######## design 1 ########
design_1/m2.png
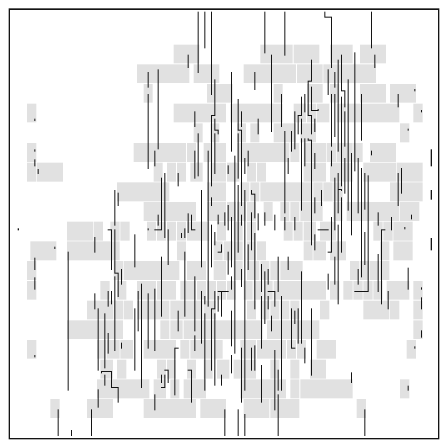

## src/rtl/hazard_scheduler_pkg.sv

```systemverilog
`default_nettype none
// ============================================================================
// Module   : hazard_scheduler_pkg
// Brief    : Shared forwarding-select and multiply-tracker state encodings.
// Revision : 1.0
// ============================================================================
package hazard_scheduler_pkg;

    localparam logic [1:0] FWD_RF  = 2'd0;
    localparam logic [1:0] FWD_ALU = 2'd1;
    localparam logic [1:0] FWD_MUL = 2'd2;

    // Wide enough for MUL_LAT-1 with MUL_LAT up to 15.
    localparam int CNT_W = 4;

    typedef enum logic [0:0] {
        IDLE = 1'b0,
        BUSY = 1'b1
    } mul_state_t;

    // Multiply result wins over the ALU bypass when both match.
    function automatic logic [1:0] fwd_select(input logic mul_hit, input logic alu_hit);
        if (mul_hit) begin
            return FWD_MUL;
        end else if (alu_hit) begin
            return FWD_ALU;
        end
        return FWD_RF;
    endfunction

endpackage
`default_nettype wire

```

## src/rtl/hazard_scheduler_mul_tracker.sv

```systemverilog
`default_nettype none
// ============================================================================
// Module   : hazard_scheduler_mul_tracker
// Brief    : Tracks the single in-flight multiply and drives its writeback.
// Revision : 1.0
// ============================================================================
module hazard_scheduler_mul_tracker
    import hazard_scheduler_pkg::*;
#(
    parameter int REG_W   = 3,
    parameter int MUL_LAT = 3
) (
    input  logic             clk,
    input  logic             rst,
    input  logic             mul_issue,
    input  logic [REG_W-1:0] issue_dst,
    input  logic             issue_we,
    output logic             busy,
    output logic [CNT_W-1:0] cnt,
    output logic [REG_W-1:0] mul_dst,
    output logic             mul_we,
    output logic             mul_wb,
    output logic [REG_W-1:0] mul_wb_dst
);

    localparam logic [CNT_W-1:0] RELOAD = CNT_W'(MUL_LAT - 1);

    mul_state_t       state;
    mul_state_t       state_nx;
    logic [CNT_W-1:0] cnt_nx;
    logic [REG_W-1:0] dst_nx;
    logic             we_nx;

    always_ff @(posedge clk) begin
        if (rst) begin
            state   <= IDLE;
            cnt     <= '0;
            mul_dst <= '0;
            mul_we  <= 1'b0;
        end else begin
            state   <= state_nx;
            cnt     <= cnt_nx;
            mul_dst <= dst_nx;
            mul_we  <= we_nx;
        end
    end

    always_comb begin
        state_nx = state;
        cnt_nx   = cnt;
        dst_nx   = mul_dst;
        we_nx    = mul_we;
        case (state)
            IDLE: begin
                if (mul_issue) begin
                    state_nx = BUSY;
                    cnt_nx   = RELOAD;
                    dst_nx   = issue_dst;
                    we_nx    = issue_we;
                end
            end
            BUSY: begin
                if (cnt == '0) begin
                    // A multiply issuing in the writeback cycle chains straight in.
                    if (mul_issue) begin
                        cnt_nx = RELOAD;
                        dst_nx = issue_dst;
                        we_nx  = issue_we;
                    end else begin
                        state_nx = IDLE;
                    end
                end else begin
                    cnt_nx = cnt - 1'b1;
                end
            end
            default: state_nx = IDLE;
        endcase
    end

    assign busy       = (state == BUSY);
    assign mul_wb     = busy && (cnt == '0) && mul_we;
    assign mul_wb_dst = mul_wb ? mul_dst : '0;

endmodule
`default_nettype wire

```

## src/rtl/hazard_scheduler.sv

```systemverilog
`default_nettype none
// ============================================================================
// Module   : hazard_scheduler
// Brief    : ID->EX issue/hazard control, forwarding selects, multiply tracking.
//            Define HAZ_STATS_EN to build the saturating stall counter.
// Revision : 1.0
// ============================================================================
module hazard_scheduler
    import hazard_scheduler_pkg::*;
#(
    parameter int REG_W   = 3,
    parameter int MUL_LAT = 3
) (
    input  logic             clk,
    input  logic             rst,
    input  logic             id_valid,
    output logic             id_ready,
    input  logic [REG_W-1:0] id_src1,
    input  logic [REG_W-1:0] id_src2,
    input  logic [REG_W-1:0] id_dst,
    input  logic             id_regwrite,
    input  logic             id_is_mul,
    output logic             ex_valid,
    output logic [1:0]       fwd_a,
    output logic [1:0]       fwd_b,
    output logic             mul_start,
    output logic             mul_wb,
    output logic [REG_W-1:0] mul_wb_dst,
    output logic [15:0]      stall_count
);

    logic             busy;
    logic [CNT_W-1:0] cnt;
    logic [REG_W-1:0] mul_dst;
    logic             mul_we;

    logic             issue;
    logic             hazard;
    logic             mul_hit_a;
    logic             mul_hit_b;
    logic             alu_hit_a;
    logic             alu_hit_b;

    logic [REG_W-1:0] last_dst;
    logic             last_regwrite;
    logic             last_is_mul;

    hazard_scheduler_mul_tracker #(
        .REG_W   (REG_W),
        .MUL_LAT (MUL_LAT)
    ) u_mul_tracker (
        .clk        (clk),
        .rst        (rst),
        .mul_issue  (issue && id_is_mul),
        .issue_dst  (id_dst),
        .issue_we   (id_regwrite),
        .busy       (busy),
        .cnt        (cnt),
        .mul_dst    (mul_dst),
        .mul_we     (mul_we),
        .mul_wb     (mul_wb),
        .mul_wb_dst (mul_wb_dst)
    );

    // cnt==2 is the issue slot whose ALU writeback would collide with mul_wb.
    always_comb begin
        hazard = 1'b0;
        if (id_is_mul && (cnt != '0)) begin
            hazard = 1'b1;
        end
        if (mul_we && ((id_src1 == mul_dst) || (id_src2 == mul_dst)) && (cnt >= CNT_W'(2))) begin
            hazard = 1'b1;
        end
        if (id_regwrite && (cnt == CNT_W'(2))) begin
            hazard = 1'b1;
        end
        if (id_regwrite && (id_dst == mul_dst) && mul_we && (cnt >= CNT_W'(2))) begin
            hazard = 1'b1;
        end
    end

    assign id_ready = !busy || !hazard;
    assign issue    = id_valid && id_ready;

    assign mul_hit_a = busy && (cnt == CNT_W'(1)) && (mul_dst == id_src1);
    assign mul_hit_b = busy && (cnt == CNT_W'(1)) && (mul_dst == id_src2);
    assign alu_hit_a = last_regwrite && !last_is_mul && (last_dst == id_src1);
    assign alu_hit_b = last_regwrite && !last_is_mul && (last_dst == id_src2);

    always_ff @(posedge clk) begin
        if (rst) begin
            ex_valid      <= 1'b0;
            mul_start     <= 1'b0;
            fwd_a         <= FWD_RF;
            fwd_b         <= FWD_RF;
            last_dst      <= '0;
            last_regwrite <= 1'b0;
            last_is_mul   <= 1'b0;
        end else begin
            ex_valid  <= issue;
            mul_start <= issue && id_is_mul;
            if (issue) begin
                fwd_a         <= fwd_select(mul_hit_a, alu_hit_a);
                fwd_b         <= fwd_select(mul_hit_b, alu_hit_b);
                last_dst      <= id_dst;
                last_regwrite <= id_regwrite;
                last_is_mul   <= id_is_mul;
            end else begin
                fwd_a         <= FWD_RF;
                fwd_b         <= FWD_RF;
                last_regwrite <= 1'b0;
                last_is_mul   <= 1'b0;
            end
        end
    end

`ifdef HAZ_STATS_EN
    logic [15:0] stall_cnt;

    always_ff @(posedge clk) begin
        if (rst) begin
            stall_cnt <= '0;
        end else if (id_valid && !id_ready && (stall_cnt != 16'hFFFF)) begin
            stall_cnt <= stall_cnt + 16'd1;
        end
    end

    assign stall_count = stall_cnt;
`else
    assign stall_count = '0;
`endif

endmodule
`default_nettype wire

```

## config.mk

```make
export PLATFORM = sky130hd
export DESIGN_NAME = hazard_scheduler
export DESIGN_NICKNAME = d
export VERILOG_FILES = /design/src/rtl/hazard_scheduler_pkg.sv /design/src/rtl/hazard_scheduler_mul_tracker.sv /design/src/rtl/hazard_scheduler.sv
export SDC_FILE = /design/constraint.sdc
export NUM_CORES = 1
export LEC_CHECK = 0
export ABC_AREA = 1
export CORE_MARGIN = 2
export CORE_UTILIZATION = 40
export DETAILED_ROUTE_END_ITERATION = 16
export MAX_ROUTING_LAYER = met4
export PLACE_DENSITY = 0.72
export SLEW_MARGIN = 20
export SYNTH_ARGS = -nofsm -noshare
export SYNTH_HDL_FRONTEND = slang
export SYNTH_SLANG_ARGS = --single-unit
```

## constraint.sdc

```tcl
create_clock -name clk -period 2.3 [get_ports clk]
set_input_delay 0.46 -clock clk [delete_from_list [all_inputs] [get_ports clk]]
set_output_delay 0.46 -clock clk [all_outputs]
set_load 0.03 [all_outputs]
```

######## design 2 ########
File: config.mk
export PLATFORM = sky130hd
export DESIGN_NAME = sha256_digest_tx
export DESIGN_NICKNAME = d
export VERILOG_FILES = /design/src/rtl/sha256_digest_tx.sv
export SDC_FILE = /design/constraint.sdc
export NUM_CORES = 1
export LEC_CHECK = 0
export ABC_AREA = 0
export CAP_MARGIN = 10
export CORE_UTILIZATION = 30
export CTS_BUF_LIST = sky130_fd_sc_hd__clkbuf_8
export DETAILED_ROUTE_END_ITERATION = 16
export PLACE_DENSITY_LB_ADDON = 0.12
export SYNTH_ARGS = -nofsm -noshare
export SYNTH_HDL_FRONTEND = slang
export SYNTH_SLANG_ARGS = --single-unit
File: constraint.sdc
create_clock -name CLK -period 13 [get_ports CLK]
set_input_delay 2.6 -clock CLK [delete_from_list [all_inputs] [get_ports CLK]]
set_output_delay 2.6 -clock CLK [all_outputs]
set_load 0.005 [all_outputs]
File: src/rtl/sha256_digest_tx.sv
// sha256_digest_tx: captures a finished SHA-256 digest (H0..H7) on a load
// strobe and streams it out one word per handshake over valid/ready, H0 first.
// The configuration macro DIGEST_TX_BSWAP_EN byte-reverses every output word
// for little-endian hosts. Without the macro, words leave big-endian as captured.
module sha256_digest_tx #(
  parameter  int NWORDS = 8,
  parameter  int DW     = 32,
  localparam int IW     = $clog2(NWORDS)
) (
  input  logic                 CLK,
  input  logic                 RST,
  input  logic                 load,
  input  logic                 abort,
  input  logic [NWORDS*DW-1:0] digest_i,
  output logic                 busy,
  output logic                 tx_valid,
  input  logic                 tx_ready,
  output logic [DW-1:0]        tx_data,
  output logic [IW-1:0]        tx_idx,
  output logic                 tx_last,
  output logic                 done,
  output logic                 load_err
);

  typedef enum logic [0:0] {
    IDLE = 1'b0,
    SEND = 1'b1
  } state_t;

  localparam logic [IW-1:0] IDX_ZERO = IW'(0);
  localparam logic [IW-1:0] IDX_ONE  = IW'(1);
  localparam logic [IW-1:0] IDX_LAST = IW'(NWORDS - 1);

  state_t                 state_q,    state_d;
  logic [NWORDS*DW-1:0]   buf_q,      buf_d;
  logic [IW-1:0]          idx_q,      idx_d;
  logic [DW-1:0]          data_q,     data_d;
  logic                   valid_q,    valid_d;
  logic                   last_q,     last_d;
  logic                   done_q,     done_d;
  logic                   load_err_q, load_err_d;

  // Reverse the byte order of one word (byte 0 <-> byte N-1, and so on).
  function automatic logic [DW-1:0] byte_swap(input logic [DW-1:0] w);
    logic [DW-1:0] r;
    r = {DW{1'b0}};
    for (int b = 0; b < DW / 8; b++) begin
      r[b*8 +: 8] = w[(DW/8 - 1 - b)*8 +: 8];
    end
    return r;
  endfunction

  // Word k of a captured digest; word 0 (H0) sits in the most significant slot.
  function automatic logic [DW-1:0] pick_word(input logic [NWORDS*DW-1:0] b,
                                              input logic [IW-1:0]        idx);
    int k;
    k = NWORDS - 1 - int'(idx);
    return b[k*DW +: DW];
  endfunction

  // Apply the optional host byte order to a word headed for tx_data.
  function automatic logic [DW-1:0] present(input logic [DW-1:0] w);
`ifdef DIGEST_TX_BSWAP_EN
    return byte_swap(w);
`else
    return w;
`endif
  endfunction

  // Next-state logic: capture, word advance, abort and error pulses.
  always_comb begin
    state_d    = state_q;
    buf_d      = buf_q;
    idx_d      = idx_q;
    data_d     = data_q;
    valid_d    = valid_q;
    done_d     = 1'b0;
    load_err_d = 1'b0;
    if (abort) begin
      // Abort wins over load and handshake; the buffer is kept.
      state_d = IDLE;
      valid_d = 1'b0;
      idx_d   = IDX_ZERO;
    end else begin
      case (state_q)
        IDLE: begin
          if (load) begin
            // tx_data is loaded straight from digest_i so H0 shows next cycle.
            buf_d   = digest_i;
            idx_d   = IDX_ZERO;
            data_d  = present(pick_word(digest_i, IDX_ZERO));
            valid_d = 1'b1;
            state_d = SEND;
          end else begin
            valid_d = 1'b0;
          end
        end
        SEND: begin
          if (load) begin
            load_err_d = 1'b1;
          end else begin
            load_err_d = 1'b0;
          end
          if (valid_q && tx_ready) begin
            if (idx_q == IDX_LAST) begin
              state_d = IDLE;
              valid_d = 1'b0;
              idx_d   = IDX_ZERO;
              done_d  = 1'b1;
            end else begin
              idx_d  = idx_q + IDX_ONE;
              data_d = present(pick_word(buf_q, idx_q + IDX_ONE));
            end
          end else begin
            idx_d = idx_q;
          end
        end
        default: begin
          state_d = IDLE;
          valid_d = 1'b0;
          idx_d   = IDX_ZERO;
        end
      endcase
    end
    last_d = valid_d && (idx_d == IDX_LAST);
  end

  // State and output registers with asynchronous reset.
  always_ff @(posedge CLK or posedge RST) begin
    if (RST) begin
      state_q    <= IDLE;
      buf_q      <= {(NWORDS*DW){1'b0}};
      idx_q      <= IDX_ZERO;
      data_q     <= {DW{1'b0}};
      valid_q    <= 1'b0;
      last_q     <= 1'b0;
      done_q     <= 1'b0;
      load_err_q <= 1'b0;
    end else begin
      state_q    <= state_d;
      buf_q      <= buf_d;
      idx_q      <= idx_d;
      data_q     <= data_d;
      valid_q    <= valid_d;
      last_q     <= last_d;
      done_q     <= done_d;
      load_err_q <= load_err_d;
    end
  end

  assign busy     = (state_q == SEND);
  assign tx_valid = valid_q;
  assign tx_data  = data_q;
  assign tx_idx   = idx_q;
  assign tx_last  = last_q;
  assign done     = done_q;
  assign load_err = load_err_q;

endmodule

design_1/congestion_map.png
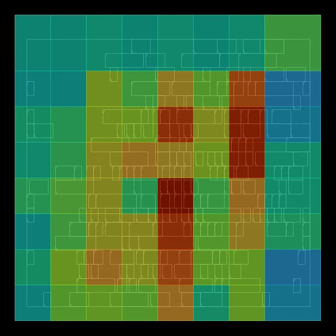
Global Route met1 Usage: 19.5%
met3 Usage GRT: 2.84%
global route hottest layer: met2
global-route usage over all layers: 14.9%

## Picture notes: design_1/m2.png
wire length on this layer	1090 um
longest straight run	27.5 um
share of all routed wire	45%
nets with wire on the layer	164
via count: 1064
overall routed net length: 2430 um
met2 Use GR: 22.7%

==> results_dict.tcl, design 1 <==
# metrics dict for downstream scripts
set metrics [dict create \
    outcome "finished, final reports clean" \
    final.period_utilization_pct 96.1 \
    placed_cell_area_um2 1430 \
    postCtsSetupRepairBufs 0 \
    setup_total_negative_slack_ps 0 \
    layout.filler_cells 277 \
    clock_buffer_depth 2 \
    core_area_um2 2830 \
    synth-main-ff-cell "sky130_fd_sc_hd__dfxtp_1" \
    power.share.switching_pct 29.5 \
    n_sequential_cell 20 \
    yosys.cell_types.count 25 \
    synth-simple-area-share_pct 31.8 \
    non_clock_inverter_count 26 \
    fraction_of_the_yosys_area_taken_by_sequential_cells_pct 33.0 \
    synth.cells.most_frequent "sky130_fd_sc_hd__nand2_1 (40), sky130_fd_sc_hd__nor2_1 (33), sky130_fd_sc_hd__inv_1 (21)" \
    worst_hold_path.endpoint "last_dst[2]" \
    p_comb_mw 0.208 \
    maximum_number_of_pins_on_one_net_before_global_route_repair 15 \
    post_synth_xor_area_fraction_pct 6.49 \
    area_share_of_fa_ha_maj_cells_after_synthesis_pct 3.09 \
    worstSetupStartpointType "input pin" \
    layout_top_cells_excl_fill_tap "sky130_fd_sc_hd__nand2_1 (40), sky130_fd_sc_hd__nor2_1 (32), sky130_fd_sc_hd__inv_1 (21)" \
    clockBufferCount 3 \
    max-vdd-ir-drop_mv 0.246 \
    hold_path.startpoint "last_dst[2]" \
    rr_worst_depth 13 \
    setup_ws_ps 90.4 \
    met2WireLength_um 1090 \
    layout_cell_share_with_drive_strength_beyond_1_pct 12.5 \
    timing.critical_path.to "id_ready" \
    htree_levels 1 \
    number_of_openroad_warnings 29 \
    signal_buffers 27 \
    crit_path_max_fanout 3 \
    insertion_delay_ps 300 \
    cp_data_required_time_ps 1840 \
    drt_first_pass_iters 4 \
    cts_repair_resize_count 1 \
    top_cell_family_by_delay_on_the_critical_path "buffers and inverters" \
    p_leak_nw 0.785 \
    regArea_um2 403 \
    finalClockSkew_ps 14.9 \
    worst_r2r_setup_slack_ps 590 \
]
==> design 1: registers in the layout, indices dropped and copies added (netlist names) <==
register,flops
ex_valid,1
fwd_a,2
u_mul_tracker.mul_we,1
last_dst,3
mul_start,1
fwd_b,2
u_mul_tracker.mul_dst,3
last_is_mul,1
last_regwrite,1
u_mul_tracker.cnt,4
u_mul_tracker.busy,1
==> design 1: through the flow <==
step,power [mW],hold WS [ps],cells
after floorplan,0.550,456,194
final,0.875,535,239
after detailed placement,0.592,484,234
after CTS,0.881,503,238
after global routing,0.920,571,239
after global placement,0.590,477,234
design_2/congestion_map.png
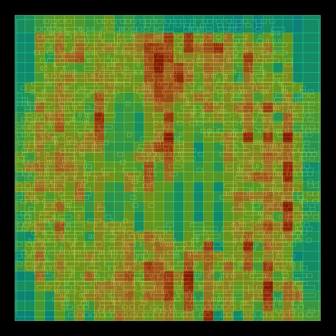
met2 Use GR: 28.7%
met3 Usage GRT: 4.33%
final cell utilization of the core: 41.0%

==> results_dict.tcl, design 2 <==
# metrics dict for downstream scripts
set metrics [dict create \
    outcome "finished, final reports clean" \
    hold_crit_path_type "reg2reg" \
    top_cell_family_by_delay_on_the_critical_path "buffers and inverters" \
    placed_cell_area_um2 16700 \
    path_common_cell "sky130_fd_sc_hd__buf_4" \
    cts_tree "built" \
    regArea_um2 7410 \
    power_density_nw_per_um2 137 \
    power.share.switching_pct 27.3 \
    core_area_um2 43400 \
    worst_r2r_startpoint "busy" \
    final_cell_area_um2 17800 \
    worst-endpoint-arrival_ps 6350 \
    syn_area_per_cell_um2 9.88 \
    intPower_mw 1.77 \
    gpl.final_weighted_congestion 0.740 \
    p_comb_mw 0.399 \
    yosysWarnings 0 \
    place.detailed.instances 2154 \
    cp_data_required_time_ps 13520 \
    clockPowerShare_pct 36.4 \
    worst_r2r_setup_slack_ps 9120 \
    route.layer.met1.wl_um 18200 \
    number_of_openroad_warnings 33 \
    routed-via-count 10200 \
    final.period_utilization_pct 44.9 \
    drt-total-wl_um 39900 \
    total_sequential_power_mw 1.15 \
    fraction_of_the_yosys_area_taken_by_sequential_cells_pct 55.8 \
    hold-path-cell-count 2 \
    dominant_cells "sequential cells" \
    setup_total_negative_slack_ps 0 \
    postCtsSetupRepairBufs 0 \
    timing.critical_path.to_type "register" \
    finalClockSkew_ps 22.2 \
    grt_setup_unrepaired "no" \
    yosys-top-cells-area "sky130_fd_sc_hd__dfrtp_1 (56%), sky130_fd_sc_hd__nand2_1 (22%), sky130_fd_sc_hd__mux4_2 (11%), sky130_fd_sc_hd__a22oi_2 (2.7%), sky130_fd_sc_hd__mux2i_1 (2.4%)" \
    cts_repair_resize_count 0 \
    wire_per_inst_um 17.7 \
]
[design 2: registers in the layout (all words and copies together), names as in the netlist]
signal	flops
tx_valid	1
load_err	1
tx_data	32
busy	1
tx_last	1
buf_q	256
done	1
tx_idx	3
[design 2: cells by family (layout without fill, tap and decap cells)]
kind of cell,Yosys count,count (layout),synth area share (%)
AOI/OAI and AO/OA,70,70,4.44
adders and majority gates,3,3,0.283
buffers and inverters,89,413,3.51
DFF,296,296,55.8
muxes,97,97,13.4
and+or+nand+nor,789,789,22.6

## Gallery

Gate families picked out.
Plate I
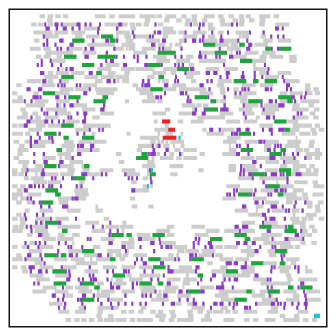
Plate II
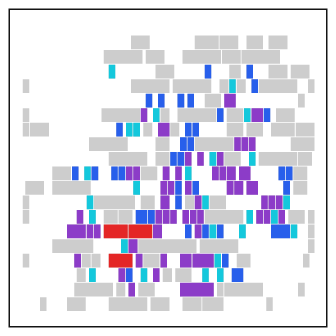
- most cells: Plate I
design 2: Plate I
design 1: Plate II


######## design 3 ########
### config.mk
export PLATFORM = sky130hd
export DESIGN_NAME = sram_access_ctrl
export DESIGN_NICKNAME = d
export VERILOG_FILES = /design/src/rtl/sram_access_ctrl.sv
export SDC_FILE = /design/constraint.sdc
export NUM_CORES = 1
export LEC_CHECK = 0
export CAP_MARGIN = 10
export CORE_ASPECT_RATIO = 0.5
export CORE_UTILIZATION = 41
export DETAILED_ROUTE_END_ITERATION = 10
export PLACE_DENSITY_LB_ADDON = 0.05
export REMOVE_ABC_BUFFERS = 1
export SYNTH_ARGS = -nofsm -noshare
export SYNTH_HDL_FRONTEND = slang
export SYNTH_SLANG_ARGS = --single-unit
### constraint.sdc
create_clock -name clk -period 3.09 [get_ports clk]
set_input_delay 0.309 -clock clk [delete_from_list [all_inputs] [get_ports clk]]
set_output_delay 0.309 -clock clk [all_outputs]
set_load 0.005 [all_outputs]
### src/rtl/sram_access_ctrl.sv
`default_nettype none
// ============================================================================
// sram_access_ctrl : single-word read/write sequencer for an 8x32 SRAM macro
//                    with 32/16/8-bit word modes. Optional macro: SRAM_CTRL_ERR_EN
// Revision 1.0
// ============================================================================
module sram_access_ctrl #(
  parameter int ROWS   = 8,
  parameter int ROW_W  = 32,
  parameter int ADDR_W = 5,
  parameter int RD_LAT = 1
) (
  input  logic                     clk,
  input  logic                     rst_n,
  input  logic [1:0]               cfg_conf,
  input  logic                     req_valid,
  output logic                     req_ready,
  input  logic                     req_we,
  input  logic [ADDR_W-1:0]        req_addr,
  input  logic [ROW_W-1:0]         req_wdata,
  output logic                     rsp_valid,
  input  logic                     rsp_ready,
  output logic [ROW_W-1:0]         rsp_rdata,
  output logic                     rsp_err,
  output logic                     sram_en,
  output logic                     sram_we,
  output logic [$clog2(ROWS)-1:0]  sram_row,
  output logic [1:0]               sram_col,
  output logic [1:0]               sram_conf,
  output logic [ROW_W-1:0]         sram_wdata,
  input  logic [ROW_W-1:0]         sram_rdata
);

  localparam int ROW_AW = $clog2(ROWS);

  typedef enum logic [1:0] {
    S_IDLE  = 2'd0,
    S_ISSUE = 2'd1,
    S_WAIT  = 2'd2,
    S_RESP  = 2'd3
  } state_t;

  state_t              state_q, state_d;
  logic                we_q, we_d;
  logic                err_q, err_d;
  logic [1:0]          cnt_q, cnt_d;
  logic [ROW_W-1:0]    rdata_q, rdata_d;
  logic [ROW_AW-1:0]   row_q, row_d;
  logic [1:0]          col_q, col_d;
  logic [1:0]          conf_q, conf_d;
  logic [ROW_W-1:0]    wdata_q, wdata_d;

  logic [1:0]          dec_conf;
  logic [ROW_AW-1:0]   dec_row;
  logic [1:0]          dec_col;
  logic [ROW_W-1:0]    dec_wdata;
  logic                req_err;
  logic [ROW_W-1:0]    rd_lane;

  // Request decode works straight off the port so the macro-side fields can
  // be captured at accept and then simply held until the next access.
  always_comb begin
    dec_conf = (cfg_conf == 2'b11) ? 2'b10 : cfg_conf;
    dec_row  = ROW_AW'(req_addr >> dec_conf);
    case (dec_conf)
      2'b00:   begin dec_col = 2'b00;                dec_wdata = req_wdata; end
      2'b01:   begin dec_col = {1'b0, req_addr[0]};  dec_wdata = {2{req_wdata[ROW_W/2-1:0]}}; end
      default: begin dec_col = req_addr[1:0];        dec_wdata = {4{req_wdata[ROW_W/4-1:0]}}; end
    endcase
`ifdef SRAM_CTRL_ERR_EN
    req_err = (cfg_conf == 2'b11) || ((req_addr >> (ROW_AW + int'(cfg_conf))) != '0);
`else
    req_err = 1'b0;
`endif
  end

  always_comb begin
    rd_lane = (sram_rdata >> (int'(col_q) * (ROW_W >> conf_q)))
            & ({ROW_W{1'b1}} >> (ROW_W - (ROW_W >> conf_q)));
  end

  always_comb begin
    state_d = state_q;
    we_d    = we_q;
    err_d   = err_q;
    cnt_d   = cnt_q;
    rdata_d = rdata_q;
    row_d   = row_q;
    col_d   = col_q;
    conf_d  = conf_q;
    wdata_d = wdata_q;
    case (state_q)
      S_IDLE: begin
        if (req_valid) begin
          we_d    = req_we;
          err_d   = req_err;
          rdata_d = '0;
          if (req_err) begin
            state_d = S_RESP;
          end else begin
            row_d   = dec_row;
            col_d   = dec_col;
            conf_d  = dec_conf;
            wdata_d = dec_wdata;
            state_d = S_ISSUE;
          end
        end
      end
      S_ISSUE: begin
        cnt_d   = 2'(RD_LAT);
        state_d = we_q ? S_RESP : S_WAIT;
      end
      S_WAIT: begin
        if (cnt_q == 2'd1) begin
          rdata_d = rd_lane;
          state_d = S_RESP;
        end else begin
          cnt_d = cnt_q - 2'd1;
        end
      end
      S_RESP: begin
        if (rsp_ready) state_d = S_IDLE;
      end
      default: state_d = S_IDLE;
    endcase
  end

  always_ff @(posedge clk or negedge rst_n) begin
    if (!rst_n) begin
      state_q <= S_IDLE;
      we_q    <= 1'b0;
      err_q   <= 1'b0;
      cnt_q   <= 2'd0;
      rdata_q <= '0;
      row_q   <= '0;
      col_q   <= 2'b00;
      conf_q  <= 2'b00;
      wdata_q <= '0;
    end else begin
      state_q <= state_d;
      we_q    <= we_d;
      err_q   <= err_d;
      cnt_q   <= cnt_d;
      rdata_q <= rdata_d;
      row_q   <= row_d;
      col_q   <= col_d;
      conf_q  <= conf_d;
      wdata_q <= wdata_d;
    end
  end

  assign req_ready  = (state_q == S_IDLE);
  assign sram_en    = (state_q == S_ISSUE);
  assign sram_we    = (state_q == S_ISSUE) && we_q;
  assign rsp_valid  = (state_q == S_RESP);
  assign rsp_rdata  = rdata_q;
  assign rsp_err    = err_q;
  assign sram_row   = row_q;
  assign sram_col   = col_q;
  assign sram_conf  = conf_q;
  assign sram_wdata = wdata_q;

endmodule
`default_nettype wire
######## design 4 ########
===== src/rtl/uart_cmd_responder_if.sv =====
// ---------------------------------------------------------------------------
// uart_cmd_responder_if
// Groups the three buses around the command responder:
//   - UART receive side : rx_p_data, rx_d_vld, par_err, stp_err
//   - UART transmit side: tx_p_data, tx_d_vld, tx_busy
//   - register file port: addr, wr_en, wr_data, rd_en, rd_data, rd_data_vld
//   - status            : frame_err
// modport master : the command responder itself
// modport slave  : the surrounding system (UART top + register file)
// ---------------------------------------------------------------------------
interface uart_cmd_responder_if #(
  parameter int DATA_WIDTH = 8,
  parameter int ADDR_WIDTH = 4
);
  logic [DATA_WIDTH-1:0] rx_p_data;
  logic                  rx_d_vld;
  logic                  par_err;
  logic                  stp_err;
  logic [DATA_WIDTH-1:0] tx_p_data;
  logic                  tx_d_vld;
  logic                  tx_busy;
  logic [ADDR_WIDTH-1:0] addr;
  logic                  wr_en;
  logic [DATA_WIDTH-1:0] wr_data;
  logic                  rd_en;
  logic [DATA_WIDTH-1:0] rd_data;
  logic                  rd_data_vld;
  logic                  frame_err;

  modport master (
    input  rx_p_data, rx_d_vld, par_err, stp_err,
    output tx_p_data, tx_d_vld,
    input  tx_busy,
    output addr, wr_en, wr_data, rd_en,
    input  rd_data, rd_data_vld,
    output frame_err
  );

  modport slave (
    output rx_p_data, rx_d_vld, par_err, stp_err,
    input  tx_p_data, tx_d_vld,
    output tx_busy,
    input  addr, wr_en, wr_data, rd_en,
    output rd_data, rd_data_vld,
    input  frame_err
  );
endinterface


===== src/rtl/uart_cmd_responder.sv =====
// ---------------------------------------------------------------------------
// uart_cmd_responder
// Parses UART command frames and drives a register-file port.
//   write frame: WR_CMD, addr, data  -> one wr_en pulse, no reply
//   read  frame: RD_CMD, addr        -> one rd_en pulse, reply byte is the
//                                       read data, or ERR_RESP on timeout
// Ports:
//   clk  - system clock
//   rst  - synchronous active-high reset (drops any frame / pending reply)
//   bus  - uart_cmd_responder_if.master (RX bytes, TX handshake,
//          register-file port, frame_err pulse)
// All outputs come straight from registers.
// ---------------------------------------------------------------------------
module uart_cmd_responder #(
  parameter int                    DATA_WIDTH = 8,
  parameter int                    ADDR_WIDTH = 4,
  parameter int                    RD_TIMEOUT = 16,
  parameter logic [DATA_WIDTH-1:0] WR_CMD     = 8'hAA,
  parameter logic [DATA_WIDTH-1:0] RD_CMD     = 8'hBB,
  parameter logic [DATA_WIDTH-1:0] ERR_RESP   = 8'hFF
) (
  input  logic                  clk,
  input  logic                  rst,
  uart_cmd_responder_if.master  bus
);

  localparam logic [2:0] S_IDLE    = 3'd0;
  localparam logic [2:0] S_WR_ADDR = 3'd1;
  localparam logic [2:0] S_WR_DATA = 3'd2;
  localparam logic [2:0] S_RD_ADDR = 3'd3;
  localparam logic [2:0] S_RD_WAIT = 3'd4;
  localparam logic [2:0] S_TX_REQ  = 3'd5;
  localparam logic [2:0] S_TX_WAIT = 3'd6;

  localparam int              CNT_W        = (RD_TIMEOUT > 1) ? $clog2(RD_TIMEOUT) : 1;
  localparam logic [CNT_W-1:0] TIMEOUT_LAST = CNT_W'(RD_TIMEOUT - 1);

  logic [2:0]            state_r,     state_s;
  logic [CNT_W-1:0]      cnt_r,       cnt_s;
  logic [ADDR_WIDTH-1:0] addr_r,      addr_s;
  logic [DATA_WIDTH-1:0] wr_data_r,   wr_data_s;
  logic [DATA_WIDTH-1:0] tx_data_r,   tx_data_s;
  logic                  tx_vld_r,    tx_vld_s;
  logic                  wr_en_r,     wr_en_s;
  logic                  rd_en_r,     rd_en_s;
  logic                  frame_err_r, frame_err_s;
  logic                  rx_ok_s;
  logic                  rx_bad_s;

  // Classify the incoming byte; only meaningful while a frame is being parsed
  assign rx_ok_s  = bus.rx_d_vld & ~bus.par_err & ~bus.stp_err;
  assign rx_bad_s = bus.rx_d_vld & (bus.par_err | bus.stp_err);

  // Next-state and next-output computation for the frame parser
  always_comb begin
    state_s     = state_r;
    cnt_s       = cnt_r;
    addr_s      = addr_r;
    wr_data_s   = wr_data_r;
    tx_data_s   = tx_data_r;
    tx_vld_s    = tx_vld_r;
    wr_en_s     = 1'b0;
    rd_en_s     = 1'b0;
    frame_err_s = 1'b0;

    case (state_r)
      S_IDLE: begin
        if (rx_bad_s) begin
          frame_err_s = 1'b1;
          state_s     = S_IDLE;
        end else if (rx_ok_s) begin
          if (bus.rx_p_data == WR_CMD) begin
            state_s = S_WR_ADDR;
          end else if (bus.rx_p_data == RD_CMD) begin
            state_s = S_RD_ADDR;
          end else begin
            state_s = S_IDLE;
          end
        end else begin
          state_s = S_IDLE;
        end
      end

      S_WR_ADDR: begin
        if (rx_bad_s) begin
          frame_err_s = 1'b1;
          state_s     = S_IDLE;
        end else if (rx_ok_s) begin
          addr_s  = bus.rx_p_data[ADDR_WIDTH-1:0];
          state_s = S_WR_DATA;
        end else begin
          state_s = S_WR_ADDR;
        end
      end

      S_WR_DATA: begin
        if (rx_bad_s) begin
          frame_err_s = 1'b1;
          state_s     = S_IDLE;
        end else if (rx_ok_s) begin
          wr_data_s = bus.rx_p_data;
          wr_en_s   = 1'b1;
          state_s   = S_IDLE;
        end else begin
          state_s = S_WR_DATA;
        end
      end

      S_RD_ADDR: begin
        if (rx_bad_s) begin
          frame_err_s = 1'b1;
          state_s     = S_IDLE;
        end else if (rx_ok_s) begin
          addr_s  = bus.rx_p_data[ADDR_WIDTH-1:0];
          rd_en_s = 1'b1;
          cnt_s   = {CNT_W{1'b0}};
          state_s = S_RD_WAIT;
        end else begin
          state_s = S_RD_ADDR;
        end
      end

      // Real read data has priority over a timeout expiring in the same cycle
      S_RD_WAIT: begin
        if (bus.rd_data_vld) begin
          tx_data_s = bus.rd_data;
          tx_vld_s  = 1'b1;
          state_s   = S_TX_REQ;
        end else if (cnt_r == TIMEOUT_LAST) begin
          tx_data_s = ERR_RESP;
          tx_vld_s  = 1'b1;
          state_s   = S_TX_REQ;
        end else begin
          cnt_s   = cnt_r + CNT_W'(1);
          state_s = S_RD_WAIT;
        end
      end

      // Hold the request until the transmitter reports it has taken the byte
      S_TX_REQ: begin
        if (bus.tx_busy) begin
          tx_vld_s = 1'b0;
          state_s  = S_TX_WAIT;
        end else begin
          tx_vld_s = 1'b1;
          state_s  = S_TX_REQ;
        end
      end

      S_TX_WAIT: begin
        if (!bus.tx_busy) begin
          state_s = S_IDLE;
        end else begin
          state_s = S_TX_WAIT;
        end
      end

      default: begin
        tx_vld_s = 1'b0;
        state_s  = S_IDLE;
      end
    endcase
  end

  // State and output registers with synchronous reset
  always_ff @(posedge clk) begin
    if (rst) begin
      state_r     <= S_IDLE;
      cnt_r       <= {CNT_W{1'b0}};
      addr_r      <= {ADDR_WIDTH{1'b0}};
      wr_data_r   <= {DATA_WIDTH{1'b0}};
      tx_data_r   <= {DATA_WIDTH{1'b0}};
      tx_vld_r    <= 1'b0;
      wr_en_r     <= 1'b0;
      rd_en_r     <= 1'b0;
      frame_err_r <= 1'b0;
    end else begin
      state_r     <= state_s;
      cnt_r       <= cnt_s;
      addr_r      <= addr_s;
      wr_data_r   <= wr_data_s;
      tx_data_r   <= tx_data_s;
      tx_vld_r    <= tx_vld_s;
      wr_en_r     <= wr_en_s;
      rd_en_r     <= rd_en_s;
      frame_err_r <= frame_err_s;
    end
  end

  assign bus.addr      = addr_r;
  assign bus.wr_data   = wr_data_r;
  assign bus.wr_en     = wr_en_r;
  assign bus.rd_en     = rd_en_r;
  assign bus.tx_p_data = tx_data_r;
  assign bus.tx_d_vld  = tx_vld_r;
  assign bus.frame_err = frame_err_r;

endmodule


===== src/flat_wrapper.sv =====
// flat-port wrapper written by rule: the top's interface ports become plain ports
module uart_cmd_responder_flat 
#(
  parameter int                    DATA_WIDTH = 8,
  parameter int                    ADDR_WIDTH = 4,
  parameter int                    RD_TIMEOUT = 16,
  parameter logic [DATA_WIDTH-1:0] WR_CMD     = 8'hAA,
  parameter logic [DATA_WIDTH-1:0] RD_CMD     = 8'hBB,
  parameter logic [DATA_WIDTH-1:0] ERR_RESP   = 8'hFF
)
  (clk, rst, bus_rx_p_data, bus_rx_d_vld, bus_par_err, bus_stp_err, bus_tx_p_data, bus_tx_d_vld, bus_tx_busy, bus_addr, bus_wr_en, bus_wr_data, bus_rd_en, bus_rd_data, bus_rd_data_vld, bus_frame_err);
  uart_cmd_responder_if #(.DATA_WIDTH(DATA_WIDTH), .ADDR_WIDTH(ADDR_WIDTH)) bus_i ();
  input  logic clk;
  input  logic rst;
  input wire logic [$bits(bus_i.rx_p_data)-1:0] bus_rx_p_data;
  input wire logic [$bits(bus_i.rx_d_vld)-1:0] bus_rx_d_vld;
  input wire logic [$bits(bus_i.par_err)-1:0] bus_par_err;
  input wire logic [$bits(bus_i.stp_err)-1:0] bus_stp_err;
  output wire logic [$bits(bus_i.tx_p_data)-1:0] bus_tx_p_data;
  output wire logic [$bits(bus_i.tx_d_vld)-1:0] bus_tx_d_vld;
  input wire logic [$bits(bus_i.tx_busy)-1:0] bus_tx_busy;
  output wire logic [$bits(bus_i.addr)-1:0] bus_addr;
  output wire logic [$bits(bus_i.wr_en)-1:0] bus_wr_en;
  output wire logic [$bits(bus_i.wr_data)-1:0] bus_wr_data;
  output wire logic [$bits(bus_i.rd_en)-1:0] bus_rd_en;
  input wire logic [$bits(bus_i.rd_data)-1:0] bus_rd_data;
  input wire logic [$bits(bus_i.rd_data_vld)-1:0] bus_rd_data_vld;
  output wire logic [$bits(bus_i.frame_err)-1:0] bus_frame_err;
  assign bus_i.rx_p_data = bus_rx_p_data;
  assign bus_i.rx_d_vld = bus_rx_d_vld;
  assign bus_i.par_err = bus_par_err;
  assign bus_i.stp_err = bus_stp_err;
  assign bus_tx_p_data = bus_i.tx_p_data;
  assign bus_tx_d_vld = bus_i.tx_d_vld;
  assign bus_i.tx_busy = bus_tx_busy;
  assign bus_addr = bus_i.addr;
  assign bus_wr_en = bus_i.wr_en;
  assign bus_wr_data = bus_i.wr_data;
  assign bus_rd_en = bus_i.rd_en;
  assign bus_i.rd_data = bus_rd_data;
  assign bus_i.rd_data_vld = bus_rd_data_vld;
  assign bus_frame_err = bus_i.frame_err;
  uart_cmd_responder #(.DATA_WIDTH(DATA_WIDTH), .ADDR_WIDTH(ADDR_WIDTH), .RD_TIMEOUT(RD_TIMEOUT), .WR_CMD(WR_CMD), .RD_CMD(RD_CMD), .ERR_RESP(ERR_RESP)) u_core (.clk(clk), .rst(rst), .bus(bus_i));
endmodule

===== config.mk =====
export PLATFORM = sky130hd
export DESIGN_NAME = uart_cmd_responder_flat
export DESIGN_NICKNAME = d
export VERILOG_FILES = /design/src/rtl/uart_cmd_responder_if.sv /design/src/rtl/uart_cmd_responder.sv /design/src/flat_wrapper.sv
export SDC_FILE = /design/constraint.sdc
export NUM_CORES = 1
export LEC_CHECK = 0
export CAP_MARGIN = 20
export CELL_PAD_IN_SITES_DETAIL_PLACEMENT = 0
export CELL_PAD_IN_SITES_GLOBAL_PLACEMENT = 2
export CORE_ASPECT_RATIO = 1.2
export CORE_MARGIN = 1
export CORE_UTILIZATION = 24
export CTS_CLUSTER_DIAMETER = 40
export DETAILED_ROUTE_END_ITERATION = 6
export GPL_ROUTABILITY_DRIVEN = 0
export PLACE_DENSITY_LB_ADDON = 0.1
export SLEW_MARGIN = 15
export SYNTH_ARGS = -nofsm -noshare
export SYNTH_HDL_FRONTEND = slang
export SYNTH_SLANG_ARGS = --single-unit

===== constraint.sdc =====
create_clock -name clk -period 1.7 [get_ports clk]
set_input_delay 0.425 -clock clk [delete_from_list [all_inputs] [get_ports clk]]
set_output_delay 0.425 -clock clk [all_outputs]
set_load 0.005 [all_outputs]

design_4/m3.png
Bar = 20 um.
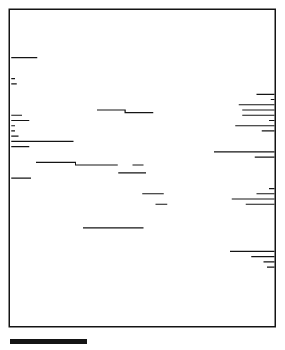
longest straight run	15.9 um
share of all routed wire	6.8%
overall routed net length: 3260 um
met3 Usage GRT: 4.58%
via count: 1193

==> results_dict.tcl, design 4 <==
# metrics dict for downstream scripts
set metrics [dict create \
    outcome "finished, final reports clean" \
    grt_pass1_vias 1121 \
    synth-compound-area-share_pct 8.59 \
    setup_total_negative_slack_ps 0 \
    synth-edff-count 0 \
    dominant_cells "sequential cells" \
    core_area_um2 5040 \
    wire_per_inst_um 12.2 \
    signal_buffers 61 \
    seqAreaFraction_pct 31.0 \
    synth_flops 31 \
    hold_path.startpoint "u_core.bus.addr[1]" \
    power_density_nw_per_um2 737 \
    initial_core_util_pct 25.4 \
    delay_of_the_slowest_cell_on_the_worst_path_ps 460 \
    synth.yosys.chip_area_um2 1280 \
    place_ws_ps -178 \
    power.share.switching_pct 20.8 \
    non_clock_inverter_count 1 \
    floorplan.tapcells 60 \
    met3_wirelength_um 221 \
    critical-path-slowest-cell "sky130_fd_sc_hd__clkdlybuf4s50_1" \
    design.final.nets 229 \
    postSynthNetCount 170 \
    setup_viol 0 \
    final.period_utilization_pct 93.2 \
    dr.first_iter.drc_count 15 \
    htree_levels 2 \
    mux_area_share_pct 6.24 \
]
design 4: power groups by stage:
stage	Combinational (mW)	Sequential (mW)	Clock, mW
3_5_place_dp	0.114	0.744	0
4_1_cts	0.115	0.727	0.666
2_1_floorplan	0.0272	0.744	0
6_report	0.113	0.728	0.635
3_3_place_gp	0.114	0.744	0
5_1_grt	0.122	0.727	0.698
design 4: worst min-delay path: stages (launching register included):
cell and delay, ps:
sky130_fd_sc_hd__dfxtp_1 310, sky130_fd_sc_hd__nand2_1 50, sky130_fd_sc_hd__a21oi_1 50
design_3/m2.png
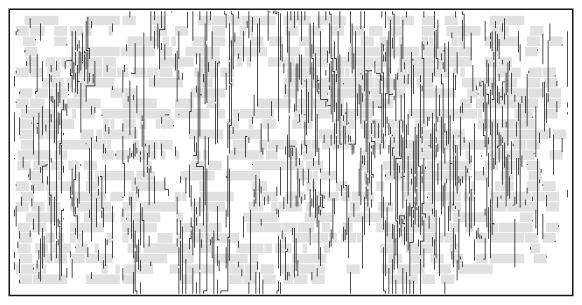
main direction	vertical
share of all routed wire	43%
longest straight run	40.8 um
wire length on this layer	4910 um
met2 Use GR: 32.3%
via count: 3691
overall routed net length: 11600 um

==> results_dict.tcl, design 3 <==
# metrics dict for downstream scripts
set metrics [dict create \
    delay_of_the_slowest_cell_on_the_worst_path_ps 520 \
    layout.filler_cells 900 \
    worstSetupStartpointType "register" \
    non_clock_inverter_count 16 \
    setup_total_negative_slack_ps 0 \
    cp_num_cells 9 \
    drt_first_pass_iters 4 \
    seqAreaFraction_pct 30.2 \
    signal_buffers 164 \
    insertion_delay_ps 330 \
    hold_slack_ps 124 \
    postCtsHoldBufs 0 \
    rr_worst_depth 9 \
    synthesis.instances 415 \
    clockNetworkAreaShare_pct 4.69 \
    power.total_mw 5.33 \
    post-synth-top-area-cell "sky130_fd_sc_hd__dfrtp_1" \
    floorplan.tapcells 140 \
    timing.critical_path.to_type "register" \
    post_layout_nonfiller_instances 705 \
    crit_type "reg2reg" \
    synth_flops 76 \
    final.period_utilization_pct 96.2 \
    seq_power_share_pct 32.0 \
    clock_buffer_depth 2 \
    cts_tree "built" \
    outcome "finished, final reports clean" \
    worst-path-buf-inv 1 \
    io_buffers 150 \
    grt_pass1_vias 3446 \
    maximum_number_of_pins_on_one_net_before_global_route_repair 77 \
    layout.core_utilization_pct 61.5 \
    clockPowerShare_pct 19.8 \
    cts_num_sinks 76 \
    synth-edff-count 0 \
    final-max-slew-violation-count 0 \
    synth-main-ff-cell "sky130_fd_sc_hd__dfrtp_1" \
    antennaDiodeCount 0 \
    multiInputCombCellCount 293 \
]
## design 3: cell families (layout without fill, tap and decap cells)
family	Yosys count	after routing	synth area share [%]
AND/OR/NAND/NOR	111	111	12.8
AND-OR/OR-AND	91	91	13.6
multiplexers	77	77	21.4
flip-flops	76	76	43.7
buffers and inverters	46	196	4.63
adder cells (fa/ha/maj)	12	12	3.62
other	1	1	0.0862
XOR/XNOR	1	1	0.201
## design 3: routing by layer
layer	up-vias	track usage (%)	wire length (um)
met4	0	5.84	114
met1	1734	28.2	5320
met3	11	10.1	1210
met2	132	32.3	4910
met5	-	0	0
li1	1814	-	-

######## design 5 ########
design_5/congestion_map.png
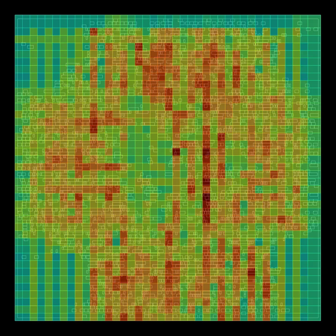

File: src/rtl/analog_to_mixed_serializer_pkg.sv
// rtl/analog_to_mixed_serializer_pkg.sv - Shared constants, sizing helper and FSM states for the byte serializer
package psec5_mixed_pkg;

  localparam int BYTE_W = 8;

  function automatic int bytes_per_ch(input int width);
    return (width + BYTE_W - 1) / BYTE_W;
  endfunction

  typedef enum logic [1:0] {
    IDLE = 2'd0,
    SEND = 2'd1,
    DONE = 2'd2
  } state_e;

endpackage

File: src/rtl/analog_to_mixed_serializer_if.sv
// rtl/analog_to_mixed_serializer_if.sv - Snapshot, byte stream and status bundle of the serializer
interface analog_to_mixed_serializer_if
  import psec5_mixed_pkg::*;
#(
  parameter int NUM_CH   = 8,
  parameter int CH_WIDTH = 50
);
  localparam int BPC        = bytes_per_ch(CH_WIDTH);
  localparam int CH_IDX_W   = (NUM_CH > 1) ? $clog2(NUM_CH) : 1;
  localparam int BYTE_IDX_W = (BPC > 1) ? $clog2(BPC) : 1;

  logic                         load_i;
  logic [NUM_CH*CH_WIDTH-1:0]   ch_data_i;
  logic [NUM_CH-1:0]            ch_en_i;
  logic                         ready_i;
  logic                         clr_ovr_i;
  logic [BYTE_W-1:0]            byte_o;
  logic [CH_IDX_W-1:0]          ch_idx_o;
  logic [BYTE_IDX_W-1:0]        byte_idx_o;
  logic                         valid_o;
  logic                         last_o;
  logic                         busy_o;
  logic                         done_o;
  logic                         overrun_o;

  modport master (
    output load_i, ch_data_i, ch_en_i, ready_i, clr_ovr_i,
    input  byte_o, ch_idx_o, byte_idx_o, valid_o, last_o, busy_o, done_o, overrun_o
  );

  modport slave (
    input  load_i, ch_data_i, ch_en_i, ready_i, clr_ovr_i,
    output byte_o, ch_idx_o, byte_idx_o, valid_o, last_o, busy_o, done_o, overrun_o
  );

endinterface

File: src/rtl/analog_to_mixed_serializer_ch_next_sel.sv
// rtl/analog_to_mixed_serializer_ch_next_sel.sv - Lowest enabled channel, either overall or strictly above idx
module ch_next_sel #(
  parameter int NUM_CH   = 8,
  parameter int CH_IDX_W = 3
) (
  input  logic [NUM_CH-1:0]   mask,
  input  logic [CH_IDX_W-1:0] idx,
  input  logic                first,
  output logic [CH_IDX_W-1:0] next_idx,
  output logic                found
);

  // Scan downward so the lowest qualifying channel is the last one written.
  always_comb begin
    next_idx = '0;
    found    = 1'b0;
    for (int k = NUM_CH - 1; k >= 0; k--) begin
      if (mask[k] && (first || (k > int'(idx)))) begin
        next_idx = CH_IDX_W'(k);
        found    = 1'b1;
      end
    end
  end

endmodule

File: src/rtl/analog_to_mixed_serializer.sv
// rtl/analog_to_mixed_serializer.sv - Snapshots channel words and streams their little-endian bytes over valid/ready
module analog_to_mixed_serializer
  import psec5_mixed_pkg::*;
#(
  parameter int NUM_CH   = 8,
  parameter int CH_WIDTH = 50
) (
  input  logic                        clk,
  input  logic                        rst_n,
  analog_to_mixed_serializer_if.slave bus
);

  localparam int BPC        = bytes_per_ch(CH_WIDTH);
  localparam int CH_IDX_W   = (NUM_CH > 1) ? $clog2(NUM_CH) : 1;
  localparam int BYTE_IDX_W = (BPC > 1) ? $clog2(BPC) : 1;

  state_e                     state_q, state_d;
  logic [NUM_CH*CH_WIDTH-1:0] shadow_q;
  logic [NUM_CH-1:0]          en_q;
  logic [CH_IDX_W-1:0]        ch_q;
  logic [BYTE_IDX_W-1:0]      byte_q;
  logic                       overrun_q;

  logic                       init_found, adv_found;
  logic [CH_IDX_W-1:0]        init_idx, adv_idx;
  logic                       valid, busy, last_byte, xfer;
  logic [CH_WIDTH-1:0]        ch_word;
  logic [BPC*BYTE_W-1:0]      padded;
  logic [BYTE_W-1:0]          cur_byte;

  ch_next_sel #(.NUM_CH(NUM_CH), .CH_IDX_W(CH_IDX_W)) u_first_sel (
    .mask     (bus.ch_en_i),
    .idx      ({CH_IDX_W{1'b0}}),
    .first    (1'b1),
    .next_idx (init_idx),
    .found    (init_found)
  );

  ch_next_sel #(.NUM_CH(NUM_CH), .CH_IDX_W(CH_IDX_W)) u_adv_sel (
    .mask     (en_q),
    .idx      (ch_q),
    .first    (1'b0),
    .next_idx (adv_idx),
    .found    (adv_found)
  );

  assign valid     = (state_q == SEND);
  assign busy      = (state_q != IDLE);
  assign last_byte = (byte_q == BYTE_IDX_W'(BPC - 1));
  assign xfer      = valid & bus.ready_i;
  assign ch_word   = shadow_q[int'(ch_q)*CH_WIDTH +: CH_WIDTH];

  // Bits above CH_WIDTH in the final byte read as zero.
  always_comb begin
    padded                 = '0;
    padded[CH_WIDTH-1:0]   = ch_word;
  end

  assign cur_byte = padded[int'(byte_q)*BYTE_W +: BYTE_W];

  always_comb begin
    state_d = state_q;
    case (state_q)
      IDLE: if (bus.load_i) state_d = init_found ? SEND : DONE;
      SEND: if (xfer && last_byte && !adv_found) state_d = DONE;
      DONE: state_d = IDLE;
      default: state_d = IDLE;
    endcase
  end

  always_ff @(posedge clk or negedge rst_n) begin
    if (!rst_n) begin
      state_q <= IDLE;
    end else begin
      state_q <= state_d;
    end
  end

  always_ff @(posedge clk or negedge rst_n) begin
    if (!rst_n) begin
      shadow_q  <= '0;
      en_q      <= '0;
      ch_q      <= '0;
      byte_q    <= '0;
      overrun_q <= 1'b0;
    end else begin
      if (state_q == IDLE && bus.load_i) begin
        shadow_q <= bus.ch_data_i;
        en_q     <= bus.ch_en_i;
        ch_q     <= init_idx;
        byte_q   <= '0;
      end else if (xfer) begin
        if (last_byte) begin
          byte_q <= '0;
          if (adv_found) ch_q <= adv_idx;
        end else begin
          byte_q <= byte_q + BYTE_IDX_W'(1);
        end
      end
      // A fresh overrun outranks a simultaneous clear.
      if (bus.load_i && busy) begin
        overrun_q <= 1'b1;
      end else if (bus.clr_ovr_i) begin
        overrun_q <= 1'b0;
      end
    end
  end

  assign bus.valid_o    = valid;
  assign bus.byte_o     = valid ? cur_byte : '0;
  assign bus.ch_idx_o   = valid ? ch_q : '0;
  assign bus.byte_idx_o = valid ? byte_q : '0;
  assign bus.last_o     = valid & last_byte & ~adv_found;
  assign bus.busy_o     = busy;
  assign bus.done_o     = (state_q == DONE);
  assign bus.overrun_o  = overrun_q;

endmodule
File: src/flat_wrapper.sv
// flat-port wrapper written by rule: the top's interface ports become plain ports
module analog_to_mixed_serializer_flat import psec5_mixed_pkg::*;
#(
  parameter int NUM_CH   = 8,
  parameter int CH_WIDTH = 50
)
  (clk, rst_n, bus_load_i, bus_ch_data_i, bus_ch_en_i, bus_ready_i, bus_clr_ovr_i, bus_byte_o, bus_ch_idx_o, bus_byte_idx_o, bus_valid_o, bus_last_o, bus_busy_o, bus_done_o, bus_overrun_o);
  analog_to_mixed_serializer_if #(.NUM_CH(NUM_CH), .CH_WIDTH(CH_WIDTH)) bus_i ();
  input  logic clk;
  input  logic rst_n;
  input wire logic [$bits(bus_i.load_i)-1:0] bus_load_i;
  input wire logic [$bits(bus_i.ch_data_i)-1:0] bus_ch_data_i;
  input wire logic [$bits(bus_i.ch_en_i)-1:0] bus_ch_en_i;
  input wire logic [$bits(bus_i.ready_i)-1:0] bus_ready_i;
  input wire logic [$bits(bus_i.clr_ovr_i)-1:0] bus_clr_ovr_i;
  output wire logic [$bits(bus_i.byte_o)-1:0] bus_byte_o;
  output wire logic [$bits(bus_i.ch_idx_o)-1:0] bus_ch_idx_o;
  output wire logic [$bits(bus_i.byte_idx_o)-1:0] bus_byte_idx_o;
  output wire logic [$bits(bus_i.valid_o)-1:0] bus_valid_o;
  output wire logic [$bits(bus_i.last_o)-1:0] bus_last_o;
  output wire logic [$bits(bus_i.busy_o)-1:0] bus_busy_o;
  output wire logic [$bits(bus_i.done_o)-1:0] bus_done_o;
  output wire logic [$bits(bus_i.overrun_o)-1:0] bus_overrun_o;
  assign bus_i.load_i = bus_load_i;
  assign bus_i.ch_data_i = bus_ch_data_i;
  assign bus_i.ch_en_i = bus_ch_en_i;
  assign bus_i.ready_i = bus_ready_i;
  assign bus_i.clr_ovr_i = bus_clr_ovr_i;
  assign bus_byte_o = bus_i.byte_o;
  assign bus_ch_idx_o = bus_i.ch_idx_o;
  assign bus_byte_idx_o = bus_i.byte_idx_o;
  assign bus_valid_o = bus_i.valid_o;
  assign bus_last_o = bus_i.last_o;
  assign bus_busy_o = bus_i.busy_o;
  assign bus_done_o = bus_i.done_o;
  assign bus_overrun_o = bus_i.overrun_o;
  analog_to_mixed_serializer #(.NUM_CH(NUM_CH), .CH_WIDTH(CH_WIDTH)) u_core (.clk(clk), .rst_n(rst_n), .bus(bus_i));
endmodule
File: config.mk
export PLATFORM = sky130hd
export DESIGN_NAME = analog_to_mixed_serializer_flat
export DESIGN_NICKNAME = d
export VERILOG_FILES = /design/src/rtl/analog_to_mixed_serializer_pkg.sv /design/src/rtl/analog_to_mixed_serializer_if.sv /design/src/rtl/analog_to_mixed_serializer_ch_next_sel.sv /design/src/rtl/analog_to_mixed_serializer.sv /design/src/flat_wrapper.sv
export SDC_FILE = /design/constraint.sdc
export NUM_CORES = 1
export LEC_CHECK = 0
export CORE_MARGIN = 2
export CORE_UTILIZATION = 25
export CTS_BUF_LIST = sky130_fd_sc_hd__clkbuf_8
export DETAILED_ROUTE_END_ITERATION = 16
export HOLD_SLACK_MARGIN = 0.12
export PLACE_DENSITY = 0.42
export SYNTH_ARGS = -nofsm -noshare
export SYNTH_HDL_FRONTEND = slang
export SYNTH_SLANG_ARGS = --single-unit
File: constraint.sdc
create_clock -name clk -period 2.8 [get_ports clk]
set_clock_uncertainty 0.2 [all_clocks]
set_input_delay 0.56 -clock clk [delete_from_list [all_inputs] [get_ports clk]]
set_output_delay 0.56 -clock clk [all_outputs]
set_load 0.05 [all_outputs]
######## design 6 ########
<file path="config.mk">
export PLATFORM = sky130hd
export DESIGN_NAME = flash_read_controller
export DESIGN_NICKNAME = d
export VERILOG_FILES = /design/src/rtl/flash_read_controller.sv
export SDC_FILE = /design/constraint.sdc
export NUM_CORES = 1
export LEC_CHECK = 0
export CAP_MARGIN = 30
export CORE_AREA = 2 2 96 98
export DETAILED_ROUTE_END_ITERATION = 7
export DIE_AREA = 0 0 98 100
export PLACE_DENSITY = 0.85
export SLEW_MARGIN = 20
export SYNTH_ARGS = -nofsm -noshare
export SYNTH_HDL_FRONTEND = slang
export SYNTH_SLANG_ARGS = --single-unit
</file>
<file path="constraint.sdc">
create_clock -name clk_i -period 7.37 [get_ports clk_i]
set_input_delay 1.1055 -clock clk_i [delete_from_list [all_inputs] [get_ports clk_i]]
set_output_delay 1.1055 -clock clk_i [all_outputs]
set_load 0.02 [all_outputs]
</file>
<file path="src/rtl/flash_read_controller.sv">
// Flash read controller: accepts a word-address request from the sample
// address sequencer and performs one Avalon-MM single-word read of the flash
// controller, returning the word with a one-cycle valid pulse.
//
// state       | meaning
// ------------+--------------------------------------------------------------
// IDLE        | waiting for a request edge or a buffered (pending) request
// ASSERT_READ | read strobe high, address held until the slave drops waitrequest
// WAIT_DATA   | read accepted, waiting for readdatavalid or the timeout
// DONE        | data_valid pulse for exactly one cycle
module flash_read_controller #(
    parameter int ADDR_WIDTH     = 23,
    parameter int TIMEOUT_CYCLES = 255
) (
    input  logic                  clk_i,
    input  logic                  rst_i,
    input  logic                  start_i,
    input  logic [ADDR_WIDTH-1:0] address_in_i,
    output logic                  flash_mem_read_o,
    output logic [ADDR_WIDTH-1:0] flash_mem_address_o,
    output logic [3:0]            flash_mem_byteenable_o,
    input  logic                  flash_mem_waitrequest_i,
    input  logic [31:0]           flash_mem_readdata_i,
    input  logic                  flash_mem_readdatavalid_i,
    output logic [31:0]           data_out_o,
    output logic                  data_valid_o,
    output logic                  busy_o,
    output logic                  timeout_err_o
);

    localparam logic [1:0] S_IDLE        = 2'd0;
    localparam logic [1:0] S_ASSERT_READ = 2'd1;
    localparam logic [1:0] S_WAIT_DATA   = 2'd2;
    localparam logic [1:0] S_DONE        = 2'd3;

    // Timer value on which WAIT_DATA gives up; legal TIMEOUT_CYCLES is 1..255.
    localparam logic [7:0] TIMER_LAST = 8'(TIMEOUT_CYCLES - 1);

    logic [1:0]            state_q,        state_d;
    logic                  start_dly_q;
    logic                  pending_q,      pending_d;
    logic [ADDR_WIDTH-1:0] pending_addr_q, pending_addr_d;
    logic [ADDR_WIDTH-1:0] addr_q,         addr_d;
    logic [7:0]            timer_q,        timer_d;
    logic [31:0]           data_out_q,     data_out_d;
    logic                  timeout_err_q,  timeout_err_d;
    logic                  req;

    assign req = start_i & ~start_dly_q;

    // Next-state logic: FSM, one-deep request buffer and WAIT_DATA timeout.
    always_comb begin
        state_d        = state_q;
        pending_d      = pending_q;
        pending_addr_d = pending_addr_q;
        addr_d         = addr_q;
        timer_d        = timer_q;
        data_out_d     = data_out_q;
        timeout_err_d  = timeout_err_q;

        // A request arriving while busy (DONE included) is buffered; the newest wins.
        if (req && (state_q != S_IDLE)) begin
            pending_d      = 1'b1;
            pending_addr_d = address_in_i;
        end

        case (state_q)
            S_IDLE: begin
                if (req) begin
                    addr_d        = address_in_i;
                    pending_d     = 1'b0;
                    timeout_err_d = 1'b0;
                    state_d       = S_ASSERT_READ;
                end else if (pending_q) begin
                    addr_d        = pending_addr_q;
                    pending_d     = 1'b0;
                    timeout_err_d = 1'b0;
                    state_d       = S_ASSERT_READ;
                end
            end
            S_ASSERT_READ: begin
                if (!flash_mem_waitrequest_i) begin
                    timer_d = 8'd0;
                    state_d = S_WAIT_DATA;
                end
            end
            S_WAIT_DATA: begin
                if (flash_mem_readdatavalid_i) begin
                    data_out_d = flash_mem_readdata_i;
                    state_d    = S_DONE;
                end else if (timer_q == TIMER_LAST) begin
                    data_out_d    = 32'd0;
                    timeout_err_d = 1'b1;
                    state_d       = S_DONE;
                end else begin
                    timer_d = timer_q + 8'd1;
                end
            end
            S_DONE: begin
                state_d = S_IDLE;
            end
            default: begin
                state_d = S_IDLE;
            end
        endcase
    end

    // State registers; reset drops any read in flight and the buffered request.
    always_ff @(posedge clk_i or posedge rst_i) begin
        if (rst_i) begin
            state_q        <= S_IDLE;
            start_dly_q    <= 1'b0;
            pending_q      <= 1'b0;
            pending_addr_q <= '0;
            addr_q         <= '0;
            timer_q        <= 8'd0;
            data_out_q     <= 32'd0;
            timeout_err_q  <= 1'b0;
        end else begin
            state_q        <= state_d;
            start_dly_q    <= start_i;
            pending_q      <= pending_d;
            pending_addr_q <= pending_addr_d;
            addr_q         <= addr_d;
            timer_q        <= timer_d;
            data_out_q     <= data_out_d;
            timeout_err_q  <= timeout_err_d;
        end
    end

    assign flash_mem_read_o       = (state_q == S_ASSERT_READ);
    assign flash_mem_address_o    = addr_q;
    assign flash_mem_byteenable_o = flash_mem_read_o ? 4'b1111 : 4'b0000;
    assign data_out_o             = data_out_q;
    assign data_valid_o           = (state_q == S_DONE);
    assign busy_o                 = (state_q != S_IDLE);
    assign timeout_err_o          = timeout_err_q;

endmodule
</file>
######## design 7 ########
$ cat config.mk
export PLATFORM = sky130hd
export DESIGN_NAME = button_event_arbiter_flat
export DESIGN_NICKNAME = d
export VERILOG_FILES = /design/src/rtl/button_event_arbiter_if.sv /design/src/rtl/button_event_arbiter.sv /design/src/flat_wrapper.sv
export SDC_FILE = /design/constraint.sdc
export NUM_CORES = 1
export LEC_CHECK = 0
export CAP_MARGIN = 30
export CORE_ASPECT_RATIO = 1.4
export CORE_UTILIZATION = 59
export DETAILED_ROUTE_END_ITERATION = 10
export GPL_ROUTABILITY_DRIVEN = 0
export PLACE_DENSITY = 0.85
export REMOVE_ABC_BUFFERS = 1
export SETUP_SLACK_MARGIN = 0.15
export SLEW_MARGIN = 20
export SYNTH_ARGS = -nofsm -noshare
export SYNTH_HDL_FRONTEND = slang
export SYNTH_SLANG_ARGS = --single-unit
$ cat constraint.sdc
create_clock -name clk -period 6.5 [get_ports clk]
set_input_delay 0.65 -clock clk [delete_from_list [all_inputs] [get_ports clk]]
set_output_delay 0.65 -clock clk [all_outputs]
set_load 0.02 [all_outputs]
$ cat src/rtl/button_event_arbiter_if.sv
// Single-event channel between the button arbiter and its consumer.
// The arbiter drives valid/id and holds them until the consumer raises ready.
interface button_event_arbiter_if #(
  parameter int ID_W = 2
);

  logic            evt_valid;
  logic [ID_W-1:0] evt_id;
  logic            evt_ready;

  modport master (
    output evt_valid,
    output evt_id,
    input  evt_ready
  );

  modport slave (
    input  evt_valid,
    input  evt_id,
    output evt_ready
  );

endinterface

$ cat src/rtl/button_event_arbiter.sv
// Button event arbiter: queues one pending press per button and hands the
// queued presses out one at a time, round-robin, on a valid/ready channel.
// After every accepted event the channel stays quiet for GAP_CYCLES clocks
// so the downstream UI FSM never sees events back to back.
module button_event_arbiter #(
  parameter int N_BTN      = 4,
  parameter int ID_W       = 2,
  parameter int GAP_CYCLES = 16,
  parameter int GAP_W      = 8
) (
  input  logic                  clk,
  input  logic                  rst,
  input  logic [N_BTN-1:0]      btn_pulse,
  button_event_arbiter_if.master evt_if,
  output logic [N_BTN-1:0]      pending,
  output logic [N_BTN-1:0]      overrun,
  input  logic                  overrun_clr
);

  typedef enum logic [1:0] {
    IDLE    = 2'd0,
    PRESENT = 2'd1,
    GAP     = 2'd2
  } state_t;

  // Value loaded into the gap counter on a handshake; the counter then runs
  // down to zero, which gives exactly GAP_CYCLES cycles in the GAP state.
  localparam logic [GAP_W-1:0] GAP_LOAD =
    (GAP_CYCLES == 0) ? '0 : GAP_W'(GAP_CYCLES - 1);
  localparam bit HAS_GAP = (GAP_CYCLES != 0);

  state_t           state_q,     state_d;
  logic             evt_valid_q, evt_valid_d;
  logic [ID_W-1:0]  evt_id_q,    evt_id_d;
  logic [N_BTN-1:0] pending_q,   pending_d;
  logic [N_BTN-1:0] overrun_q,   overrun_d;
  logic [ID_W-1:0]  rr_ptr_q,    rr_ptr_d;
  logic [GAP_W-1:0] gap_cnt_q,   gap_cnt_d;

  logic             arb_found;
  logic [ID_W-1:0]  arb_idx;
  logic [N_BTN-1:0] arb_onehot;
  logic             grant;
  logic [N_BTN-1:0] grant_vec;
  logic [N_BTN-1:0] ovr_set;

  // Modular add on button indices, so non-power-of-two N_BTN wraps correctly.
  function automatic logic [ID_W-1:0] wrap_add(input logic [ID_W-1:0] base,
                                               input int              off);
    int sum;
    sum = int'(base) + off;
    if (sum >= N_BTN) begin
      sum = sum - N_BTN;
    end
    return ID_W'(sum);
  endfunction

  // Round-robin search: first pending button at or after rr_ptr, wrapping.
  always_comb begin
    logic [ID_W-1:0] cand;
    arb_found  = 1'b0;
    arb_idx    = '0;
    arb_onehot = '0;
    cand       = '0;
    for (int k = 0; k < N_BTN; k++) begin
      cand = wrap_add(rr_ptr_q, k);
      if (!arb_found && pending_q[cand]) begin
        arb_found        = 1'b1;
        arb_idx          = cand;
        arb_onehot[cand] = 1'b1;
      end
    end
  end

  // Event channel FSM: grant from IDLE, hold in PRESENT, then enforce the gap.
  always_comb begin
    state_d     = state_q;
    evt_valid_d = evt_valid_q;
    evt_id_d    = evt_id_q;
    rr_ptr_d    = rr_ptr_q;
    gap_cnt_d   = gap_cnt_q;
    grant       = 1'b0;

    case (state_q)
      IDLE: begin
        evt_valid_d = 1'b0;
        if (arb_found) begin
          grant       = 1'b1;
          evt_valid_d = 1'b1;
          evt_id_d    = arb_idx;
          rr_ptr_d    = wrap_add(arb_idx, 1);
          state_d     = PRESENT;
        end
      end

      PRESENT: begin
        if (evt_if.evt_ready) begin
          evt_valid_d = 1'b0;
          if (HAS_GAP) begin
            gap_cnt_d = GAP_LOAD;
            state_d   = GAP;
          end else begin
            state_d = IDLE;
          end
        end
      end

      GAP: begin
        evt_valid_d = 1'b0;
        if (gap_cnt_q == '0) begin
          state_d = IDLE;
        end else begin
          gap_cnt_d = gap_cnt_q - GAP_W'(1);
        end
      end

      default: begin
        evt_valid_d = 1'b0;
        state_d     = IDLE;
      end
    endcase
  end

  // Press capture: a press landing on a slot that is being granted re-queues
  // it; a press landing on a slot that stays pending is lost and flagged.
  always_comb begin
    grant_vec = grant ? arb_onehot : '0;
    ovr_set   = btn_pulse & pending_q & ~grant_vec;
    pending_d = (pending_q & ~grant_vec) | btn_pulse;
    overrun_d = (overrun_q & {N_BTN{~overrun_clr}}) | ovr_set;
  end

  // State register; reset discards any event in flight and all queued presses.
  always_ff @(posedge clk) begin
    if (rst) begin
      state_q     <= IDLE;
      evt_valid_q <= 1'b0;
      evt_id_q    <= '0;
      pending_q   <= '0;
      overrun_q   <= '0;
      rr_ptr_q    <= '0;
      gap_cnt_q   <= '0;
    end else begin
      state_q     <= state_d;
      evt_valid_q <= evt_valid_d;
      evt_id_q    <= evt_id_d;
      pending_q   <= pending_d;
      overrun_q   <= overrun_d;
      rr_ptr_q    <= rr_ptr_d;
      gap_cnt_q   <= gap_cnt_d;
    end
  end

  assign evt_if.evt_valid = evt_valid_q;
  assign evt_if.evt_id    = evt_id_q;
  assign pending          = pending_q;
  assign overrun          = overrun_q;

endmodule

$ cat src/flat_wrapper.sv
// flat-port wrapper written by rule: the top's interface ports become plain ports
module button_event_arbiter_flat 
#(
  parameter int N_BTN      = 4,
  parameter int ID_W       = 2,
  parameter int GAP_CYCLES = 16,
  parameter int GAP_W      = 8
)
  (clk, rst, btn_pulse, pending, overrun, overrun_clr, evt_if_evt_valid, evt_if_evt_id, evt_if_evt_ready);
  button_event_arbiter_if #(.ID_W(ID_W)) evt_if_i ();
  input  logic clk;
  input  logic rst;
  input  logic [N_BTN-1:0] btn_pulse;
  output logic [N_BTN-1:0] pending;
  output logic [N_BTN-1:0] overrun;
  input  logic overrun_clr;
  output wire logic [$bits(evt_if_i.evt_valid)-1:0] evt_if_evt_valid;
  output wire logic [$bits(evt_if_i.evt_id)-1:0] evt_if_evt_id;
  input wire logic [$bits(evt_if_i.evt_ready)-1:0] evt_if_evt_ready;
  assign evt_if_evt_valid = evt_if_i.evt_valid;
  assign evt_if_evt_id = evt_if_i.evt_id;
  assign evt_if_i.evt_ready = evt_if_evt_ready;
  button_event_arbiter #(.N_BTN(N_BTN), .ID_W(ID_W), .GAP_CYCLES(GAP_CYCLES), .GAP_W(GAP_W)) u_core (.clk(clk), .rst(rst), .btn_pulse(btn_pulse), .evt_if(evt_if_i), .pending(pending), .overrun(overrun), .overrun_clr(overrun_clr));
endmodule
######## design 8 ########
`config.mk`:
```
export PLATFORM = sky130hd
export DESIGN_NAME = fifo_write_arbiter
export DESIGN_NICKNAME = d
export VERILOG_FILES = /design/src/rtl/fifo_arb_pkg.sv /design/src/rtl/fifo_write_arbiter.sv
export SDC_FILE = /design/constraint.sdc
export NUM_CORES = 1
export LEC_CHECK = 0
export CAP_MARGIN = 20
export CORE_MARGIN = 2
export CORE_UTILIZATION = 45
export DETAILED_ROUTE_END_ITERATION = 16
export PLACE_DENSITY = 0.79
export SETUP_SLACK_MARGIN = 0.1
export SLEW_MARGIN = 30
export SYNTH_ARGS = -nofsm -noshare
export SYNTH_HDL_FRONTEND = slang
export SYNTH_SLANG_ARGS = --single-unit
```
`constraint.sdc`:
```
create_clock -name clk -period 3 [get_ports clk]
set_input_delay 0.6 -clock clk [delete_from_list [all_inputs] [get_ports clk]]
set_output_delay 0.6 -clock clk [all_outputs]
set_load 0.005 [all_outputs]
```
`src/rtl/fifo_arb_pkg.sv`:
```
// ==== fifo_arb_pkg : shared encodings for fifo_write_arbiter ==== rev 1.0
`default_nettype none

package fifo_arb_pkg;

   localparam int DATA_W_DEF = 4;
   localparam int BURST_W    = 4;
   localparam int WORDS_W    = 8;

   localparam logic [1:0] ST_IDLE   = 2'd0;
   localparam logic [1:0] ST_SERVE0 = 2'd1;
   localparam logic [1:0] ST_SERVE1 = 2'd2;

   localparam logic [1:0] OWN_NONE = 2'b00;
   localparam logic [1:0] OWN_REQ0 = 2'b01;
   localparam logic [1:0] OWN_REQ1 = 2'b10;

   function automatic logic [1:0] owner_of(input logic [1:0] st);
      case (st)
         ST_SERVE0: owner_of = OWN_REQ0;
         ST_SERVE1: owner_of = OWN_REQ1;
         default:   owner_of = OWN_NONE;
      endcase
   endfunction

endpackage

`default_nettype wire

```
`src/rtl/fifo_write_arbiter.sv`:
```
// ==== fifo_write_arbiter : two-requester burst round-robin FIFO write arbiter ==== rev 1.0
`default_nettype none

module fifo_write_arbiter
   import fifo_arb_pkg::*;
#(
   parameter int DATA_W    = DATA_W_DEF,
   parameter int BURST_MAX = 4
)(
   input  logic              clk,
   input  logic              rst,
   input  logic              req0,
   input  logic [DATA_W-1:0] data0,
   input  logic              req1,
   input  logic [DATA_W-1:0] data1,
   input  logic              full,
   output logic              gnt0,
   output logic              gnt1,
   output logic              push,
   output logic [DATA_W-1:0] push_data,
   output logic [1:0]        owner,
   output logic [7:0]        words_pushed
);

   logic [1:0]         state_q, state_d;
   logic               last1_q, last1_d;   // 1 => requester 1 was served last
   logic [BURST_W-1:0] burst_q, burst_d;
   logic [WORDS_W-1:0] words_q;

   logic xfer0, xfer1, burst_last;

   // Grants are gated by rst so a burst in flight is cut off on the reset cycle.
   assign xfer0      = !rst && (state_q == ST_SERVE0) && req0 && !full;
   assign xfer1      = !rst && (state_q == ST_SERVE1) && req1 && !full;
   assign burst_last = (burst_q == BURST_W'(BURST_MAX - 1));

   always_comb begin
      state_d = state_q;
      last1_d = last1_q;
      burst_d = burst_q;
      case (state_q)
         ST_IDLE: begin
            if (!full) begin
               if (req0 && (!req1 || last1_q))
                  state_d = ST_SERVE0;
               else if (req1)
                  state_d = ST_SERVE1;
            end
         end
         ST_SERVE0: begin
            if (!req0 || (xfer0 && burst_last)) begin
               state_d = ST_IDLE;
               last1_d = 1'b0;
               burst_d = '0;
            end else if (xfer0) begin
               burst_d = burst_q + 1'b1;
            end
         end
         ST_SERVE1: begin
            if (!req1 || (xfer1 && burst_last)) begin
               state_d = ST_IDLE;
               last1_d = 1'b1;
               burst_d = '0;
            end else if (xfer1) begin
               burst_d = burst_q + 1'b1;
            end
         end
         default: begin
            state_d = ST_IDLE;
            burst_d = '0;
         end
      endcase
   end

   always_ff @(posedge clk) begin
      if (rst) begin
         state_q <= ST_IDLE;
         last1_q <= 1'b1;
         burst_q <= '0;
         words_q <= '0;
      end else begin
         state_q <= state_d;
         last1_q <= last1_d;
         burst_q <= burst_d;
         if (xfer0 || xfer1)
            words_q <= words_q + 1'b1;
      end
   end

   assign gnt0         = xfer0;
   assign gnt1         = xfer1;
   assign push         = xfer0 | xfer1;
   assign push_data    = xfer0 ? data0 : (xfer1 ? data1 : '0);
   assign owner        = rst ? OWN_NONE : owner_of(state_q);
   assign words_pushed = words_q;

endmodule

`default_nettype wire

```

==> screenshots <==
Routing congestion.
(a)
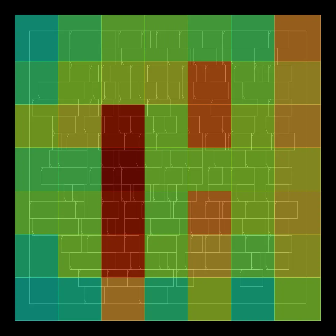
(b)
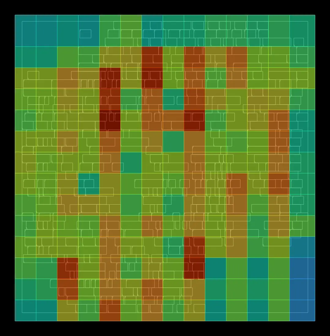
(c)
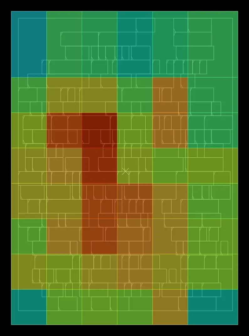
design 8: (a)
design 7: (c)
design 6: (b)

design_8/gates.png
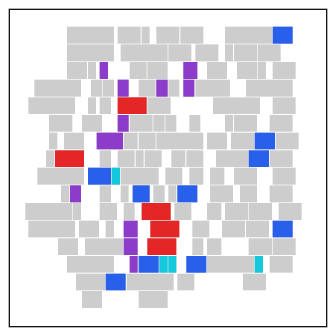
colour	family	cells
cyan	inv cells	4
blue	non-inverting ao/oa cells	10
red	fa/ha/maj cells	5
purple	nand cells	11
most common library cell in the layout ignoring fill and taps: sky130_fd_sc_hd__clkdlybuf4s50_1
Cell Count, Final, Fillers Out: 162
multi-input combinational area share: 44.0%

design_8/m3.png
Bar = 10 um.
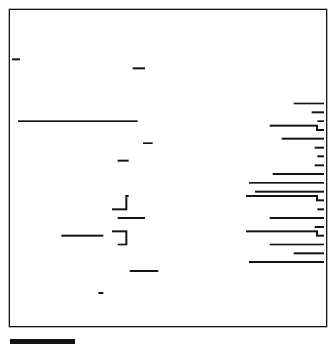
share of all routed wire	7.2%
wire length on this layer	160 um
nets with wire on the layer	23
main direction	horizontal
via count: 861
overall routed net length: 2210 um
met3 Usage GRT: 6.13%

==> results_dict.tcl, design 8 <==
# metrics dict for downstream scripts
set metrics [dict create \
    outcome "finished, final reports clean" \
    met2WireLength_um 1080 \
    reg2reg_to "last1_q" \
    p_leak_nw 0.488 \
    worst_r2r_setup_slack_ps 1320 \
    antennaDiodeCount 0 \
    groute.usage.overall_pct 20.1 \
    power.share.combinational_pct 33.0 \
    globalRouteOverflowTotal 0 \
    multi_input_comb_area_um2 562 \
    hold_path.startpoint "words_pushed[7]" \
    finalClockSkew_ps 0.616 \
    layout.filler_cells 174 \
    postSynth.asyncResetShare_pct 0 \
    synth_stat.cells 101 \
    netSwitchingPower_mw 0.171 \
    met3_wirelength_um 159 \
    hpwlAfterDp_um 1680 \
    hold_crit_path_type "reg2reg" \
    signal_buffers 35 \
    layout_cell_share_with_drive_strength_beyond_1_pct 13.3 \
    htree_levels 1 \
    rr_worst_depth 5 \
    worstSetupStartpointType "input pin" \
    setup_viol 0 \
    hold_slack_ps 526 \
    max-vdd-ir-drop_mv 0.385 \
    yosysWarnings 0 \
    clockBufferCount 3 \
    synth.cells.most_frequent "sky130_fd_sc_hd__dfxtp_1 (15), sky130_fd_sc_hd__nor2_1 (15), sky130_fd_sc_hd__xnor2_1 (8)" \
    place.detailed.instances 158 \
    ant_nets 0 \
    fmax_mhz 357 \
    drcViolationCount 0 \
    number_of_clock_buffers_inserted_by_tritoncts 3 \
]
==> design 8: logic make-up (layout without fill, tap and decap cells) <==
family                   after synthesis  after routing  synth area share, %
adder cells (fa/ha/maj)                5              5                 6.93
AND-OR/OR-AND                         23             23                 20.8
XOR/XNOR                               9              9                 8.74
buffers and inverters                  9             43                 5.68
multiplexers                           1              1                 1.11
AND/OR/NAND/NOR                       39             39                 23.4
flip-flops                            15             15                 33.3
==> design 8: worst max-delay path, delay by kind of cell <==
| family | cells | cell delay [ps] |
|---|---|---|
| AOI/OAI and AO/OA | 1 | 230 |
| buffers and inverters | 3 | 1120 |
| and+or+nand+nor | 1 | 250 |
design_5/ff_map.png
Other sequential cells in the stronger grey, the rest of the logic in the fainter grey.
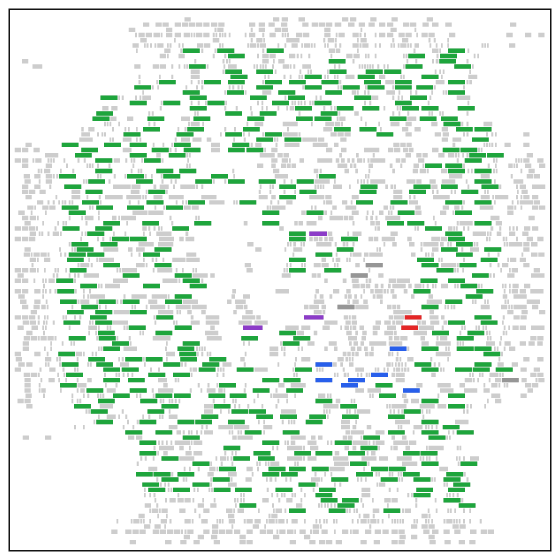
colour	name in the netlist	placed flops
blue	u_core.en_q	7
red	u_core.state_q	2
green	u_core.shadow_q	400
purple	u_core.ch_q	3
not coloured	4
final cell utilization of the core: 36.4%
share of cell area taken by flip-flops and latches: 37.7%
area taken by flip-flops and latches: 10400 um2
total sequential power: 10.9 mW

design_5/m3.png
Bar = 100 um.
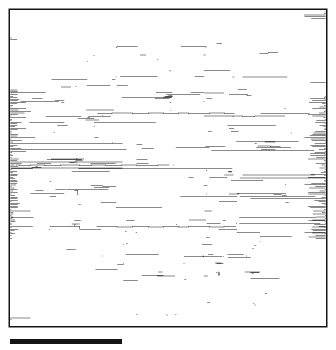
nets with wire on the layer	305
share of all routed wire	6.2%
via count: 16500
overall routed net length: 78400 um
met3 Usage GRT: 4.76%

## Picture notes: design_5/congestion_map.png
global route hottest layer: met2
met2 Use GR: 31.6%

==> results_dict.tcl, design 5 <==
# metrics dict for downstream scripts
set metrics [dict create \
    cts_repair_resize_count 26 \
    groute.usage.overall_pct 19.6 \
    rr_worst_depth 8 \
    postSynth.asyncResetShare_pct 100 \
    non_clock_inverter_count 7 \
    grt_setup_unrepaired "yes" \
    grt_pass1_vias 17500 \
    worstMarginPinSlew_ps 865 \
    core_area_um2 75900 \
    setup_ws_ps -1070 \
    setup_viol 14 \
    yosys-top-cells-area "sky130_fd_sc_hd__dfrtp_1 (54%), sky130_fd_sc_hd__nand2_1 (24%), sky130_fd_sc_hd__mux4_2 (8.6%), sky130_fd_sc_hd__mux2i_1 (2.1%), sky130_fd_sc_hd__clkbuf_1 (1.8%)" \
    post_synth_xor_area_fraction_pct 0 \
    critical-path-slowest-cell "sky130_fd_sc_hd__mux4_2" \
    yosysWarnings 0 \
    worst_r2r_setup_slack_ps 280 \
    grt_first_pass_wirelength_um 114000 \
    reg2reg_to "u_core.ch_q[2]" \
    synth-main-ff-cell "sky130_fd_sc_hd__dfrtp_1" \
    outcome "complete, but fails checks" \
    drt_first_pass_iters 9 \
    wire_per_inst_um 21.1 \
    max_slew_margin_pct 41.9 \
    place.detailed.instances 3545 \
    synth-compound-area-share_pct 3.82 \
    placed_cell_area_um2 25600 \
    p_comb_mw 13.3 \
    initial_antenna_violation_count 7 \
    fp-row-count 101 \
    synth-edff-count 0 \
    p_leak_nw 13.3 \
    worstSetupStartpointType "register" \
    failed_checks "negative setup slack" \
    place_ws_ps -436 \
    synth.cells.most_frequent "sky130_fd_sc_hd__nand2_1 (1245), sky130_fd_sc_hd__dfrtp_1 (416), sky130_fd_sc_hd__clkbuf_1 (94)" \
    postCtsSetupRepairBufs 8 \
]
design 5: layer usage:
metal | up-vias | GRT usage, %
li1 | 7843 | -
met1 | 8059 | 26.6
met2 | 505 | 31.6
met3 | 112 | 4.76
met4 | 12 | 4.59
met5 | - | 0
design 5: sequential cells by signal, indices dropped and copies added (netlist names):
register,flops
u_core.ch_q,3
u_core.byte_q,3
u_core.state_q,2
u_core.en_q,7
u_core.bus.overrun_o,1
u_core.shadow_q,400
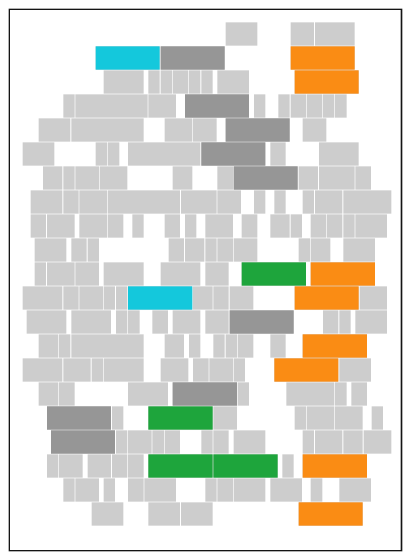
design_7/ff_map.png
Other sequential cells in the stronger grey, the rest of the logic in the fainter grey.
colour	name in the netlist	placed flops
green	u_core.overrun	4
cyan	u_core.rr_ptr_q	2
orange	u_core.gap_cnt_q	8
share of cell area taken by flip-flops and latches: 27.6%
final cell utilization of the core: 69.9%

==> results_dict.tcl, design 7 <==
# metrics dict for downstream scripts
set metrics [dict create \
    layout_top_cells_excl_fill_tap "sky130_fd_sc_hd__nor2_1 (29), sky130_fd_sc_hd__dfxtp_1 (23), sky130_fd_sc_hd__clkdlybuf4s50_1 (18)" \
    fp-row-count 21 \
    multi_input_comb_area_um2 915 \
    post-synth-top-area-cell "sky130_fd_sc_hd__dfxtp_1" \
    seq_power_share_pct 31.4 \
    final-max-slew-violation-count 0 \
    clockBufferCount 3 \
    fraction_of_the_yosys_area_taken_by_sequential_cells_pct 31.2 \
    insertion_delay_ps 300 \
    globalRouteOverflowTotal 0 \
    design.final.nets 205 \
    htree_levels 1 \
    rr_worst_depth 8 \
    core_area_um2 2390 \
    layout_cell_share_with_drive_strength_beyond_1_pct 8.60 \
    failed_checks "design-rule violations" \
    yosys.cell_types.count 36 \
    outcome "complete, but fails checks" \
    cts_tree "built" \
    cp_data_required_time_ps 6720 \
    clock_buffer_depth 2 \
    worst_r2r_setup_slack_ps 3380 \
    dominant_cells "logic gates" \
    cts_num_sinks 23 \
    reg2reg_to "u_core.rr_ptr_q[1]" \
    cts_repair_resize_count 0 \
    timing.critical_path.to "u_core.rr_ptr_q[1]" \
    max-vdd-ir-drop_mv 0.327 \
    setup_total_negative_slack_ps 0 \
    postCtsSetupRepairBufs 0 \
    comb_share_pct 54.8 \
    cp_cell_sequence "inv_1 -> ha_1 -> mux4_2 -> nor2b_1 -> o21ai_1 -> o31a_1 -> xor2_1 -> a211oi_2" \
    syn-cell-area_um2 1480 \
    signal_buffers 18 \
    drcViolationCount 2 \
    critical-path-slowest-cell "sky130_fd_sc_hd__dfxtp_1" \
    logic_family "AND-OR/OR-AND gates" \
    finalClockSkew_ps 9.67 \
    clk_pin_slew_worst_paths_ps 120 \
    signal_buffer_area_fraction_pct 10.8 \
    n_sequential_cell 23 \
    synth_flops 23 \
]
[design 7: metrics by stage]
stage                     hold WS, ps  setup WS, ps  util, %
after global routing              518          3220     69.9
after global placement            456          3630     68.7
after CTS                         493          3450     69.9
after floorplan                   432          3840        -
final                             490          3380     69.9
after detailed placement          473          3500     68.7
[design 7: routing by layer]
layer | share of wire [%] | vias to the layer above | wire [um]
met3 | 2.8 | 6 | 90
met2 | 54 | 31 | 1700
met1 | 42 | 601 | 1320
met5 | 0 | - | 0
li1 | - | 650 | -
met4 | 1.8 | 0 | 56
design_6/gates.png
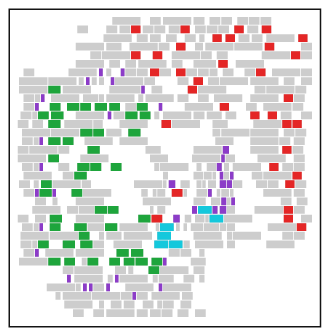
colour	family	cells
purple	nand cells	38
red	non-inverting ao/oa cells	34
green	mux cells	47
cyan	fa/ha/maj cells	6
most common library cell in the layout ignoring fill and taps: sky130_fd_sc_hd__clkdlybuf4s50_1
multi-input combinational area share: 26.7%
Cell Count, Final, Fillers Out: 539

design_6/m3.png
Bar = 20 um.
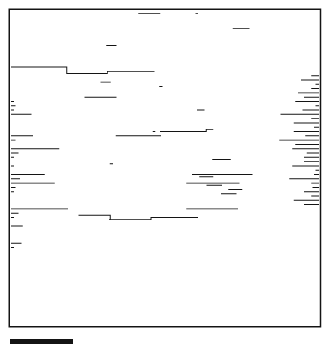
share of all routed wire	5.4%
nets with wire on the layer	65
longest straight run	18.9 um
met3 Usage GRT: 4.46%
via count: 2829
overall routed net length: 8690 um

==> results_dict.tcl, design 6 <==
# metrics dict for downstream scripts
set metrics [dict create \
    highest-signal-layer "met4" \
    area_share_of_fa_ha_maj_cells_after_synthesis_pct 1.96 \
    globalRouteOverflowTotal 0 \
    final-max-slew-violation-count 0 \
    outcome "finished, final reports clean" \
    number_of_openroad_warnings 30 \
    drt_first_pass_iters 4 \
    fp-row-count 35 \
    max-vdd-ir-drop_mv 0.192 \
    synth_dominant_cell_count "sky130_fd_sc_hd__dfrtp_1" \
    drcViolationCount 0 \
    worst_hold_path.endpoint "flash_mem_address_o[5]" \
    clockPowerShare_pct 14.6 \
    total_sequential_power_mw 0.858 \
    power.clock.total_mw 0.326 \
    place_ws_ps 3430 \
]
design 6: layout make-up:
cell class	count	area (um2)
fillers	704	3530
multi-input cells	188	1430
inverters	6	23.8
clock inverters	6	52.6
repair buffers	127	1300
clock buffers	10	138
well taps	111	139
flip-flops and latches	91	2280
design 6: critical path, stage by stage:
cell and delay (ps):
sky130_fd_sc_hd__clkdlybuf4s50_1 480, sky130_fd_sc_hd__nor2b_4 800, sky130_fd_sc_hd__and2_1 560, sky130_fd_sc_hd__buf_8 230
sky130_fd_sc_hd__mux2_2 350


## Gallery

Met2 routing.
shot_01.png
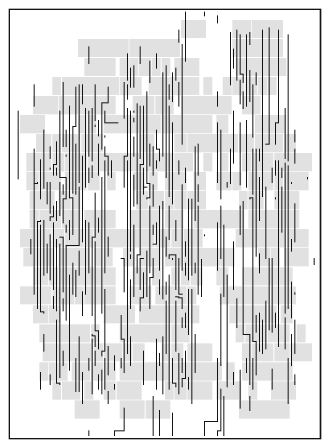
shot_02.png
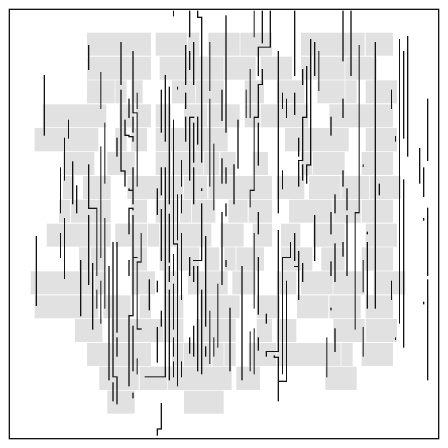
shot_03.png
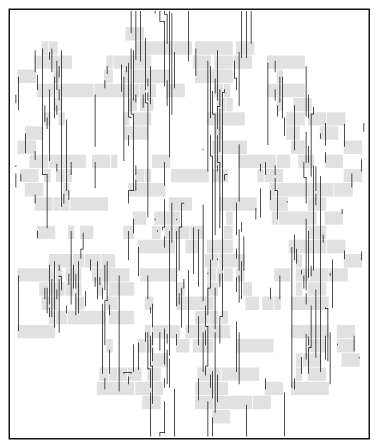
shot_04.png
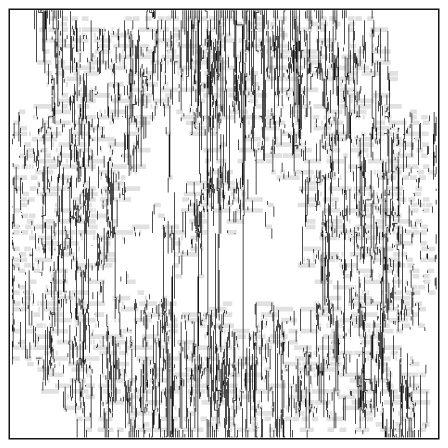
shot_05.png
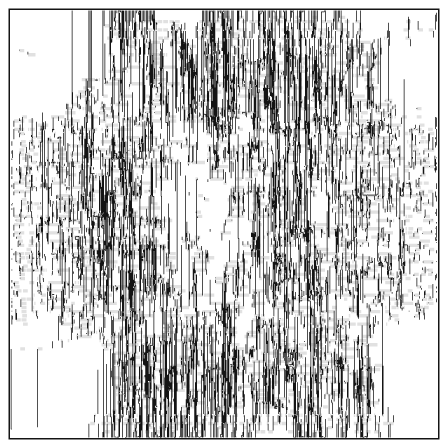
shot_06.png
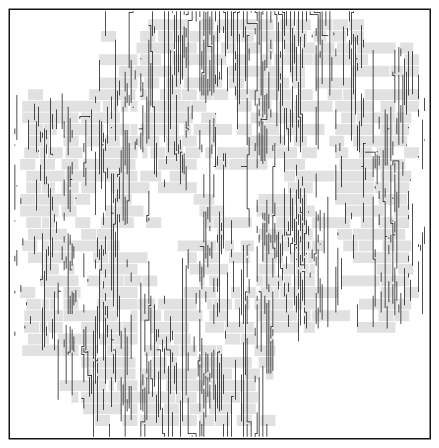
Design 4 is shot_03.png.
Design 2 is shot_04.png.
Design 5 is shot_05.png.
Design 8 is shot_02.png.
Design 7 is shot_01.png.
Design 6 is shot_06.png.

Key to shot_02.png:
longest straight run	32.3 um
main direction	vertical
nets with wire on the layer	135


==> notes/layouts.md <==
Pictures saved along the way, in no particular order.

Gate families picked out.
image #1
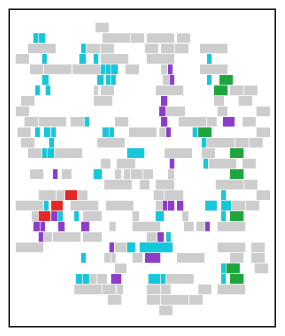
image #2
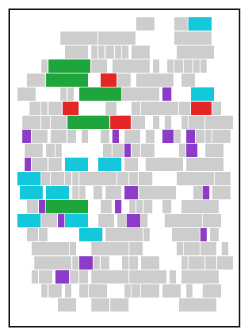
image #3
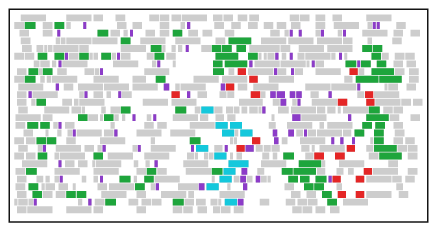
For design 3, see image #3.
For design 7, see image #2.
For design 4, see image #1.

Power figures rest on the tool's default switching activity, not on a simulated workload.
